######## leftstrip_flat ########
**leftstrip_flat: M4 wires**

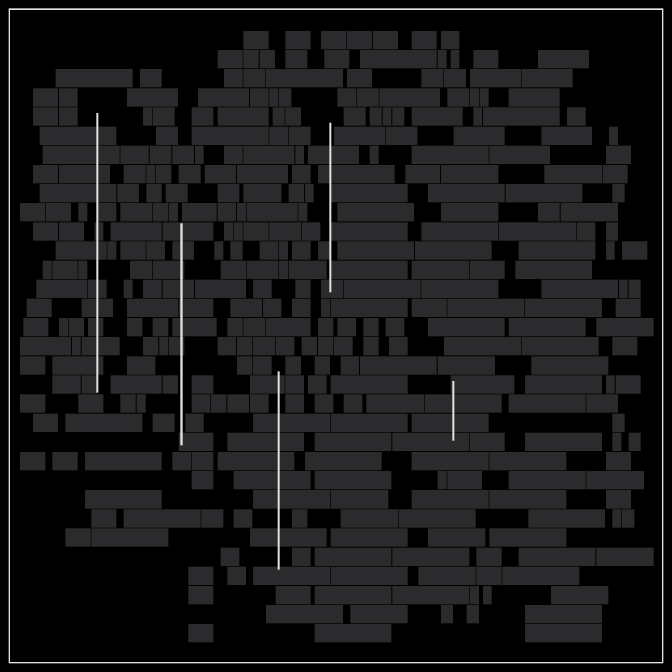

File: config.mk
export PLATFORM = sky130hd
export DESIGN_NAME = leftstrip_flat
export DESIGN_NICKNAME = d
export VERILOG_FILES = /design/src/rtl/leftpad_pkg.sv /design/src/rtl/leftstrip_if.sv /design/src/rtl/leftstrip_buf.sv /design/src/rtl/leftstrip.sv /design/src/flat_wrapper.sv
export SDC_FILE = /design/constraint.sdc
export NUM_CORES = 1
export LEC_CHECK = 0
export CORE_UTILIZATION = 51
export CTS_CLUSTER_SIZE = 16
export DETAILED_ROUTE_END_ITERATION = 7
export GPL_ROUTABILITY_DRIVEN = 0
export PLACE_DENSITY = 0.81
export REMOVE_ABC_BUFFERS = 1
export SLEW_MARGIN = 0
export SYNTH_ARGS = -nofsm -noshare
export SYNTH_HDL_FRONTEND = slang
export SYNTH_SLANG_ARGS = --single-unit
File: constraint.sdc
create_clock -name clk -period 2.6 [get_ports clk]
set_input_delay 0.78 -clock clk [delete_from_list [all_inputs] [get_ports clk]]
set_output_delay 0.78 -clock clk [all_outputs]
set_load 0.01 [all_outputs]
File: src/rtl/leftpad_pkg.sv
// Types and width helpers shared by the leftpad / leftstrip character-stream blocks.
package leftpad_pkg;

    typedef enum logic [1:0] {
        ST_READ,
        ST_O_STR,
        ST_DONE
    } state_e;

    // Width of total-length and stream-position counters.
    function automatic int total_w(input int str_len_max);
        return $clog2(2 * str_len_max);
    endfunction

    // Wide enough to hold str_len_max exactly.
    function automatic int strlen_w(input int str_len_max);
        return $clog2(str_len_max + 1);
    endfunction

    function automatic int padlen_w(input int str_len_max);
        return $clog2(2 * str_len_max);
    endfunction

    // Buffer index width, kept at least one bit for a single-entry buffer.
    function automatic int addr_w(input int depth);
        return (depth > 1) ? $clog2(depth) : 1;
    endfunction

endpackage

File: src/rtl/leftstrip_if.sv
// Character-stream interface: padded input stream in, recovered string out.
interface leftstrip_if #(
    parameter int CHAR_W = 8
);
    logic              in_en;
    logic [CHAR_W-1:0] cin;
    logic              out_en;
    logic [CHAR_W-1:0] cout;

    modport master (
        output in_en,
        output cin,
        input  out_en,
        input  cout
    );

    modport slave (
        input  in_en,
        input  cin,
        output out_en,
        output cout
    );
endinterface

File: src/rtl/leftstrip_buf.sv
// Recovered-string storage: append-only write port, combinational read, full flag.
module leftstrip_buf
    import leftpad_pkg::*;
#(
    parameter  int DEPTH  = 8,
    parameter  int CHAR_W = 8,
    localparam int AW     = addr_w(DEPTH),
    localparam int CW     = strlen_w(DEPTH)
) (
    input  logic              clk,
    input  logic              rst,
    input  logic              wr_en,
    input  logic [CHAR_W-1:0] wr_data,
    input  logic [AW-1:0]     rd_idx,
    output logic [CHAR_W-1:0] rd_data,
    output logic [CW-1:0]     count,
    output logic              full
);

    logic [CHAR_W-1:0] mem [DEPTH];
    logic [CW-1:0]     wr_ptr;

    assign full    = (wr_ptr == CW'(DEPTH));
    assign count   = wr_ptr;
    assign rd_data = mem[rd_idx];

    // NOTE: sequential state is updated with non-blocking assignments so every
    // register samples the pre-edge values, independent of statement order.
    always_ff @(posedge clk) begin
        if (rst) begin
            wr_ptr <= '0;
        end else if (wr_en && !full) begin
            wr_ptr <= wr_ptr + 1'b1;
        end
    end

    // NOTE: the storage array has no reset; the write pointer alone decides
    // which entries are valid, so clearing the array would only cost logic.
    always_ff @(posedge clk) begin
        if (wr_en && !full) begin
            mem[wr_ptr[AW-1:0]] <= wr_data;
        end
    end

endmodule

File: src/rtl/leftstrip.sv
// Strips leading pad characters from a fixed-length stream and replays the rest,
// reporting pad count and recovered length.
module leftstrip
    import leftpad_pkg::*;
#(
    parameter  int STR_LEN_MAX = 8,
    parameter  int CHAR_W      = 8,
    localparam int TW          = total_w(STR_LEN_MAX),
    localparam int SW          = strlen_w(STR_LEN_MAX),
    localparam int PW          = padlen_w(STR_LEN_MAX),
    localparam int AW          = addr_w(STR_LEN_MAX)
) (
    input  logic              clk,
    input  logic              rst,
    input  logic [TW-1:0]     total,
    input  logic [CHAR_W-1:0] cpad,
    leftstrip_if.slave        s,
    output logic [SW-1:0]     strlen_out,
    output logic [PW-1:0]     padlen_out,
    output logic              ovf,
    output logic              done
);

    state_e            state_q, state_d;
    logic [TW-1:0]     total_la;
    logic [CHAR_W-1:0] cpad_la;
    logic [TW-1:0]     rcv_cnt;
    logic [PW-1:0]     padlen_q;
    logic [SW-1:0]     rd_idx;
    logic              stripping;
    logic              ovf_q;

    logic              accept, discard, store, last;
    logic              buf_full;
    logic [SW-1:0]     buf_count;
    logic [CHAR_W-1:0] buf_rd;

    assign accept  = (state_q == ST_READ) && s.in_en && (total_la != '0);
    assign discard = accept && stripping && (s.cin == cpad_la);
    assign store   = accept && !discard;
    assign last    = accept && (TW'(rcv_cnt + 1'b1) == total_la);

    leftstrip_buf #(
        .DEPTH  (STR_LEN_MAX),
        .CHAR_W (CHAR_W)
    ) u_buf (
        .clk     (clk),
        .rst     (rst),
        .wr_en   (store),
        .wr_data (s.cin),
        .rd_idx  (rd_idx[AW-1:0]),
        .rd_data (buf_rd),
        .count   (buf_count),
        .full    (buf_full)
    );

    always_ff @(posedge clk) begin
        if (rst) state_q <= ST_READ;
        else     state_q <= state_d;
    end

    // NOTE: state_d gets a default before the case so no path leaves it
    // unassigned, which would otherwise infer a latch.
    always_comb begin
        state_d = state_q;
        unique case (state_q)
            ST_READ: begin
                if (total_la == '0) begin
                    state_d = ST_DONE;
                end else if (last) begin
                    state_d = (buf_count != '0 || store) ? ST_O_STR : ST_DONE;
                end
            end
            ST_O_STR: begin
                if (SW'(rd_idx + 1'b1) == buf_count) state_d = ST_DONE;
            end
            ST_DONE: state_d = ST_DONE;
            default: state_d = ST_DONE;
        endcase
    end

    always_ff @(posedge clk) begin
        if (rst) begin
            total_la  <= total;
            cpad_la   <= cpad;
            rcv_cnt   <= '0;
            padlen_q  <= '0;
            rd_idx    <= '0;
            stripping <= 1'b1;
            ovf_q     <= 1'b0;
        end else begin
            if (accept)               rcv_cnt   <= rcv_cnt + 1'b1;
            if (discard)              padlen_q  <= padlen_q + 1'b1;
            if (store)                stripping <= 1'b0;
            // A store into a full buffer is the dropped-character case.
            if (store && buf_full)    ovf_q     <= 1'b1;
            if (state_q == ST_O_STR)  rd_idx    <= rd_idx + 1'b1;
        end
    end

    assign s.out_en   = (state_q == ST_O_STR);
    assign s.cout     = s.out_en ? buf_rd : '0;
    assign strlen_out = buf_count;
    assign padlen_out = padlen_q;
    assign ovf        = ovf_q;
    assign done       = (state_q == ST_DONE);

    a_out_en_state : assert property (@(posedge clk) disable iff (rst)
        s.out_en == (state_q == ST_O_STR));

    a_no_return_read : assert property (@(posedge clk) disable iff (rst)
        (state_q != ST_READ) |=> (state_q != ST_READ));

    a_done_counts : assert property (@(posedge clk) disable iff (rst)
        done |-> (int'(padlen_out) + int'(strlen_out) <= int'(total_la)));

endmodule

File: src/flat_wrapper.sv
// flat-port wrapper written by rule: the top's interface ports become plain ports
module leftstrip_flat import leftpad_pkg::*;
#(
    parameter  int STR_LEN_MAX = 8,
    parameter  int CHAR_W      = 8,
    localparam int TW          = total_w(STR_LEN_MAX),
    localparam int SW          = strlen_w(STR_LEN_MAX),
    localparam int PW          = padlen_w(STR_LEN_MAX),
    localparam int AW          = addr_w(STR_LEN_MAX)
)
  (clk, rst, total, cpad, strlen_out, padlen_out, ovf, done, s_in_en, s_cin, s_out_en, s_cout);
  leftstrip_if #(.CHAR_W(CHAR_W)) s_i ();
  input  logic clk;
  input  logic rst;
  input  logic [TW-1:0] total;
  input  logic [CHAR_W-1:0] cpad;
  output logic [SW-1:0] strlen_out;
  output logic [PW-1:0] padlen_out;
  output logic ovf;
  output logic done;
  input wire logic [$bits(s_i.in_en)-1:0] s_in_en;
  input wire logic [$bits(s_i.cin)-1:0] s_cin;
  output wire logic [$bits(s_i.out_en)-1:0] s_out_en;
  output wire logic [$bits(s_i.cout)-1:0] s_cout;
  assign s_i.in_en = s_in_en;
  assign s_i.cin = s_cin;
  assign s_out_en = s_i.out_en;
  assign s_cout = s_i.cout;
  leftstrip #(.STR_LEN_MAX(STR_LEN_MAX), .CHAR_W(CHAR_W)) u_core (.clk(clk), .rst(rst), .total(total), .cpad(cpad), .s(s_i), .strlen_out(strlen_out), .padlen_out(padlen_out), .ovf(ovf), .done(done));
endmodule
######## uart_tx_arbiter ########
## src/rtl/uart_tx_arbiter.sv

```systemverilog
`default_nettype none
// ============================================================================
// Module   : uart_tx_arbiter
// Purpose  : Shares one byte-level UART TX core between NUM_REQ requesters.
//            Round-robin by default; fixed priority when UART_TX_ARB_PRIO_EN
//            is defined.
// Revision : 1.0 - initial release
// ============================================================================
module uart_tx_arbiter #(
    parameter int NUM_REQ  = 4,
    parameter int IDW      = 2,
    parameter int GAP_CLKS = 434,
    parameter int GAP_W    = 16
) (
    input  logic                   clk_50M,
    input  logic                   rst,
    input  logic [NUM_REQ-1:0]     req_valid,
    input  logic [8*NUM_REQ-1:0]   req_data,
    output logic [NUM_REQ-1:0]     req_ready,
    output logic [7:0]             tx_data,
    output logic                   tx_start,
    input  logic                   tx_busy,
    output logic [IDW-1:0]         grant_id,
    output logic                   busy
);

    typedef enum logic [1:0] {
        IDLE      = 2'd0,
        WAIT_BUSY = 2'd1,
        WAIT_DONE = 2'd2,
        GAP       = 2'd3
    } state_t;

    localparam logic [GAP_W-1:0] C_GAP_LAST = (GAP_CLKS == 0) ? '0 : GAP_W'(GAP_CLKS - 1);

    state_t               r_state;
    state_t               w_next;
    logic                 w_grant;
    logic                 w_gap_clr;
    logic [GAP_W-1:0]     r_gap_cnt;
    logic [NUM_REQ-1:0]   w_cand;
    logic [IDW-1:0]       w_winner;
    logic [NUM_REQ-1:0]   w_onehot;
    logic [7:0]           w_byte;
    logic                 w_any;

`ifndef UART_TX_ARB_PRIO_EN
    logic [IDW-1:0]       r_last_grant;
    logic [NUM_REQ-1:0]   w_above;
`endif

    // Winner = lowest-index candidate; round-robin restricts candidates to
    // those above the last grant when any exist, which gives the wrap order.
    always_comb begin
        w_winner = '0;
        w_onehot = '0;
        w_byte   = '0;
        w_any    = |req_valid;
`ifndef UART_TX_ARB_PRIO_EN
        w_above  = '0;
        for (int i = 0; i < NUM_REQ; i++) begin
            w_above[i] = req_valid[i] && (i > int'(r_last_grant));
        end
        w_cand = (|w_above) ? w_above : req_valid;
`else
        w_cand = req_valid;
`endif
        for (int i = NUM_REQ - 1; i >= 0; i--) begin
            if (w_cand[i]) begin
                w_winner = IDW'(i);
                w_onehot = NUM_REQ'(1) << i;
                w_byte   = req_data[8*i +: 8];
            end
        end
    end

    always_ff @(posedge clk_50M or posedge rst) begin
        if (rst) begin
            r_state <= IDLE;
        end else begin
            r_state <= w_next;
        end
    end

    always_comb begin
        w_next    = r_state;
        w_grant   = 1'b0;
        w_gap_clr = 1'b0;
        case (r_state)
            IDLE: begin
                if (w_any) begin
                    w_grant = 1'b1;
                    w_next  = WAIT_BUSY;
                end
            end
            WAIT_BUSY: begin
                if (tx_busy) begin
                    w_next = WAIT_DONE;
                end
            end
            WAIT_DONE: begin
                if (!tx_busy) begin
                    w_gap_clr = 1'b1;
                    w_next    = (GAP_CLKS == 0) ? IDLE : GAP;
                end
            end
            GAP: begin
                if (r_gap_cnt == C_GAP_LAST) begin
                    w_next = IDLE;
                end
            end
            default: w_next = IDLE;
        endcase
    end

    always_ff @(posedge clk_50M or posedge rst) begin
        if (rst) begin
            req_ready    <= '0;
            tx_start     <= 1'b0;
            tx_data      <= 8'h00;
            grant_id     <= '0;
            r_gap_cnt    <= '0;
`ifndef UART_TX_ARB_PRIO_EN
            r_last_grant <= IDW'(NUM_REQ - 1);
`endif
        end else begin
            tx_start  <= w_grant;
            req_ready <= w_grant ? w_onehot : '0;
            if (w_grant) begin
                tx_data      <= w_byte;
                grant_id     <= w_winner;
`ifndef UART_TX_ARB_PRIO_EN
                r_last_grant <= w_winner;
`endif
            end
            if (w_gap_clr) begin
                r_gap_cnt <= '0;
            end else if (r_state == GAP) begin
                r_gap_cnt <= r_gap_cnt + 1'b1;
            end
        end
    end

    assign busy = (r_state != IDLE);

endmodule
`default_nettype wire
```

## config.mk

```make
export PLATFORM = sky130hd
export DESIGN_NAME = uart_tx_arbiter
export DESIGN_NICKNAME = d
export VERILOG_FILES = /design/src/rtl/uart_tx_arbiter.sv
export SDC_FILE = /design/constraint.sdc
export NUM_CORES = 1
export LEC_CHECK = 0
export ABC_CLOCK_PERIOD_IN_PS = 6300
export CELL_PAD_IN_SITES_DETAIL_PLACEMENT = 0
export CELL_PAD_IN_SITES_GLOBAL_PLACEMENT = 1
export CORE_MARGIN = 8
export CORE_UTILIZATION = 38
export DETAILED_ROUTE_END_ITERATION = 7
export PLACE_DENSITY_LB_ADDON = 0.1
export SLEW_MARGIN = 20
export SYNTH_ARGS = -nofsm -noshare
export SYNTH_HDL_FRONTEND = slang
export SYNTH_SLANG_ARGS = --single-unit
```

## constraint.sdc

```tcl
create_clock -name clk_50M -period 6.3 [get_ports clk_50M]
set_clock_uncertainty 0.15 [all_clocks]
set_input_delay 0.63 -clock clk_50M [delete_from_list [all_inputs] [get_ports clk_50M]]
set_output_delay 0.63 -clock clk_50M [all_outputs]
set_load 0.1 [all_outputs]
```

######## mem_stage_lsu ########
==> config.mk <==
export PLATFORM = sky130hd
export DESIGN_NAME = mem_stage_lsu
export DESIGN_NICKNAME = d
export VERILOG_FILES = /design/src/rtl/e5_pkg.sv /design/src/rtl/mem_stage_lsu_mw_reg.sv /design/src/rtl/mem_stage_lsu.sv
export SDC_FILE = /design/constraint.sdc
export NUM_CORES = 1
export LEC_CHECK = 0
export CAP_MARGIN = 5
export CORE_MARGIN = 2
export CORE_UTILIZATION = 33
export DETAILED_ROUTE_END_ITERATION = 10
export PLACE_DENSITY_LB_ADDON = 0.12
export RECOVER_POWER = 25
export SYNTH_ARGS = -nofsm -noshare
export SYNTH_HDL_FRONTEND = slang
export SYNTH_SLANG_ARGS = --single-unit
==> constraint.sdc <==
create_clock -name clk -period 2.65 [get_ports clk]
set_input_delay 0.265 -clock clk [delete_from_list [all_inputs] [get_ports clk]]
set_output_delay 0.265 -clock clk [all_outputs]
set_load 0.02 [all_outputs]
==> src/rtl/e5_pkg.sv <==
// e5_pkg: shared types for the e5rv32 memory stage.
//   lsu_state_t : load/store sequencer states (CLEAR, IDLE, WAIT)
//   m_ctrl_t    : M-stage control bundle (includes memWrite)
//   w_ctrl_t    : W-stage control bundle
//   XLEN_DEF    : default datapath width
package e5_pkg;

  localparam int XLEN_DEF = 32;

  typedef enum logic [1:0] {
    CLEAR = 2'd0,
    IDLE  = 2'd1,
    WAIT  = 2'd2
  } lsu_state_t;

  typedef struct packed {
    logic resultSrc;
    logic regWrite;
    logic fRegWrite;
    logic memWrite;
  } m_ctrl_t;

  typedef struct packed {
    logic resultSrc;
    logic regWrite;
    logic fRegWrite;
  } w_ctrl_t;

  // Drop the store bit when an M bundle moves into W.
  function automatic w_ctrl_t toWCtrl(input m_ctrl_t c);
    w_ctrl_t w;
    w.resultSrc = c.resultSrc;
    w.regWrite  = c.regWrite;
    w.fRegWrite = c.fRegWrite;
    return w;
  endfunction

endpackage

==> src/rtl/mem_stage_lsu_mw_reg.sv <==
// mw_reg: M->W pipeline register with a bubble input.
//   clk, reset      : falling-edge clock, async active-low reset
//   bubble          : load an all-zero bundle instead of the D inputs
//   ctrlD/readDataD/aluResultD/rdD : next W contents
//   ctrlQ/readDataQ/aluResultQ/rdQ : registered W contents
// Also used by the non-memory writeback path.
module mw_reg
  import e5_pkg::*;
#(
  parameter int XLEN = XLEN_DEF
) (
  input  logic            clk,
  input  logic            reset,
  input  logic            bubble,
  input  w_ctrl_t         ctrlD,
  input  logic [XLEN-1:0] readDataD,
  input  logic [XLEN-1:0] aluResultD,
  input  logic [4:0]      rdD,
  output w_ctrl_t         ctrlQ,
  output logic [XLEN-1:0] readDataQ,
  output logic [XLEN-1:0] aluResultQ,
  output logic [4:0]      rdQ
);

  always_ff @(negedge clk or negedge reset) begin
    if (!reset) begin
      ctrlQ      <= '0;
      readDataQ  <= '0;
      aluResultQ <= '0;
      rdQ        <= '0;
    end else if (bubble) begin
      ctrlQ      <= '0;
      readDataQ  <= '0;
      aluResultQ <= '0;
      rdQ        <= '0;
    end else begin
      ctrlQ      <= ctrlD;
      readDataQ  <= readDataD;
      aluResultQ <= aluResultD;
      rdQ        <= rdD;
    end
  end

endmodule

==> src/rtl/mem_stage_lsu.sv <==
// mem_stage_lsu: M-stage load/store sequencer for e5rv32.
//   clk, reset            : falling-edge pipeline clock, async active-low reset
//   ResultSrcM..RdM       : M-stage controls and datapath values
//   mem_req/we/addr/wdata : data-memory request (held until mem_ready)
//   mem_ready/mem_rdata   : one-cycle completion pulse and load data
//   StallM                : freezes F/D/E/M while an access is outstanding
//   *W                    : M->W register contents (bubbles while waiting)
//   mem_err               : sticky timeout flag, cleared only by reset
// A request is issued combinationally from IDLE; a same-cycle ready completes
// it without stalling. Otherwise the fields are latched and held in WAIT until
// ready or until the wait counter hits TIMEOUT, which abandons the access and
// lets the pipeline advance past the faulting instruction with no writeback.
module mem_stage_lsu
  import e5_pkg::*;
#(
  parameter int XLEN    = XLEN_DEF,
  parameter int TIMEOUT = 15
) (
  input  logic            clk,
  input  logic            reset,
  input  logic            ResultSrcM,
  input  logic            RegWriteM,
  input  logic            FRegWriteM,
  input  logic            MemWriteM,
  input  logic [XLEN-1:0] ALUResultM,
  input  logic [XLEN-1:0] WriteDataM,
  input  logic [4:0]      RdM,
  output logic            mem_req,
  output logic            mem_we,
  output logic [XLEN-1:0] mem_addr,
  output logic [XLEN-1:0] mem_wdata,
  input  logic            mem_ready,
  input  logic [XLEN-1:0] mem_rdata,
  output logic            StallM,
  output logic            ResultSrcW,
  output logic            RegWriteW,
  output logic            FRegWriteW,
  output logic [XLEN-1:0] ReadDataW,
  output logic [XLEN-1:0] ALUResultW,
  output logic [4:0]      RdW,
  output logic            mem_err
);

  localparam logic [3:0] TO_CNT = 4'(TIMEOUT);

  lsu_state_t      state, nextState;
  logic [3:0]      cnt;
  m_ctrl_t         mCtrl, lCtrl;
  logic [XLEN-1:0] lAddr, lWdata;
  logic [4:0]      lRd;
  logic            access, latchReq, timeout;

  logic            wBubble;
  w_ctrl_t         wCtrlD, wCtrlQ;
  logic [XLEN-1:0] wReadD, wAluD;
  logic [4:0]      wRdD;

  assign mCtrl  = '{resultSrc: ResultSrcM, regWrite: RegWriteM,
                    fRegWrite: FRegWriteM, memWrite: MemWriteM};
  assign access = MemWriteM | ResultSrcM;

  always_comb begin
    nextState = state;
    mem_req   = 1'b0;
    mem_we    = 1'b0;
    mem_addr  = '0;
    mem_wdata = '0;
    StallM    = 1'b0;
    latchReq  = 1'b0;
    timeout   = 1'b0;
    wBubble   = 1'b1;
    wCtrlD    = '0;
    wReadD    = '0;
    wAluD     = '0;
    wRdD      = '0;
    case (state)
      CLEAR: nextState = IDLE;
      IDLE: begin
        if (!access) begin
          wBubble = 1'b0;
          wCtrlD  = toWCtrl(mCtrl);
          wAluD   = ALUResultM;
          wRdD    = RdM;
        end else begin
          mem_req   = 1'b1;
          mem_we    = MemWriteM;
          mem_addr  = ALUResultM;
          mem_wdata = WriteDataM;
          if (mem_ready) begin
            wBubble = 1'b0;
            wCtrlD  = toWCtrl(mCtrl);
            wReadD  = ResultSrcM ? mem_rdata : '0;
            wAluD   = ALUResultM;
            wRdD    = RdM;
          end else begin
            StallM    = 1'b1;
            latchReq  = 1'b1;
            nextState = WAIT;
          end
        end
      end
      WAIT: begin
        if (mem_ready) begin
          // ready wins over a coincident timeout
          mem_req   = 1'b1;
          mem_we    = lCtrl.memWrite;
          mem_addr  = lAddr;
          mem_wdata = lWdata;
          wBubble   = 1'b0;
          wCtrlD    = toWCtrl(lCtrl);
          wReadD    = lCtrl.resultSrc ? mem_rdata : '0;
          wAluD     = lAddr;
          wRdD      = lRd;
          nextState = IDLE;
        end else if (cnt == TO_CNT) begin
          // abandon: request and stall drop, W gets a bubble
          timeout   = 1'b1;
          nextState = IDLE;
        end else begin
          mem_req   = 1'b1;
          mem_we    = lCtrl.memWrite;
          mem_addr  = lAddr;
          mem_wdata = lWdata;
          StallM    = 1'b1;
        end
      end
      default: nextState = CLEAR;
    endcase
  end

  always_ff @(negedge clk or negedge reset) begin
    if (!reset) begin
      state   <= CLEAR;
      cnt     <= '0;
      mem_err <= 1'b0;
      lCtrl   <= '0;
      lAddr   <= '0;
      lWdata  <= '0;
      lRd     <= '0;
    end else begin
      state <= nextState;
      cnt   <= (state == WAIT && nextState == WAIT) ? cnt + 4'd1 : 4'd0;
      if (timeout) mem_err <= 1'b1;
      if (latchReq) begin
        lCtrl  <= mCtrl;
        lAddr  <= ALUResultM;
        lWdata <= WriteDataM;
        lRd    <= RdM;
      end
    end
  end

  mw_reg #(.XLEN(XLEN)) uMwReg (
    .clk        (clk),
    .reset      (reset),
    .bubble     (wBubble),
    .ctrlD      (wCtrlD),
    .readDataD  (wReadD),
    .aluResultD (wAluD),
    .rdD        (wRdD),
    .ctrlQ      (wCtrlQ),
    .readDataQ  (ReadDataW),
    .aluResultQ (ALUResultW),
    .rdQ        (RdW)
  );

  assign ResultSrcW = wCtrlQ.resultSrc;
  assign RegWriteW  = wCtrlQ.regWrite;
  assign FRegWriteW = wCtrlQ.fRegWrite;

endmodule

**uart_tx_arbiter: zoomed window**

Bar = 5 um. Window x 12 to 32, y 55 to 75 um. Cells in grey, sequential cells in the stronger grey; small squares are vias.
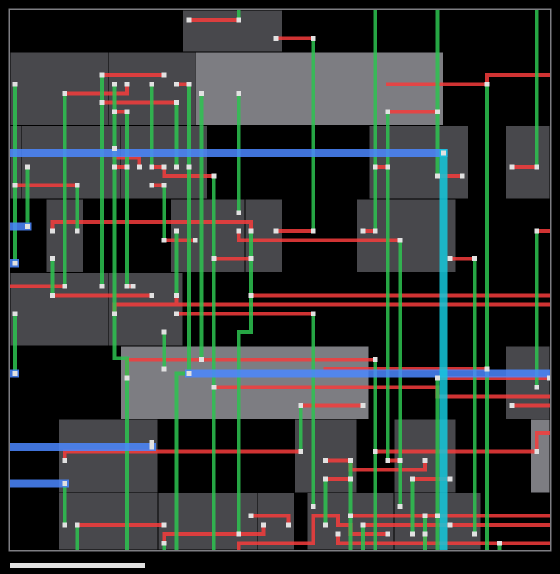
colour	layer
red	met1
green	met2
blue	met3
cyan	met4
netlist names of flops here include	`tx_data` (2)
most frequent	clkdlybuf4s50_1 (9), nor2_1 (3)
cells with their middle in the window	23
sequential cells in the window	2

==> impl_metrics.tcl, uart_tx_arbiter <==
# metrics dict for downstream scripts
set metrics [dict create \
    outcome "completed" \
    die_area_mm2 0.00750 \
    num_rows 25 \
    synthesis.nets 232 \
    inv_count 7 \
    ys_cells 187 \
    rrSetupSlack_ns 4.08 \
    grt_setup_unrepaired "no" \
    p_sw_share_pct 49.8 \
    path_clk_slew_ns 0.07 \
    power.switching_uw 637 \
    grt_util_met3_pct 5.48 \
    first_pass_iters 4 \
    bufAreaShareNonClock_pct 21.3 \
    setup_ws_ns 3.16 \
    max_cap_viol_count 0 \
    nNetsFinal 284 \
    clockBufferDepth 2 \
    dpl.cell_count 299 \
    drive_above_1_share_pct 7.92 \
    antenna_found_initial 0 \
    grt_max_degree 36 \
    worstSetupPathType "reg -> out" \
    finalCritPeriodShare_pct 49.8 \
]
[uart_tx_arbiter: cell usage after synthesis (all sizes together)]
master  number
dfrtp       33
nor2        25
and2        11
xor2        10
clkbuf       9
a221oi       8
a41oi        8
o31ai        8
inv          7
ha           6
nand2        6
nand4        6
o21ai        6
nand3        5
and3         3
and4         3
xnor2        3
a21oi        2
buf          2
dfstp        2
mux2         2
nor2b        2
nor3b        2
o41ai        2
or3          2
or4          2
a21boi       1
a21o         1
a22oi        1
a32oi        1
nand2b       1
nand3b       1
nor4         1
o211a        1
o211ai       1
o21bai       1
o22ai        1
or3b         1
[uart_tx_arbiter: registers in the layout, indices dropped and copies added (netlist names)]
signal	count
r_state	2
r_gap_cnt	16
tx_start	1
r_last_grant	2
grant_id	2
tx_data	8
req_ready	4
[uart_tx_arbiter: final timing paths]
check / depth (start not counted) / startpoint / end
worst max-delay path: 4 / r_state[0] / busy
worst min-delay path: 2 / grant_id[1] / grant_id[1]
worst max register to register: 6 / r_state[0] / tx_data[7]
worst min register to register: 2 / grant_id[1] / grant_id[1]
max in group asynchronous: 3 / rst / r_last_grant[1]
min in group asynchronous: 3 / rst / r_gap_cnt[5]
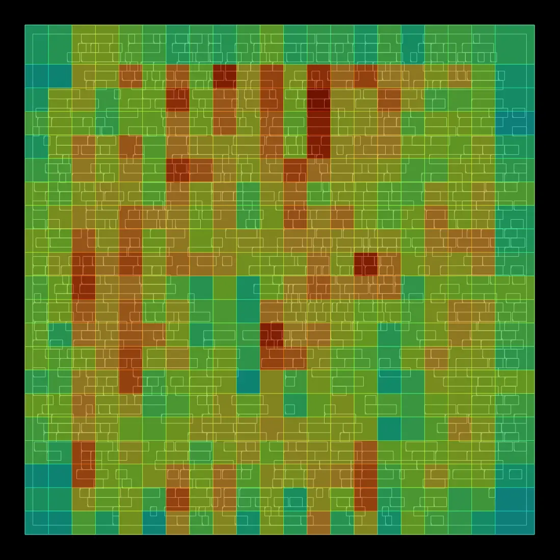
**Above:** mem_stage_lsu (routing congestion).
total global routing track utilization: 20.5%
met1 GRT Util: 27.9%
gr busiest metal: met2
post-layout util: 56.5%

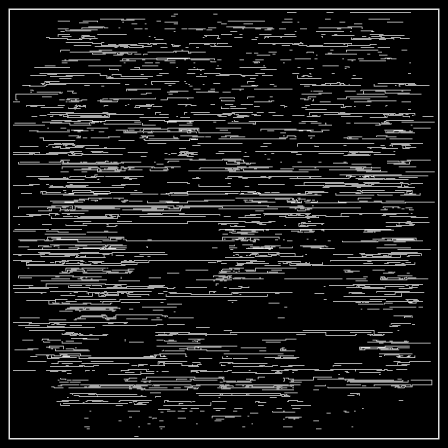
**Above:** mem_stage_lsu (M1 wires).
share of all routed wire	44%
main direction	horizontal
wire length on this layer	9980 um
nets with wire on the layer	804
longest straight run	59.8 um
Total Wirelength: 22.6 mm
vias: 5557

==> impl_metrics.tcl, mem_stage_lsu <==
# metrics dict for downstream scripts
set metrics [dict create \
    p_leak_nw 5.54 \
    comb_share_pct 29.3 \
    tritoncts "done" \
    setup_ws_ns -1.05 \
    cts_resized 682 \
    finalSetupViolCount 131 \
    violations "negative setup slack" \
    pg_seq_mw 3.76 \
    die_area_mm2 0.0224 \
    num-multi-input-gates 292 \
    worst_skew_pair.late_latency_ns 0.40 \
    p_seq_share_pct 29.4 \
    synthCells 497 \
    drive_above_1_share_pct 52.0 \
    synth_flops 152 \
    outcome "complete, but fails checks" \
    first_pass_iters 4 \
    synthesis.nets 610 \
]
## mem_stage_lsu: metal layers
layer	track usage (%)	vias to the layer above	share of wire, %
met3	5.24	27	5.8
met2	32.5	182	48
met5	0	-	0
li1	-	2528	-
met1	27.9	2820	44
met4	5.57	0	2.0
## mem_stage_lsu: logic make-up (layout without fill, tap and decap cells)
| group | after synthesis | in the layout | share of synthesized area [%] |
|---|---|---|---|
| compound gates | 120 | 120 | 14.5 |
| xor+xnor | 2 | 2 | 0.251 |
| simple gates | 94 | 94 | 8.95 |
| buf+inv | 53 | 391 | 5.76 |
| mux | 71 | 71 | 15.2 |
| flops | 152 | 152 | 54.4 |
| fa+ha+maj | 5 | 5 | 0.895 |
## mem_stage_lsu: worst paths after layout
| check | endpoint | slack, ns | startpoint | cells after the start |
|---|---|---|---|---|
| min in group asynchronous | lWdata[3] | 1.13 | reset | 1 |
| max in group asynchronous | uMwReg.ctrlQ[2] | 0.45 | reset | 2 |
| worst min-delay path | mem_err | 0.42 | mem_err | 2 |
| worst max register to register | lAddr[6] | 0.28 | state[0] | 12 |
| worst max-delay path | mem_addr[7] | -1.05 | state[0] | 8 |
| worst min register to register | mem_err | 0.42 | mem_err | 2 |
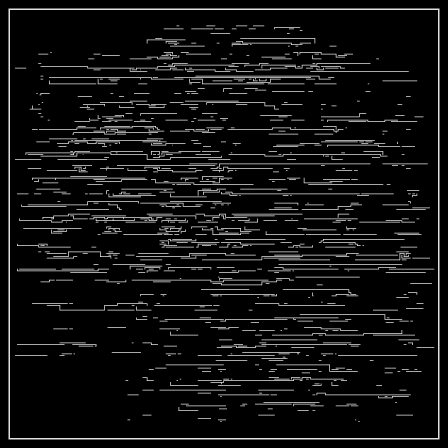
**Above:** leftstrip_flat (M1 wires).
share of all routed wire	45%
main direction	horizontal
longest straight run	32.7 um
nets with wire on the layer	347
wire length on this layer	3480 um
vias: 2453
Total Wirelength: 7.72 mm
met1 GRT Util: 26.1%

Notes on 'M4 wires' of leftstrip_flat above:
longest straight run	39.4 um
wire length on this layer	131 um

==> impl_metrics.tcl, leftstrip_flat <==
# metrics dict for downstream scripts
set metrics [dict create \
    crit_chain "buf_12 -> mux4_2 -> mux2i_1 -> nor2_1 -> buf_2" \
    hold_class "reg -> reg" \
    max_cap_viol_count 0 \
    first_pass_iters 4 \
    power_mw 3.31 \
    tns_ns 0 \
    nNetsFinal 374 \
    busiest_layer "met2" \
    outcome "completed" \
    cts.sinks 99 \
    hpwl_mm 5.48 \
    post-place-ws_ns -0.319 \
    min_to "u_core.stripping" \
    final_cell_area_mm2 0.00519 \
    area_delta_synth_final_pct 23.8 \
    num_rows 32 \
    share_comb_of_total_power_pct 14.4 \
    dpl.cell_count 436 \
    die_area_mm2 0.00859 \
    grt_first_pass_wirelength_mm 12.8 \
    crit_end "s_cout[3]" \
    grt_max_degree 20 \
    enable_flop_cells 76 \
    fin_util_pct 66.1 \
    power_leader "sequential cells" \
    wl_met2_mm 3.89 \
    endpoint_kind "output pin" \
    power_frac_clock_pct 31.0 \
    finalCritPeriodShare_pct 97.3 \
    final_cell_mix "edfxtp_1, buf_4, clkdlybuf4s50_1" \
]
## leftstrip_flat: cells by family after synthesis
| logic type | Yosys count | share of synthesized area (%) |
|---|---|---|
| xor+xnor | 24 | 5.37 |
| fa+ha+maj | 5 | 1.49 |
| compound gates | 16 | 3.16 |
| mux | 33 | 13.1 |
| flops | 99 | 65.4 |
| simple gates | 71 | 9.46 |
| buf+inv | 19 | 2.03 |
## leftstrip_flat: final cells by class
type	count	area, um^2
clock buffers	12	166
multi-input cells	149	1370
repair buffers	80	703
well taps	102	128
inverters	7	26.3
flip-flops and latches	99	2750
fillers	583	2660
clock inverters	4	52.6
## leftstrip_flat: state kept, by name (all words and copies together), names as in the netlist, named ones only
name / cells
u_core.rd_idx: 4
u_core.ovf: 1
u_core.rcv_cnt: 4
u_core.cpad_la: 8
u_core.padlen_out: 4
u_core.state_q: 2
u_core.u_buf.count: 4
u_core.u_buf.mem: 64
u_core.total_la: 4
u_core.stripping: 1
## leftstrip_flat: worst register-to-register path: cells and delay by family (launching register included)
kind                   cells  cell delay (ns)
AOI/OAI and AO/OA          1             0.06
buffers and inverters      2             0.32
and+or+nand+nor            3             0.97
DFF                        1             0.41

==> screenshots <==
The metal 2 layer.
Plate I
Bar = 20 um.
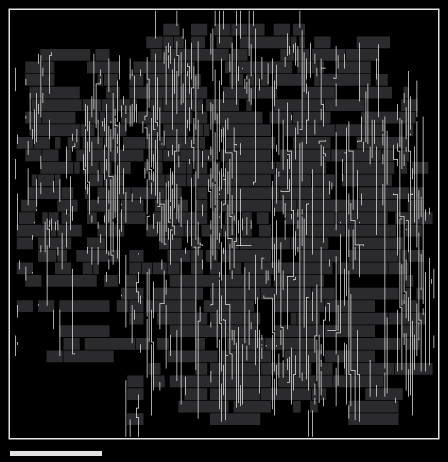
Plate II
Bar = 20 um.
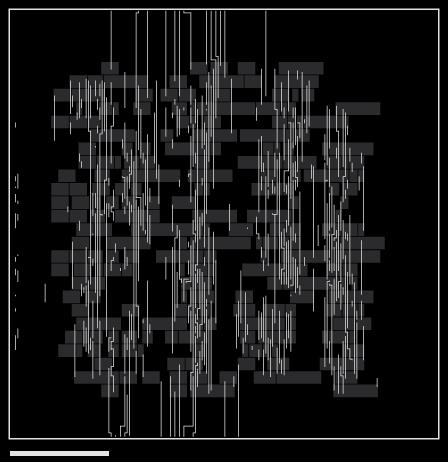
Plate III
Bar = 50 um.
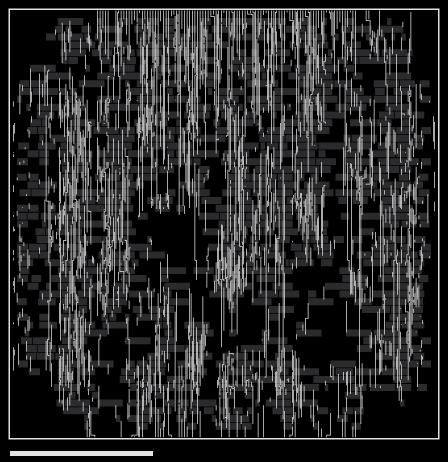
- Plate III = mem_stage_lsu
- Plate II = uart_tx_arbiter
- Plate I = leftstrip_flat
- largest die: Plate III


######## req_onehot_arbiter_flat ########
**req_onehot_arbiter_flat: routing congestion**

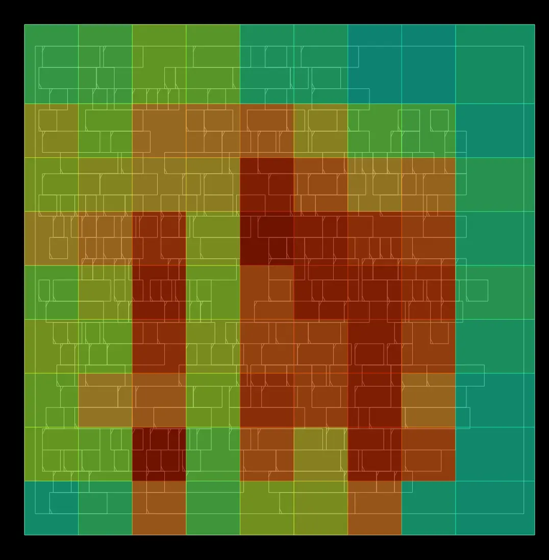

**src/rtl/req_onehot_arbiter_if.sv**
```systemverilog
// ---------------------------------------------------------------------------
// req_onehot_arbiter_if
// Bundles the request/grant handshake between the request-capture stage and
// its surroundings.
//   req        : 8 request lines, a 0->1 transition is one request event
//   grant      : one-hot winner, 8'h00 whenever grant_valid is low
//   grant_valid: grant holds a valid one-hot winner
//   grant_ack  : consumer accepts the current grant
//   pending    : registered pending-request bitmap
//   overflow   : sticky lost-request flag
//   clear_ovf  : clears overflow
// Modports: slave = the arbiter, master = the requester/consumer side.
// ---------------------------------------------------------------------------
interface req_onehot_arbiter_if;
    logic [7:0] req;
    logic [7:0] grant;
    logic       grant_valid;
    logic       grant_ack;
    logic [7:0] pending;
    logic       overflow;
    logic       clear_ovf;

    modport slave (
        input  req,
        input  grant_ack,
        input  clear_ovf,
        output grant,
        output grant_valid,
        output pending,
        output overflow
    );

    modport master (
        output req,
        output grant_ack,
        output clear_ovf,
        input  grant,
        input  grant_valid,
        input  pending,
        input  overflow
    );
endinterface

```
**src/rtl/req_onehot_arbiter.sv**
```systemverilog
// ---------------------------------------------------------------------------
// req_onehot_arbiter
// Edge-detects eight request lines, keeps them as a pending bitmap and picks
// one with a round-robin arbiter. The winner is held as a strictly one-hot
// grant until the consumer acknowledges it.
// Ports:
//   clk : rising-edge clock
//   rst : synchronous, active-high reset
//   bus : req_onehot_arbiter_if.slave (req, grant, grant_valid, grant_ack,
//         pending, overflow, clear_ovf)
// All outputs come straight from registers.
// ---------------------------------------------------------------------------
module req_onehot_arbiter (
    input  logic                clk,
    input  logic                rst,
    req_onehot_arbiter_if.slave bus
);
    typedef enum logic [0:0] {
        ST_IDLE  = 1'b0,
        ST_GRANT = 1'b1
    } state_e;

    // First set bit of vec searching start, start+1, ... (mod 8), as one-hot.
    function automatic logic [7:0] rr_pick(input logic [7:0] vec, input logic [2:0] start);
        logic [7:0] pick;
        logic [2:0] idx;
        logic       found;
        pick  = 8'h00;
        found = 1'b0;
        for (int k = 0; k < 8; k++) begin
            idx = start + 3'(k);
            if (!found && vec[idx]) begin
                pick[idx] = 1'b1;
                found     = 1'b1;
            end
        end
        return pick;
    endfunction

    // OR-based one-hot to index encoder, same structure as the downstream encoder.
    function automatic logic [2:0] onehot_idx(input logic [7:0] vec);
        onehot_idx[0] = vec[1] | vec[3] | vec[5] | vec[7];
        onehot_idx[1] = vec[2] | vec[3] | vec[6] | vec[7];
        onehot_idx[2] = vec[4] | vec[5] | vec[6] | vec[7];
    endfunction

    state_e     state_r, state_next_s;
    logic [7:0] req_q_r;
    logic [7:0] pending_r, pending_next_s;
    logic [7:0] grant_r, grant_next_s;
    logic       grant_valid_r, grant_valid_next_s;
    logic       overflow_r, overflow_next_s;
    logic [2:0] ptr_r, ptr_next_s;
    logic [7:0] rise_s;
    logic [7:0] clr_s;
    logic       accept_s;

    // Edge detect, accept decode, pending/overflow/pointer next values.
    always_comb begin
        rise_s   = bus.req & ~req_q_r;
        accept_s = (state_r == ST_GRANT) & bus.grant_ack;
        if (accept_s) begin
            clr_s      = grant_r;
            ptr_next_s = onehot_idx(grant_r) + 3'd1;
        end else begin
            clr_s      = 8'h00;
            ptr_next_s = ptr_r;
        end
        // A rise on a bit being cleared this cycle re-arms it without loss.
        pending_next_s = (pending_r & ~clr_s) | rise_s;
        if ((rise_s & pending_r & ~clr_s) != 8'h00) begin
            overflow_next_s = 1'b1;
        end else if (bus.clear_ovf) begin
            overflow_next_s = 1'b0;
        end else begin
            overflow_next_s = overflow_r;
        end
    end

    // Next-state logic: arbitrate from registered pending only.
    always_comb begin
        state_next_s = state_r;
        case (state_r)
            ST_IDLE: begin
                if (pending_r != 8'h00) begin
                    state_next_s = ST_GRANT;
                end else begin
                    state_next_s = ST_IDLE;
                end
            end
            ST_GRANT: begin
                if (accept_s) begin
                    state_next_s = ST_IDLE;
                end else begin
                    state_next_s = ST_GRANT;
                end
            end
            default: state_next_s = ST_IDLE;
        endcase
    end

    // Output logic: next values of the registered grant outputs.
    always_comb begin
        grant_next_s       = 8'h00;
        grant_valid_next_s = 1'b0;
        case (state_r)
            ST_IDLE: begin
                if (pending_r != 8'h00) begin
                    grant_next_s       = rr_pick(pending_r, ptr_r);
                    grant_valid_next_s = 1'b1;
                end else begin
                    grant_next_s       = 8'h00;
                    grant_valid_next_s = 1'b0;
                end
            end
            ST_GRANT: begin
                if (accept_s) begin
                    grant_next_s       = 8'h00;
                    grant_valid_next_s = 1'b0;
                end else begin
                    grant_next_s       = grant_r;
                    grant_valid_next_s = 1'b1;
                end
            end
            default: begin
                grant_next_s       = 8'h00;
                grant_valid_next_s = 1'b0;
            end
        endcase
    end

    // State register.
    always_ff @(posedge clk) begin
        if (rst) begin
            state_r <= ST_IDLE;
        end else begin
            state_r <= state_next_s;
        end
    end

    // Datapath and output registers.
    always_ff @(posedge clk) begin
        if (rst) begin
            req_q_r       <= 8'h00;
            pending_r     <= 8'h00;
            grant_r       <= 8'h00;
            grant_valid_r <= 1'b0;
            overflow_r    <= 1'b0;
            ptr_r         <= 3'd0;
        end else begin
            req_q_r       <= bus.req;
            pending_r     <= pending_next_s;
            grant_r       <= grant_next_s;
            grant_valid_r <= grant_valid_next_s;
            overflow_r    <= overflow_next_s;
            ptr_r         <= ptr_next_s;
        end
    end

    assign bus.grant       = grant_r;
    assign bus.grant_valid = grant_valid_r;
    assign bus.pending     = pending_r;
    assign bus.overflow    = overflow_r;
endmodule

```
**src/flat_wrapper.sv**
```systemverilog
// flat-port wrapper written by rule: the top's interface ports become plain ports
module req_onehot_arbiter_flat 
  (clk, rst, bus_req, bus_grant_ack, bus_clear_ovf, bus_grant, bus_grant_valid, bus_pending, bus_overflow);
  req_onehot_arbiter_if bus_i ();
  input  logic clk;
  input  logic rst;
  input wire logic [$bits(bus_i.req)-1:0] bus_req;
  input wire logic [$bits(bus_i.grant_ack)-1:0] bus_grant_ack;
  input wire logic [$bits(bus_i.clear_ovf)-1:0] bus_clear_ovf;
  output wire logic [$bits(bus_i.grant)-1:0] bus_grant;
  output wire logic [$bits(bus_i.grant_valid)-1:0] bus_grant_valid;
  output wire logic [$bits(bus_i.pending)-1:0] bus_pending;
  output wire logic [$bits(bus_i.overflow)-1:0] bus_overflow;
  assign bus_i.req = bus_req;
  assign bus_i.grant_ack = bus_grant_ack;
  assign bus_i.clear_ovf = bus_clear_ovf;
  assign bus_grant = bus_i.grant;
  assign bus_grant_valid = bus_i.grant_valid;
  assign bus_pending = bus_i.pending;
  assign bus_overflow = bus_i.overflow;
  req_onehot_arbiter u_core (.clk(clk), .rst(rst), .bus(bus_i));
endmodule
```
**config.mk**
```make
export PLATFORM = sky130hd
export DESIGN_NAME = req_onehot_arbiter_flat
export DESIGN_NICKNAME = d
export VERILOG_FILES = /design/src/rtl/req_onehot_arbiter_if.sv /design/src/rtl/req_onehot_arbiter.sv /design/src/flat_wrapper.sv
export SDC_FILE = /design/constraint.sdc
export NUM_CORES = 1
export LEC_CHECK = 0
export CORE_UTILIZATION = 55
export CTS_BUF_LIST = sky130_fd_sc_hd__clkbuf_8
export CTS_CLUSTER_SIZE = 12
export DETAILED_ROUTE_END_ITERATION = 10
export DONT_BUFFER_PORTS = 1
export GPL_ROUTABILITY_DRIVEN = 0
export PLACE_DENSITY = 0.7
export SLEW_MARGIN = 10
export SYNTH_ARGS = -nofsm -noshare
export SYNTH_HDL_FRONTEND = slang
export SYNTH_SLANG_ARGS = --single-unit
```
**constraint.sdc**
```tcl
create_clock -name clk -period 3.1 [get_ports clk]
set_input_delay 0.62 -clock clk [delete_from_list [all_inputs] [get_ports clk]]
set_output_delay 0.62 -clock clk [all_outputs]
set_load 0.005 [all_outputs]
```
######## fwd_hazard_unit ########
File: src/rtl/fwd_hazard_unit.sv
// Forwarding and load-use hazard unit for the in-order pipeline.
// Matches decode source operands against the EX/MEM destinations, selects
// forwarded data per operand, stalls decode on load-use hazards for LOAD_LAT
// cycles and keeps a saturating count of stalled cycles.
module fwd_hazard_unit #(
  parameter int unsigned REG_ADDR_W  = 3,
  parameter int unsigned DATA_W      = 10,
  parameter int unsigned NUM_SRC     = 2,
  parameter int unsigned LOAD_LAT    = 1,
  parameter int unsigned ZERO_REG_EN = 1,
  parameter int unsigned CNT_W       = 16
) (
  input  logic                          clk,
  input  logic                          rst_n,
  input  logic                          id_valid,
  input  logic [NUM_SRC*REG_ADDR_W-1:0] id_src_regs,
  input  logic [NUM_SRC-1:0]            id_src_used,
  input  logic                          flush,
  input  logic                          ex_wr,
  input  logic                          ex_is_load,
  input  logic [REG_ADDR_W-1:0]         ex_dest_reg,
  input  logic [DATA_W-1:0]             ex_result,
  input  logic                          mem_wr,
  input  logic [REG_ADDR_W-1:0]         mem_dest_reg,
  input  logic [DATA_W-1:0]             mem_result,
  output logic [2*NUM_SRC-1:0]          fwd_sel,
  output logic [NUM_SRC*DATA_W-1:0]     fwd_data,
  output logic                          stall,
  output logic                          bubble,
  output logic [CNT_W-1:0]              stall_cnt
);

  localparam int unsigned CW = $clog2(LOAD_LAT + 1);

  typedef enum logic {IDLE, STALL} state_t;

  state_t                  state, state_nxt;
  logic [CW-1:0]           cnt, cnt_nxt;
  logic [REG_ADDR_W-1:0]   pend_reg, pend_nxt;
  logic [NUM_SRC-1:0]      live, match_ex, match_mem, match_pend, hz_op, hold_mask;
  logic                    stall_int;

  // Per-operand match against EX, MEM and the pending load destination
  always_comb begin
    live       = '0;
    match_ex   = '0;
    match_mem  = '0;
    match_pend = '0;
    for (int unsigned i = 0; i < NUM_SRC; i++) begin
      live[i] = id_valid && id_src_used[i] &&
                !((ZERO_REG_EN != 0) && (id_src_regs[i*REG_ADDR_W +: REG_ADDR_W] == '0));
      match_ex[i]   = live[i] && ex_wr  && (id_src_regs[i*REG_ADDR_W +: REG_ADDR_W] == ex_dest_reg);
      match_mem[i]  = live[i] && mem_wr && (id_src_regs[i*REG_ADDR_W +: REG_ADDR_W] == mem_dest_reg);
      match_pend[i] = live[i] && (id_src_regs[i*REG_ADDR_W +: REG_ADDR_W] == pend_reg);
    end
    hz_op = match_ex & {NUM_SRC{ex_is_load}};
  end

  // Stall FSM next-state logic; flush overrides any hazard or pending stall
  always_comb begin
    state_nxt = state;
    cnt_nxt   = cnt;
    pend_nxt  = pend_reg;
    stall_int = 1'b0;
    hold_mask = '0;
    unique case (state)
      IDLE: begin
        if (|hz_op) begin
          stall_int = 1'b1;
          hold_mask = hz_op;
          if (LOAD_LAT > 1) begin
            state_nxt = STALL;
            cnt_nxt   = CW'(LOAD_LAT - 1);
            pend_nxt  = ex_dest_reg;
          end
        end
      end
      STALL: begin
        stall_int = 1'b1;
        hold_mask = match_pend;
        cnt_nxt   = cnt - 1'b1;
        if (cnt == CW'(1)) state_nxt = IDLE;
      end
    endcase
    if (flush) begin
      stall_int = 1'b0;
      hold_mask = '0;
      state_nxt = IDLE;
      cnt_nxt   = '0;
    end
  end

  // Forward select and data, forced to zero while reset is asserted
  always_comb begin
    fwd_sel  = '0;
    fwd_data = '0;
    for (int unsigned i = 0; i < NUM_SRC; i++) begin
      if (rst_n && !hold_mask[i]) begin
        if (match_ex[i] && !ex_is_load) begin
          fwd_sel[2*i +: 2]           = 2'b01;
          fwd_data[i*DATA_W +: DATA_W] = ex_result;
        end else if (match_mem[i]) begin
          fwd_sel[2*i +: 2]           = 2'b10;
          fwd_data[i*DATA_W +: DATA_W] = mem_result;
        end
      end
    end
  end

  assign stall  = stall_int && rst_n;
  assign bubble = stall;

  // FSM state, stall countdown and pending load destination
  always_ff @(posedge clk or negedge rst_n) begin
    if (!rst_n) begin
      state    <= IDLE;
      cnt      <= '0;
      pend_reg <= '0;
    end else begin
      state    <= state_nxt;
      cnt      <= cnt_nxt;
      pend_reg <= pend_nxt;
    end
  end

  // Saturating count of stalled cycles
  always_ff @(posedge clk or negedge rst_n) begin
    if (!rst_n) begin
      stall_cnt <= '0;
    end else if (stall_int && (stall_cnt != '1)) begin
      stall_cnt <= stall_cnt + 1'b1;
    end
  end

endmodule

File: config.mk
export PLATFORM = sky130hd
export DESIGN_NAME = fwd_hazard_unit
export DESIGN_NICKNAME = d
export VERILOG_FILES = /design/src/rtl/fwd_hazard_unit.sv
export SDC_FILE = /design/constraint.sdc
export NUM_CORES = 1
export LEC_CHECK = 0
export CORE_MARGIN = 3
export CORE_UTILIZATION = 36
export DETAILED_ROUTE_END_ITERATION = 12
export PLACE_DENSITY_LB_ADDON = 0.05
export SYNTH_ARGS = -nofsm -noshare
export SYNTH_HDL_FRONTEND = slang
export SYNTH_SLANG_ARGS = --single-unit
File: constraint.sdc
create_clock -name clk -period 2.75 [get_ports clk]
set_clock_uncertainty 0.05 [all_clocks]
set_input_delay 0.55 -clock clk [delete_from_list [all_inputs] [get_ports clk]]
set_output_delay 0.55 -clock clk [all_outputs]
set_load 0.1 [all_outputs]
######## imem_loader ########
[config.mk]
export PLATFORM = sky130hd
export DESIGN_NAME = imem_loader
export DESIGN_NICKNAME = d
export VERILOG_FILES = /design/src/rtl/imem_loader.sv
export SDC_FILE = /design/constraint.sdc
export NUM_CORES = 1
export LEC_CHECK = 0
export ABC_CLOCK_PERIOD_IN_PS = 3500
export CAP_MARGIN = 20
export CORE_UTILIZATION = 40
export DETAILED_ROUTE_END_ITERATION = 10
export PLACE_DENSITY = 0.67
export SYNTH_ARGS = -nofsm -noshare
export SYNTH_HDL_FRONTEND = slang
export SYNTH_SLANG_ARGS = --single-unit
export TNS_END_PERCENT = 1
[constraint.sdc]
create_clock -name clk -period 3.5 [get_ports clk]
set_input_delay 0.525 -clock clk [delete_from_list [all_inputs] [get_ports clk]]
set_output_delay 0.525 -clock clk [all_outputs]
set_load 0.005 [all_outputs]
[src/rtl/imem_loader.sv]
// Byte-stream to instruction-memory loader: assembles little-endian byte pairs
// into 16-bit words and writes them to word-aligned byte addresses.
`timescale 1ns/1ps
module imem_loader #(
  parameter int unsigned MEM_SIZE = 1024
) (
  input  logic        clk,
  input  logic        reset,
  input  logic        start,
  input  logic [15:0] base_addr,
  input  logic [8:0]  word_count,
  input  logic [7:0]  in_data,
  input  logic        in_valid,
  output logic        in_ready,
  output logic        wr_en,
  output logic [15:0] wr_addr,
  output logic [15:0] wr_data,
  output logic        busy,
  output logic        done,
  output logic        error,
  input  logic        abort,
  output logic [8:0]  words_loaded
);

  localparam int unsigned AW    = 16;
  localparam int unsigned CW    = 9;
  localparam int unsigned BW    = 8;
  localparam int unsigned SUM_W = 18;

  typedef enum logic [2:0] {IDLE, GET_LO, GET_HI, WRITE, DONE} state_e;

  state_e          state_q, state_d;
  logic [AW-1:0]   addr_q, addr_d;
  logic [CW-1:0]   count_q, count_d;
  logic [BW-1:0]   lo_q, lo_d, hi_q, hi_d;
  logic [CW-1:0]   words_q, words_d;
  logic [AW-1:0]   wr_addr_q, wr_addr_d, wr_data_q, wr_data_d;
  logic            wr_en_q, wr_en_d, error_q, error_d;
  logic            done_q, done_d, busy_q, busy_d, in_ready_q, in_ready_d;
  logic [SUM_W-1:0] end_addr_c;
  logic            start_ok_c, xfer_c;

  // Bounds check is done in 18 bits so base + 4*count cannot wrap.
  assign end_addr_c = SUM_W'(base_addr) + (SUM_W'(word_count) << 2);
  assign start_ok_c = (base_addr[1:0] == 2'b00) && (end_addr_c <= SUM_W'(MEM_SIZE));
  assign xfer_c     = in_valid && in_ready_q;

  always_ff @(posedge clk) begin
    if (reset) begin
      state_q    <= IDLE;
      addr_q     <= '0;
      count_q    <= '0;
      lo_q       <= '0;
      hi_q       <= '0;
      words_q    <= '0;
      wr_addr_q  <= '0;
      wr_data_q  <= '0;
      wr_en_q    <= 1'b0;
      error_q    <= 1'b0;
      done_q     <= 1'b0;
      busy_q     <= 1'b0;
      in_ready_q <= 1'b0;
    end else begin
      state_q    <= state_d;
      addr_q     <= addr_d;
      count_q    <= count_d;
      lo_q       <= lo_d;
      hi_q       <= hi_d;
      words_q    <= words_d;
      wr_addr_q  <= wr_addr_d;
      wr_data_q  <= wr_data_d;
      wr_en_q    <= wr_en_d;
      error_q    <= error_d;
      done_q     <= done_d;
      busy_q     <= busy_d;
      in_ready_q <= in_ready_d;
    end
  end

  // Abort outranks the byte handshake in every loading state.
  always_comb begin
    state_d = state_q;
    unique case (state_q)
      IDLE:    if (start && start_ok_c) state_d = (word_count == '0) ? DONE : GET_LO;
      GET_LO:  if (abort) state_d = IDLE; else if (xfer_c) state_d = GET_HI;
      GET_HI:  if (abort) state_d = IDLE; else if (xfer_c) state_d = WRITE;
      WRITE:   if (abort) state_d = IDLE;
               else state_d = ((words_q + CW'(1)) == count_q) ? DONE : GET_LO;
      DONE:    state_d = IDLE;
      default: state_d = IDLE;
    endcase
  end

  // The write commits as WRITE is left, so an abort seen in WRITE cancels it.
  always_comb begin
    addr_d     = addr_q;
    count_d    = count_q;
    lo_d       = lo_q;
    hi_d       = hi_q;
    words_d    = words_q;
    wr_addr_d  = wr_addr_q;
    wr_data_d  = wr_data_q;
    error_d    = error_q;
    wr_en_d    = 1'b0;
    done_d     = (state_d == DONE);
    busy_d     = (state_d != IDLE);
    in_ready_d = (state_d == GET_LO) || (state_d == GET_HI);
    unique case (state_q)
      IDLE: begin
        if (start && start_ok_c) begin
          addr_d  = base_addr;
          count_d = word_count;
          words_d = '0;
          error_d = 1'b0;
        end else if (start) begin
          error_d = 1'b1;
        end
      end
      GET_LO: begin
        if (abort)       error_d = 1'b1;
        else if (xfer_c) lo_d    = in_data;
      end
      GET_HI: begin
        if (abort)       error_d = 1'b1;
        else if (xfer_c) hi_d    = in_data;
      end
      WRITE: begin
        if (abort) begin
          error_d = 1'b1;
        end else begin
          wr_en_d   = 1'b1;
          wr_addr_d = addr_q;
          wr_data_d = {hi_q, lo_q};
          addr_d    = addr_q + AW'(4);
          words_d   = words_q + CW'(1);
        end
      end
      default: ;
    endcase
  end

  assign in_ready     = in_ready_q;
  assign wr_en        = wr_en_q;
  assign wr_addr      = wr_addr_q;
  assign wr_data      = wr_data_q;
  assign busy         = busy_q;
  assign done         = done_q;
  assign error        = error_q;
  assign words_loaded = words_q;

endmodule

######## div32_iter ########
File: src/rtl/div32_iter_pkg.sv
// Shared definitions for the iterative RV32M divider.
// Op encodings, FSM states and special-case result constants.
package div32_iter_pkg;

    localparam logic [1:0] OP_DIV  = 2'b00;
    localparam logic [1:0] OP_DIVU = 2'b01;
    localparam logic [1:0] OP_REM  = 2'b10;
    localparam logic [1:0] OP_REMU = 2'b11;

    localparam logic [31:0] DIV_BY_ZERO_Q = 32'hFFFF_FFFF;
    localparam logic [31:0] INT_MIN       = 32'h8000_0000;

    typedef enum logic [1:0] {
        S_IDLE = 2'd0,
        S_RUN  = 2'd1,
        S_FIX  = 2'd2,
        S_DONE = 2'd3
    } state_e;

    // DIV and REM treat operands as two's complement
    function automatic logic is_signed_op(input logic [1:0] op);
        return ~op[0];
    endfunction

    // REM and REMU return the remainder instead of the quotient
    function automatic logic is_rem_op(input logic [1:0] op);
        return op[1];
    endfunction

endpackage

File: src/rtl/div_step.sv
// One restoring-division step: shift in a dividend bit, trial subtract.
// Purely combinational; the caller registers the outputs.
module div_step #(
    parameter int N = 32
) (
    input  logic [N:0]   rem,
    input  logic         bit_in,
    input  logic [N-1:0] dvsr,
    output logic [N:0]   rem_next,
    output logic         q_bit
);

    logic [N:0] rem_sh;
    logic [N:0] trial;
    // The partial remainder stays below the divisor, so its top bit is
    // always clear before the shift and can be dropped.
    logic       unused_rem_msb;

    // Shift, trial-subtract and restore when the subtraction underflows
    always_comb begin
        unused_rem_msb = rem[N];
        rem_sh         = {rem[N-1:0], bit_in};
        trial          = rem_sh - {1'b0, dvsr};
        q_bit          = ~trial[N];
        rem_next       = q_bit ? trial : rem_sh;
    end

endmodule

File: src/rtl/div32_iter.sv
// Iterative 32-bit divider for DIV/DIVU/REM/REMU, one quotient bit
// per cycle, with early exits for divide-by-zero and signed overflow.
module div32_iter
    import div32_iter_pkg::*;
#(
    parameter int N = 32
) (
    input  logic         clk,
    input  logic         rst_n,
    input  logic         start,
    input  logic [1:0]   op,
    input  logic [N-1:0] X,
    input  logic [N-1:0] Y,
    output logic         busy,
    output logic         done,
    output logic [N-1:0] result
);

    state_e       state;
    logic [1:0]   op_q;
    logic         x_neg;
    logic         y_neg;
    logic [N-1:0] dvd;
    logic [N-1:0] ymag;
    logic [N:0]   rem;
    logic [4:0]   cnt;

    logic         x_neg_in;
    logic         y_neg_in;
    logic [N-1:0] xmag_in;
    logic [N-1:0] ymag_in;
    logic         div_zero;
    logic         ovf;
    logic [N-1:0] early_val;
    logic [N:0]   step_rem;
    logic         step_q;
    logic [N-1:0] q_fix;
    logic [N-1:0] r_fix;
    logic [N-1:0] fix_val;

    // Operand magnitudes and special-case detection at acceptance
    always_comb begin
        x_neg_in = is_signed_op(op) & X[N-1];
        y_neg_in = is_signed_op(op) & Y[N-1];
        xmag_in  = x_neg_in ? -X : X;
        ymag_in  = y_neg_in ? -Y : Y;
        div_zero = (Y == '0);
        ovf      = is_signed_op(op) && (X == INT_MIN)
                   && (Y == DIV_BY_ZERO_Q);
        if (div_zero)
            early_val = is_rem_op(op) ? X : DIV_BY_ZERO_Q;
        else
            early_val = is_rem_op(op) ? '0 : INT_MIN;
    end

    div_step #(.N(N)) u_step (
        .rem      (rem),
        .bit_in   (dvd[N-1]),
        .dvsr     (ymag),
        .rem_next (step_rem),
        .q_bit    (step_q)
    );

    // Sign correction of the unsigned quotient/remainder
    always_comb begin
        q_fix   = (x_neg ^ y_neg) ? -dvd : dvd;
        r_fix   = x_neg ? -rem[N-1:0] : rem[N-1:0];
        fix_val = is_rem_op(op_q) ? r_fix : q_fix;
    end

    // Control FSM; dvd doubles as the quotient shift register
    always_ff @(posedge clk) begin
        if (!rst_n) begin
            state  <= S_IDLE;
            op_q   <= '0;
            x_neg  <= 1'b0;
            y_neg  <= 1'b0;
            dvd    <= '0;
            ymag   <= '0;
            rem    <= '0;
            cnt    <= '0;
            busy   <= 1'b0;
            done   <= 1'b0;
            result <= '0;
        end else begin
            unique case (state)
                S_IDLE, S_DONE: begin
                    done <= 1'b0;
                    if (start) begin
                        op_q  <= op;
                        x_neg <= x_neg_in;
                        y_neg <= y_neg_in;
                        dvd   <= xmag_in;
                        ymag  <= ymag_in;
                        rem   <= '0;
                        cnt   <= 5'd31;
                        if (div_zero || ovf) begin
                            result <= early_val;
                            done   <= 1'b1;
                            state  <= S_DONE;
                        end else begin
                            busy  <= 1'b1;
                            state <= S_RUN;
                        end
                    end else begin
                        state <= S_IDLE;
                    end
                end
                S_RUN: begin
                    rem <= step_rem;
                    dvd <= {dvd[N-2:0], step_q};
                    cnt <= cnt - 5'd1;
                    if (cnt == 5'd0)
                        state <= S_FIX;
                end
                S_FIX: begin
                    result <= fix_val;
                    busy   <= 1'b0;
                    done   <= 1'b1;
                    state  <= S_DONE;
                end
                default: state <= S_IDLE;
            endcase
        end
    end

endmodule
File: config.mk
export PLATFORM = sky130hd
export DESIGN_NAME = div32_iter
export DESIGN_NICKNAME = d
export VERILOG_FILES = /design/src/rtl/div32_iter_pkg.sv /design/src/rtl/div_step.sv /design/src/rtl/div32_iter.sv
export SDC_FILE = /design/constraint.sdc
export NUM_CORES = 1
export LEC_CHECK = 0
export CELL_PAD_IN_SITES_DETAIL_PLACEMENT = 2
export CELL_PAD_IN_SITES_GLOBAL_PLACEMENT = 2
export CORE_ASPECT_RATIO = 2
export CORE_UTILIZATION = 30
export CTS_CLUSTER_SIZE = 14
export DETAILED_ROUTE_END_ITERATION = 10
export PLACE_DENSITY_LB_ADDON = 0.2
export SLEW_MARGIN = 20
export SYNTH_ARGS = -nofsm -noshare
export SYNTH_HDL_FRONTEND = slang
export SYNTH_SLANG_ARGS = --single-unit
File: constraint.sdc
create_clock -name clk -period 7 [get_ports clk]
set_input_delay 1.4 -clock clk [delete_from_list [all_inputs] [get_ports clk]]
set_output_delay 1.4 -clock clk [all_outputs]
set_load 0.01 [all_outputs]

## Gallery

Met3 routing.
shot_01.png
Bar = 20 um.
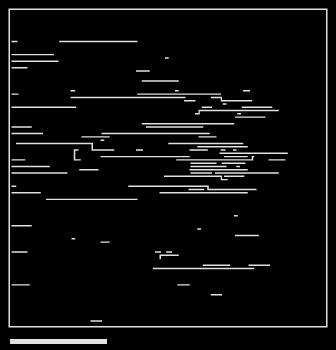
shot_02.png
Bar = 20 um.
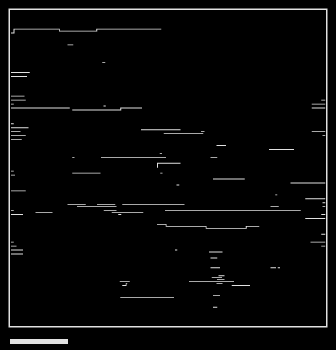
shot_03.png
Bar = 50 um.
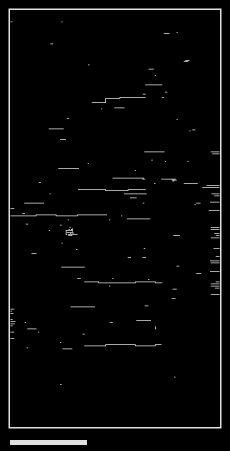
shot_04.png
Bar = 20 um.
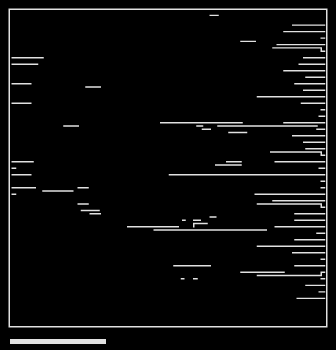
req_onehot_arbiter_flat is shot_01.png.
fwd_hazard_unit is shot_04.png.
div32_iter is shot_03.png.
imem_loader is shot_02.png.

Key to shot_01.png:
longest straight run	23.5 um
wire length on this layer	553 um
share of all routed wire	9.1%
main direction	horizontal

**req_onehot_arbiter_flat: the metal 2 layer**

Bar = 20 um.
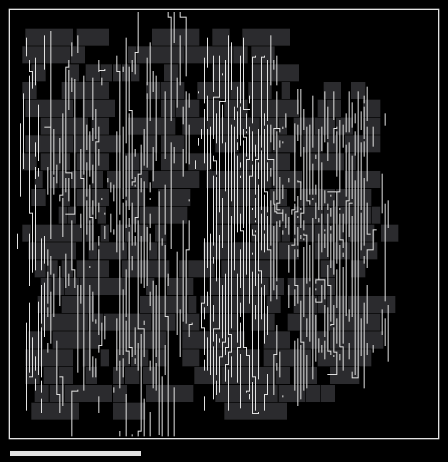
wire length on this layer	2910 um
nets with wire on the layer	223
Total Wirelength: 6.07 mm
vias: 1994
met2 usage: 50.3%

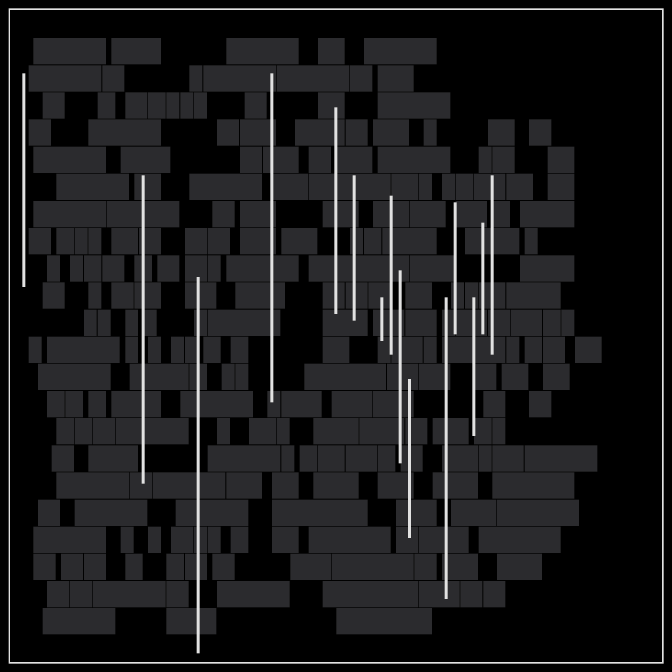
**Above:** req_onehot_arbiter_flat (M4 wires).
share of all routed wire	4.9%
wire length on this layer	296 um
longest straight run	37.4 um
nets with wire on the layer	14
main direction	vertical

About 'routing congestion' of req_onehot_arbiter_flat:
post-layout util: 62.3%
total global routing track utilization: 31.1%

==> impl_metrics.tcl, req_onehot_arbiter_flat <==
# metrics dict for downstream scripts
set metrics [dict create \
    dpl.cell_count 280 \
    syn-cell-area_mm2 0.00221 \
    nFlopsAndLatches 29 \
    outcome "completed" \
    min_to "u_core.ptr_r[2]" \
    period_minus_slack_ns 2.87 \
    inv_count 10 \
    grt_setup_unrepaired "no" \
    r2r-end "u_core.bus.grant[4]" \
    hpwl_mm 4.46 \
    comb_share_pct 64.3 \
    die_x_um 65.3 \
    ff2ff_path_depth 8 \
    crit_family "multiplexers" \
    seq_share_pct 24.9 \
    slowest_stage "mux4_2" \
    common_cells "dfxtp_1, nand2_1, a21oi_1" \
    worstSetupPathType "reg -> reg" \
    setup_ws_ns 0.229 \
    postSynthAreaPerCell_um2 9.23 \
    slowest_delay_ns 0.51 \
    worstMarginPinSlew_ns 0.701 \
    port_buffers 0 \
    p_leak_nw 0.852 \
]
==> req_onehot_arbiter_flat: cell families after synthesis <==
| kind of cell | after synthesis | synth area share [%] |
|---|---|---|
| simple gates | 86 | 20.8 |
| compound gates | 62 | 21.9 |
| flops | 29 | 26.3 |
| mux | 28 | 20.2 |
| buf+inv | 24 | 5.67 |
| fa+ha+maj | 7 | 3.97 |
| xor+xnor | 3 | 1.19 |
==> req_onehot_arbiter_flat: routing by layer <==
metal / track usage [%] / vias up
met1: 36.3 / 931
li1: - / 904
met3: 8.85 / 34
met5: 0 / -
met4: 18.8 / 0
met2: 50.3 / 125
==> req_onehot_arbiter_flat: power breakdown <==
part | switching (mW) | leakage, nW | total [mW] | internal (mW)
Combinational | 0.242 | 0.559 | 0.421 | 0.178
Sequential | 0.0435 | 0.240 | 0.446 | 0.402
Clock | 0.144 | 0.0542 | 0.344 | 0.200
Total | 0.430 | 0.852 | 1.21 | 0.781
==> req_onehot_arbiter_flat: worst register-to-register path, cell delays in order (launching register included) <==
cell	delay [ns]
dfxtp_1	0.33
clkinv_1	0.09
ha_1	0.39
mux2_1	0.42
mux4_2	0.51
o22ai_4	0.28
nand4_1	0.23
o221ai_1	0.33
a221o_1	0.23
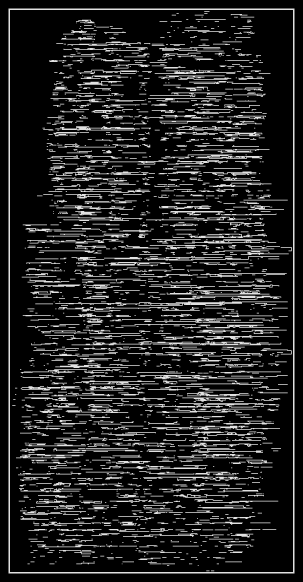
**Above:** div32_iter (M1 wires).
wire length on this layer	15800 um
longest straight run	40.2 um
main direction	horizontal
Total Wirelength: 44.8 mm
met1 GRT Util: 23.3%
vias: 11077

==> impl_metrics.tcl, div32_iter <==
# metrics dict for downstream scripts
set metrics [dict create \
    outcome "completed" \
    cts.sinks 140 \
    hold_buffers 0 \
    worst_skew_pair.late_latency_ns 0.45 \
    async_flop_share_pct 0 \
    nFlopsAndLatches 140 \
    r2r_start "dvd[31]" \
    drtIter0Drc 356 \
    grt_setup_unrepaired "no" \
    dpl.cell_count 1914 \
    fin_skew_ns 0.0114 \
    ff_latch_area_mm2 0.00280 \
    topCellsByArea "dfxtp_1, xor2_1, a21oi_1" \
    slew_headroom_pct 28.5 \
    lay_top_count "nand2_1" \
    clockBufferDepth 2 \
    start_kind "input port" \
    crit_start "Y[6]" \
    p_seq_share_pct 28.1 \
    gp_congestion 0.869 \
    hold_path_depth 2 \
    max_cap_viol_count 0 \
]
==> div32_iter: power by group through the flow <==
stage	Combinational, mW	Sequential (mW)	Clock [mW]
after global routing	2.14	1.20	1.11
after detailed placement	1.96	1.19	0
final	1.95	1.17	1.06
after global placement	1.90	1.19	0
after floorplan	1.32	1.13	0
after CTS	1.98	1.18	1.08
==> div32_iter: worst max-delay path: stages <==
cell and delay, ns:
clkdlybuf4s50_1 0.53, nor4_1 0.51, nand4b_1 0.43, nor4_4 0.51
nand3_4 0.28, o21ai_4 0.19, a22o_2 0.54, nor2_1 0.10
buf_4 0.25, a22o_1 0.25
==> div32_iter: per-layer routing <==
metal  global-route usage (%)  routed length, um  vias to the layer above
met5                        0                  0                        -
met4                     13.1               2080                        0
met3                     2.89                669                       85
met2                     50.6              26300                      150
met1                     23.3              15800                     5573
li1                         -                  -                     5269
==> div32_iter: metrics by stage <==
| stage | total power [mW] | hold slack (ns) |
|---|---|---|
| finish | 4.18 | 0.456 |
| global route | 4.45 | 0.485 |
| CTS | 4.23 | 0.461 |
| detailed placement | 3.15 | 0.451 |
| global placement | 3.09 | 0.446 |
| floorplan | 2.45 | 0.432 |
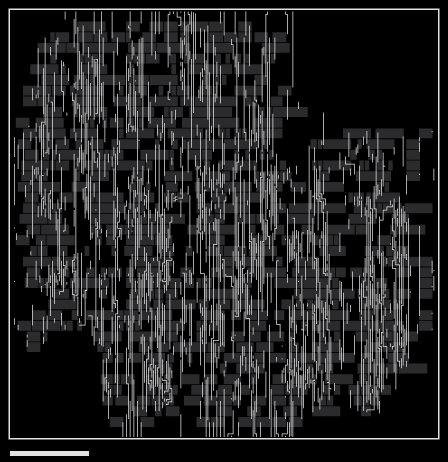
**Above:** imem_loader (the metal 2 layer).
Bar = 20 um.
share of all routed wire	48%
nets with wire on the layer	568
wire length on this layer	5920 um
main direction	vertical
vias: 4291
met2 usage: 35.5%

==> impl_metrics.tcl, imem_loader <==
# metrics dict for downstream scripts
set metrics [dict create \
    ys_sh_simple_pct 22.8 \
    common_cells "nand2_1, dfxtp_1, a21oi_1" \
    p_int_mw 1.72 \
    synthTopLogicFamily "simple AND/OR/NAND/NOR gates" \
    outcome "completed" \
    clk_share_pct 5.36 \
    r2r-end "in_ready" \
    vdd_drop_max_v 0.000269 \
    wl_met2_mm 5.92 \
    xor_area_share_pct 3.06 \
    die_x_um 109 \
    tns_ns 0 \
    ys_chip_area_mm2 0.00457 \
    rrSetupSlack_ns 0.73 \
    r2r_start "words_loaded[0]" \
    wl_per_cell_um 15.9 \
    path_clk_slew_ns 0.07 \
    endpoint_kind "flop" \
]
[imem_loader: worst max-delay path: cells and delay by family]
family	cells	cell delay, ns
multiplexers	1	0.34
adder cells (fa/ha/maj)	1	0.32
buffers and inverters	1	0.43
AND/OR/NAND/NOR	2	0.59
AND-OR/OR-AND	4	1.16
[imem_loader: sequential cells by signal (all words and copies together), names as in the netlist]
register / count
addr_q: 16
busy: 1
count_q: 9
done: 1
error: 1
hi_q: 8
in_ready: 1
lo_q: 8
state_q: 3
words_loaded: 9
wr_addr: 16
wr_data: 16
wr_en: 1
[imem_loader: through the flow]
| step | util [%] | instance area, um^2 | hold WS, ns | instances | setup slack (ns) |
|---|---|---|---|---|---|
| 2_1_floorplan | - | 4570 | 0.427 | 547 | 0.812 |
| 3_3_place_gp | 50.9 | 5590 | 0.438 | 754 | 0.0870 |
| 3_5_place_dp | 50.9 | 5590 | 0.447 | 754 | 0.0250 |
| 4_1_cts | 53.8 | 5900 | 0.457 | 770 | 0.386 |
| 5_1_grt | 53.8 | 5900 | 0.468 | 770 | 0.207 |
| 6_report | 53.8 | 5900 | 0.455 | 770 | 0.365 |
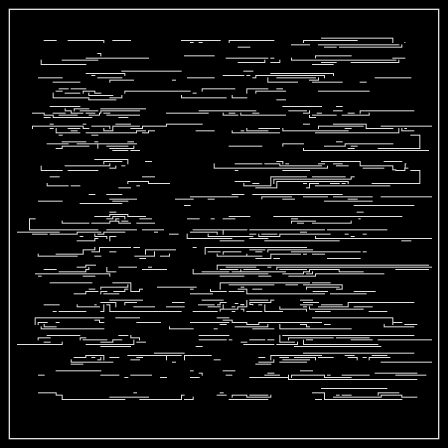
**Above:** fwd_hazard_unit (M1 wires).
nets with wire on the layer	246
longest straight run	32.7 um
share of all routed wire	38%
main direction	horizontal
wire length on this layer	2160 um
met1 GRT Util: 28.1%
vias: 1651
Total Wirelength: 5.73 mm

==> impl_metrics.tcl, fwd_hazard_unit <==
# metrics dict for downstream scripts
set metrics [dict create \
    ys_sh_simple_pct 22.9 \
    r2r_start "stall_cnt[0]" \
    finalSetupViolCount 2 \
    violations "negative setup slack" \
    combGateArea_mm2 0.00101 \
    synthesis.nets 177 \
    grt_max_degree 12 \
    ys_chip_area_mm2 0.00130 \
    num_rows 21 \
    hpwl_mm 3.86 \
    syn-cell-area_mm2 0.00130 \
    hold_buffers 0 \
    post_dp_cell_area_mm2 0.00262 \
    synth_seq_share_pct 34.7 \
    endpoint_kind "output pin" \
    postSynthAreaPerCell_um2 9.62 \
    xor_area_share_pct 18.9 \
    setup_ws_ns -0.00653 \
    start_kind "input port" \
    synthTopLogicFamily "simple AND/OR/NAND/NOR gates" \
    top_cell_area_share_pct 34.7 \
    worstSetupPathType "in -> out" \
    dpl.cell_count 284 \
    antenna_found_initial 0 \
    fillers 203 \
    async_flop_share_pct 100 \
    outcome "complete, but fails checks" \
    grt_use_met2_pct 43.7 \
    crit_arrival_ns 2.16 \
]
==> fwd_hazard_unit: Yosys cell counts, types with 3 or more instances <==
library cell,instances
a22o_1,19
nand2_1,5
xnor2_1,19
and3_1,5
nor3_1,6
buf_2,3
nand4_1,7
nor2_1,9
xor2_1,9
and4_1,3
nand3_1,9
dfrtp_1,18
inv_1,3
==> fwd_hazard_unit: per-layer routing <==
layer | vias to the layer above | routed length, um
li1 | 742 | -
met4 | 0 | 196
met2 | 86 | 2900
met3 | 19 | 468
met5 | - | 0
met1 | 804 | 2160
==> fwd_hazard_unit: worst max-delay path, cell delays in order <==
cell,delay (ns)
clkbuf_2,0.11
xnor2_1,0.18
nand4_1,0.24
nor2_1,0.24
nor3_2,0.09
and3_4,0.20
buf_6,0.13
a22o_4,0.23
buf_12,0.17
==> fwd_hazard_unit: cell type report <==
type	count	area share (%)
clock buffers	4	1.27
inverters	3	0.395
multi-input cells	109	35.6
flip-flops and latches	18	15.8
well taps	46	2.02
repair buffers	117	45.0
==> fwd_hazard_unit: sequential cells by signal (all words and copies together), names as in the netlist <==
signal,count
stall_cnt,16
cnt,1
state,1


## Gallery

Routing congestion.
panel A
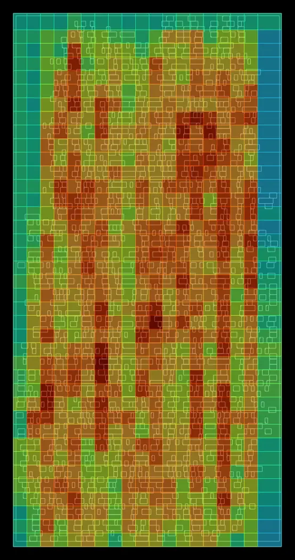
panel B
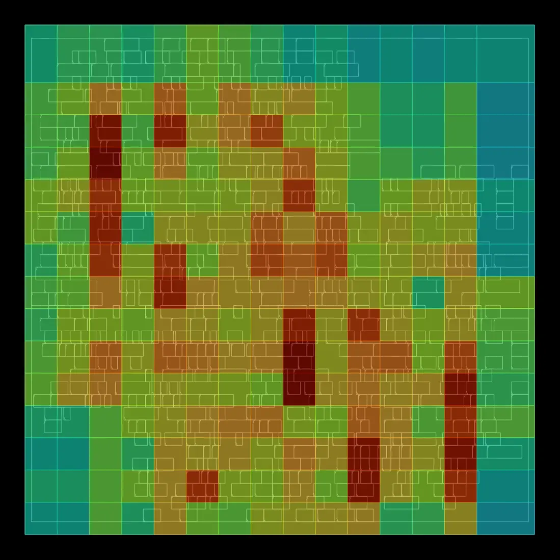
panel C
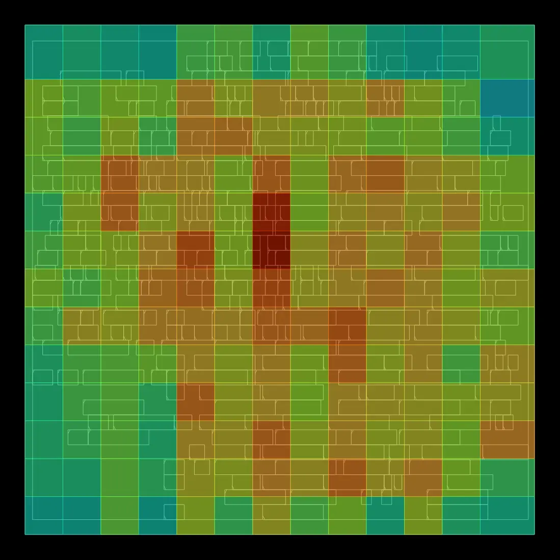
panel D
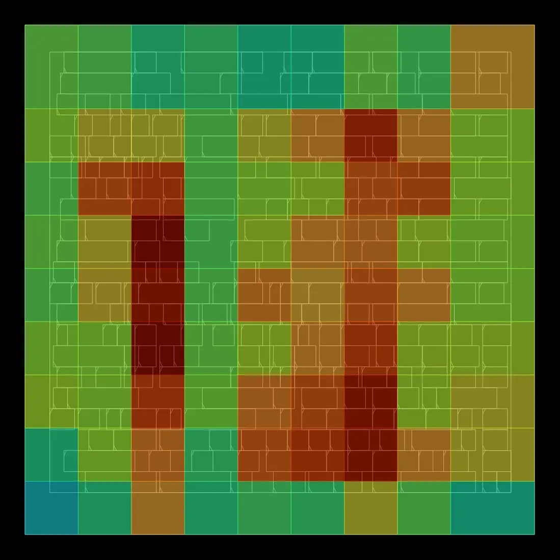
- highest utilization: panel D
- most wire per cell: panel A
imem_loader -> panel B
fwd_hazard_unit -> panel D
leftstrip_flat -> panel C
div32_iter -> panel A


## Gallery

M4 wires.
image #1
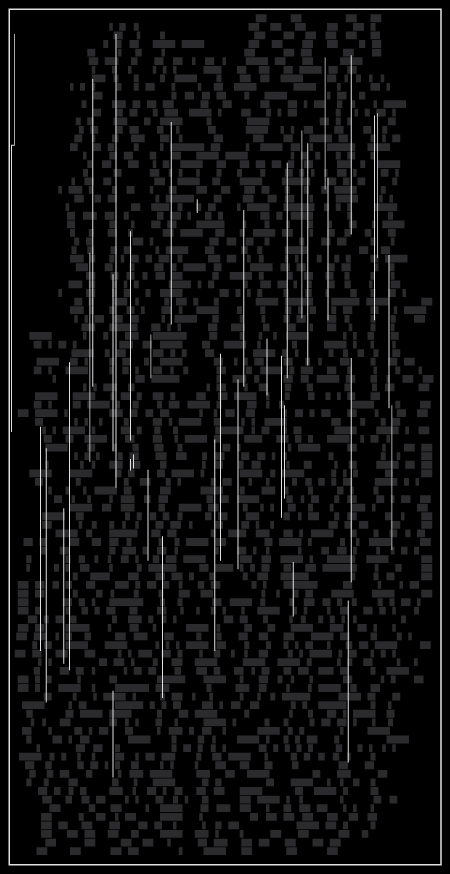
image #2
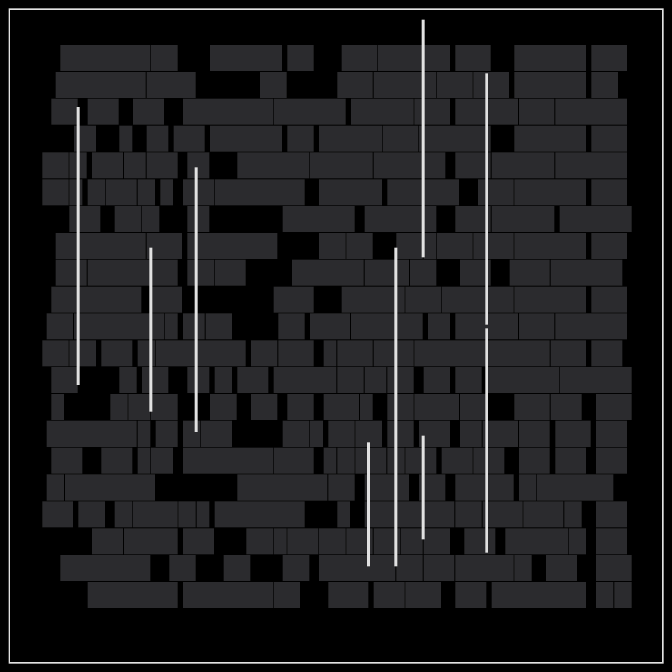
image #3
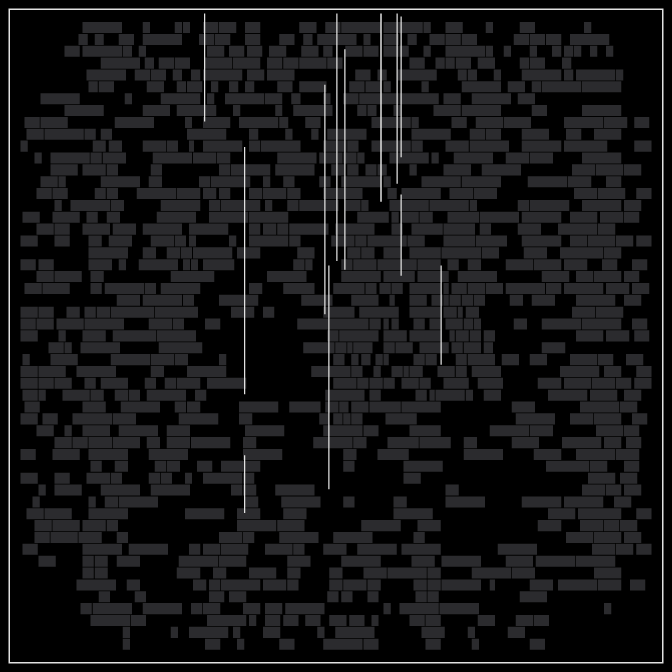
image #4
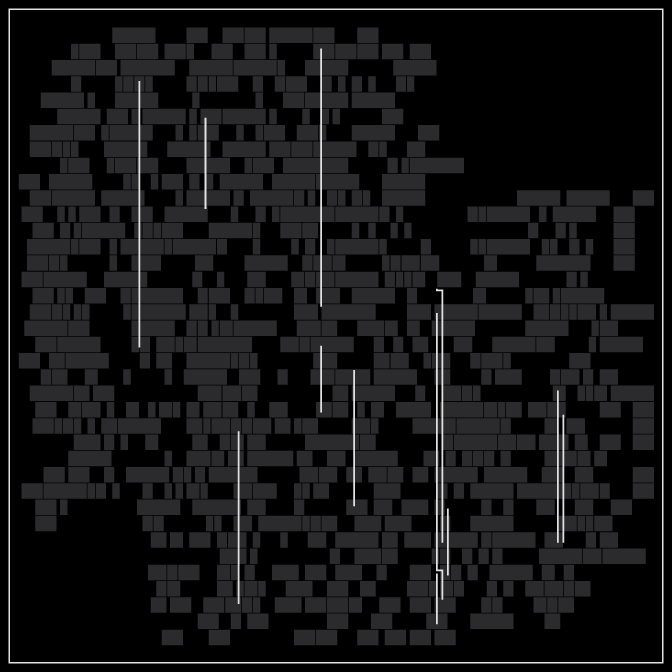
For fwd_hazard_unit, see image #2.
For div32_iter, see image #1.
For mem_stage_lsu, see image #3.
For imem_loader, see image #4.

Key to image #3:
main direction	vertical
nets with wire on the layer	10
share of all routed wire	2.0%

Power is estimated from default activity; no workload was simulated.
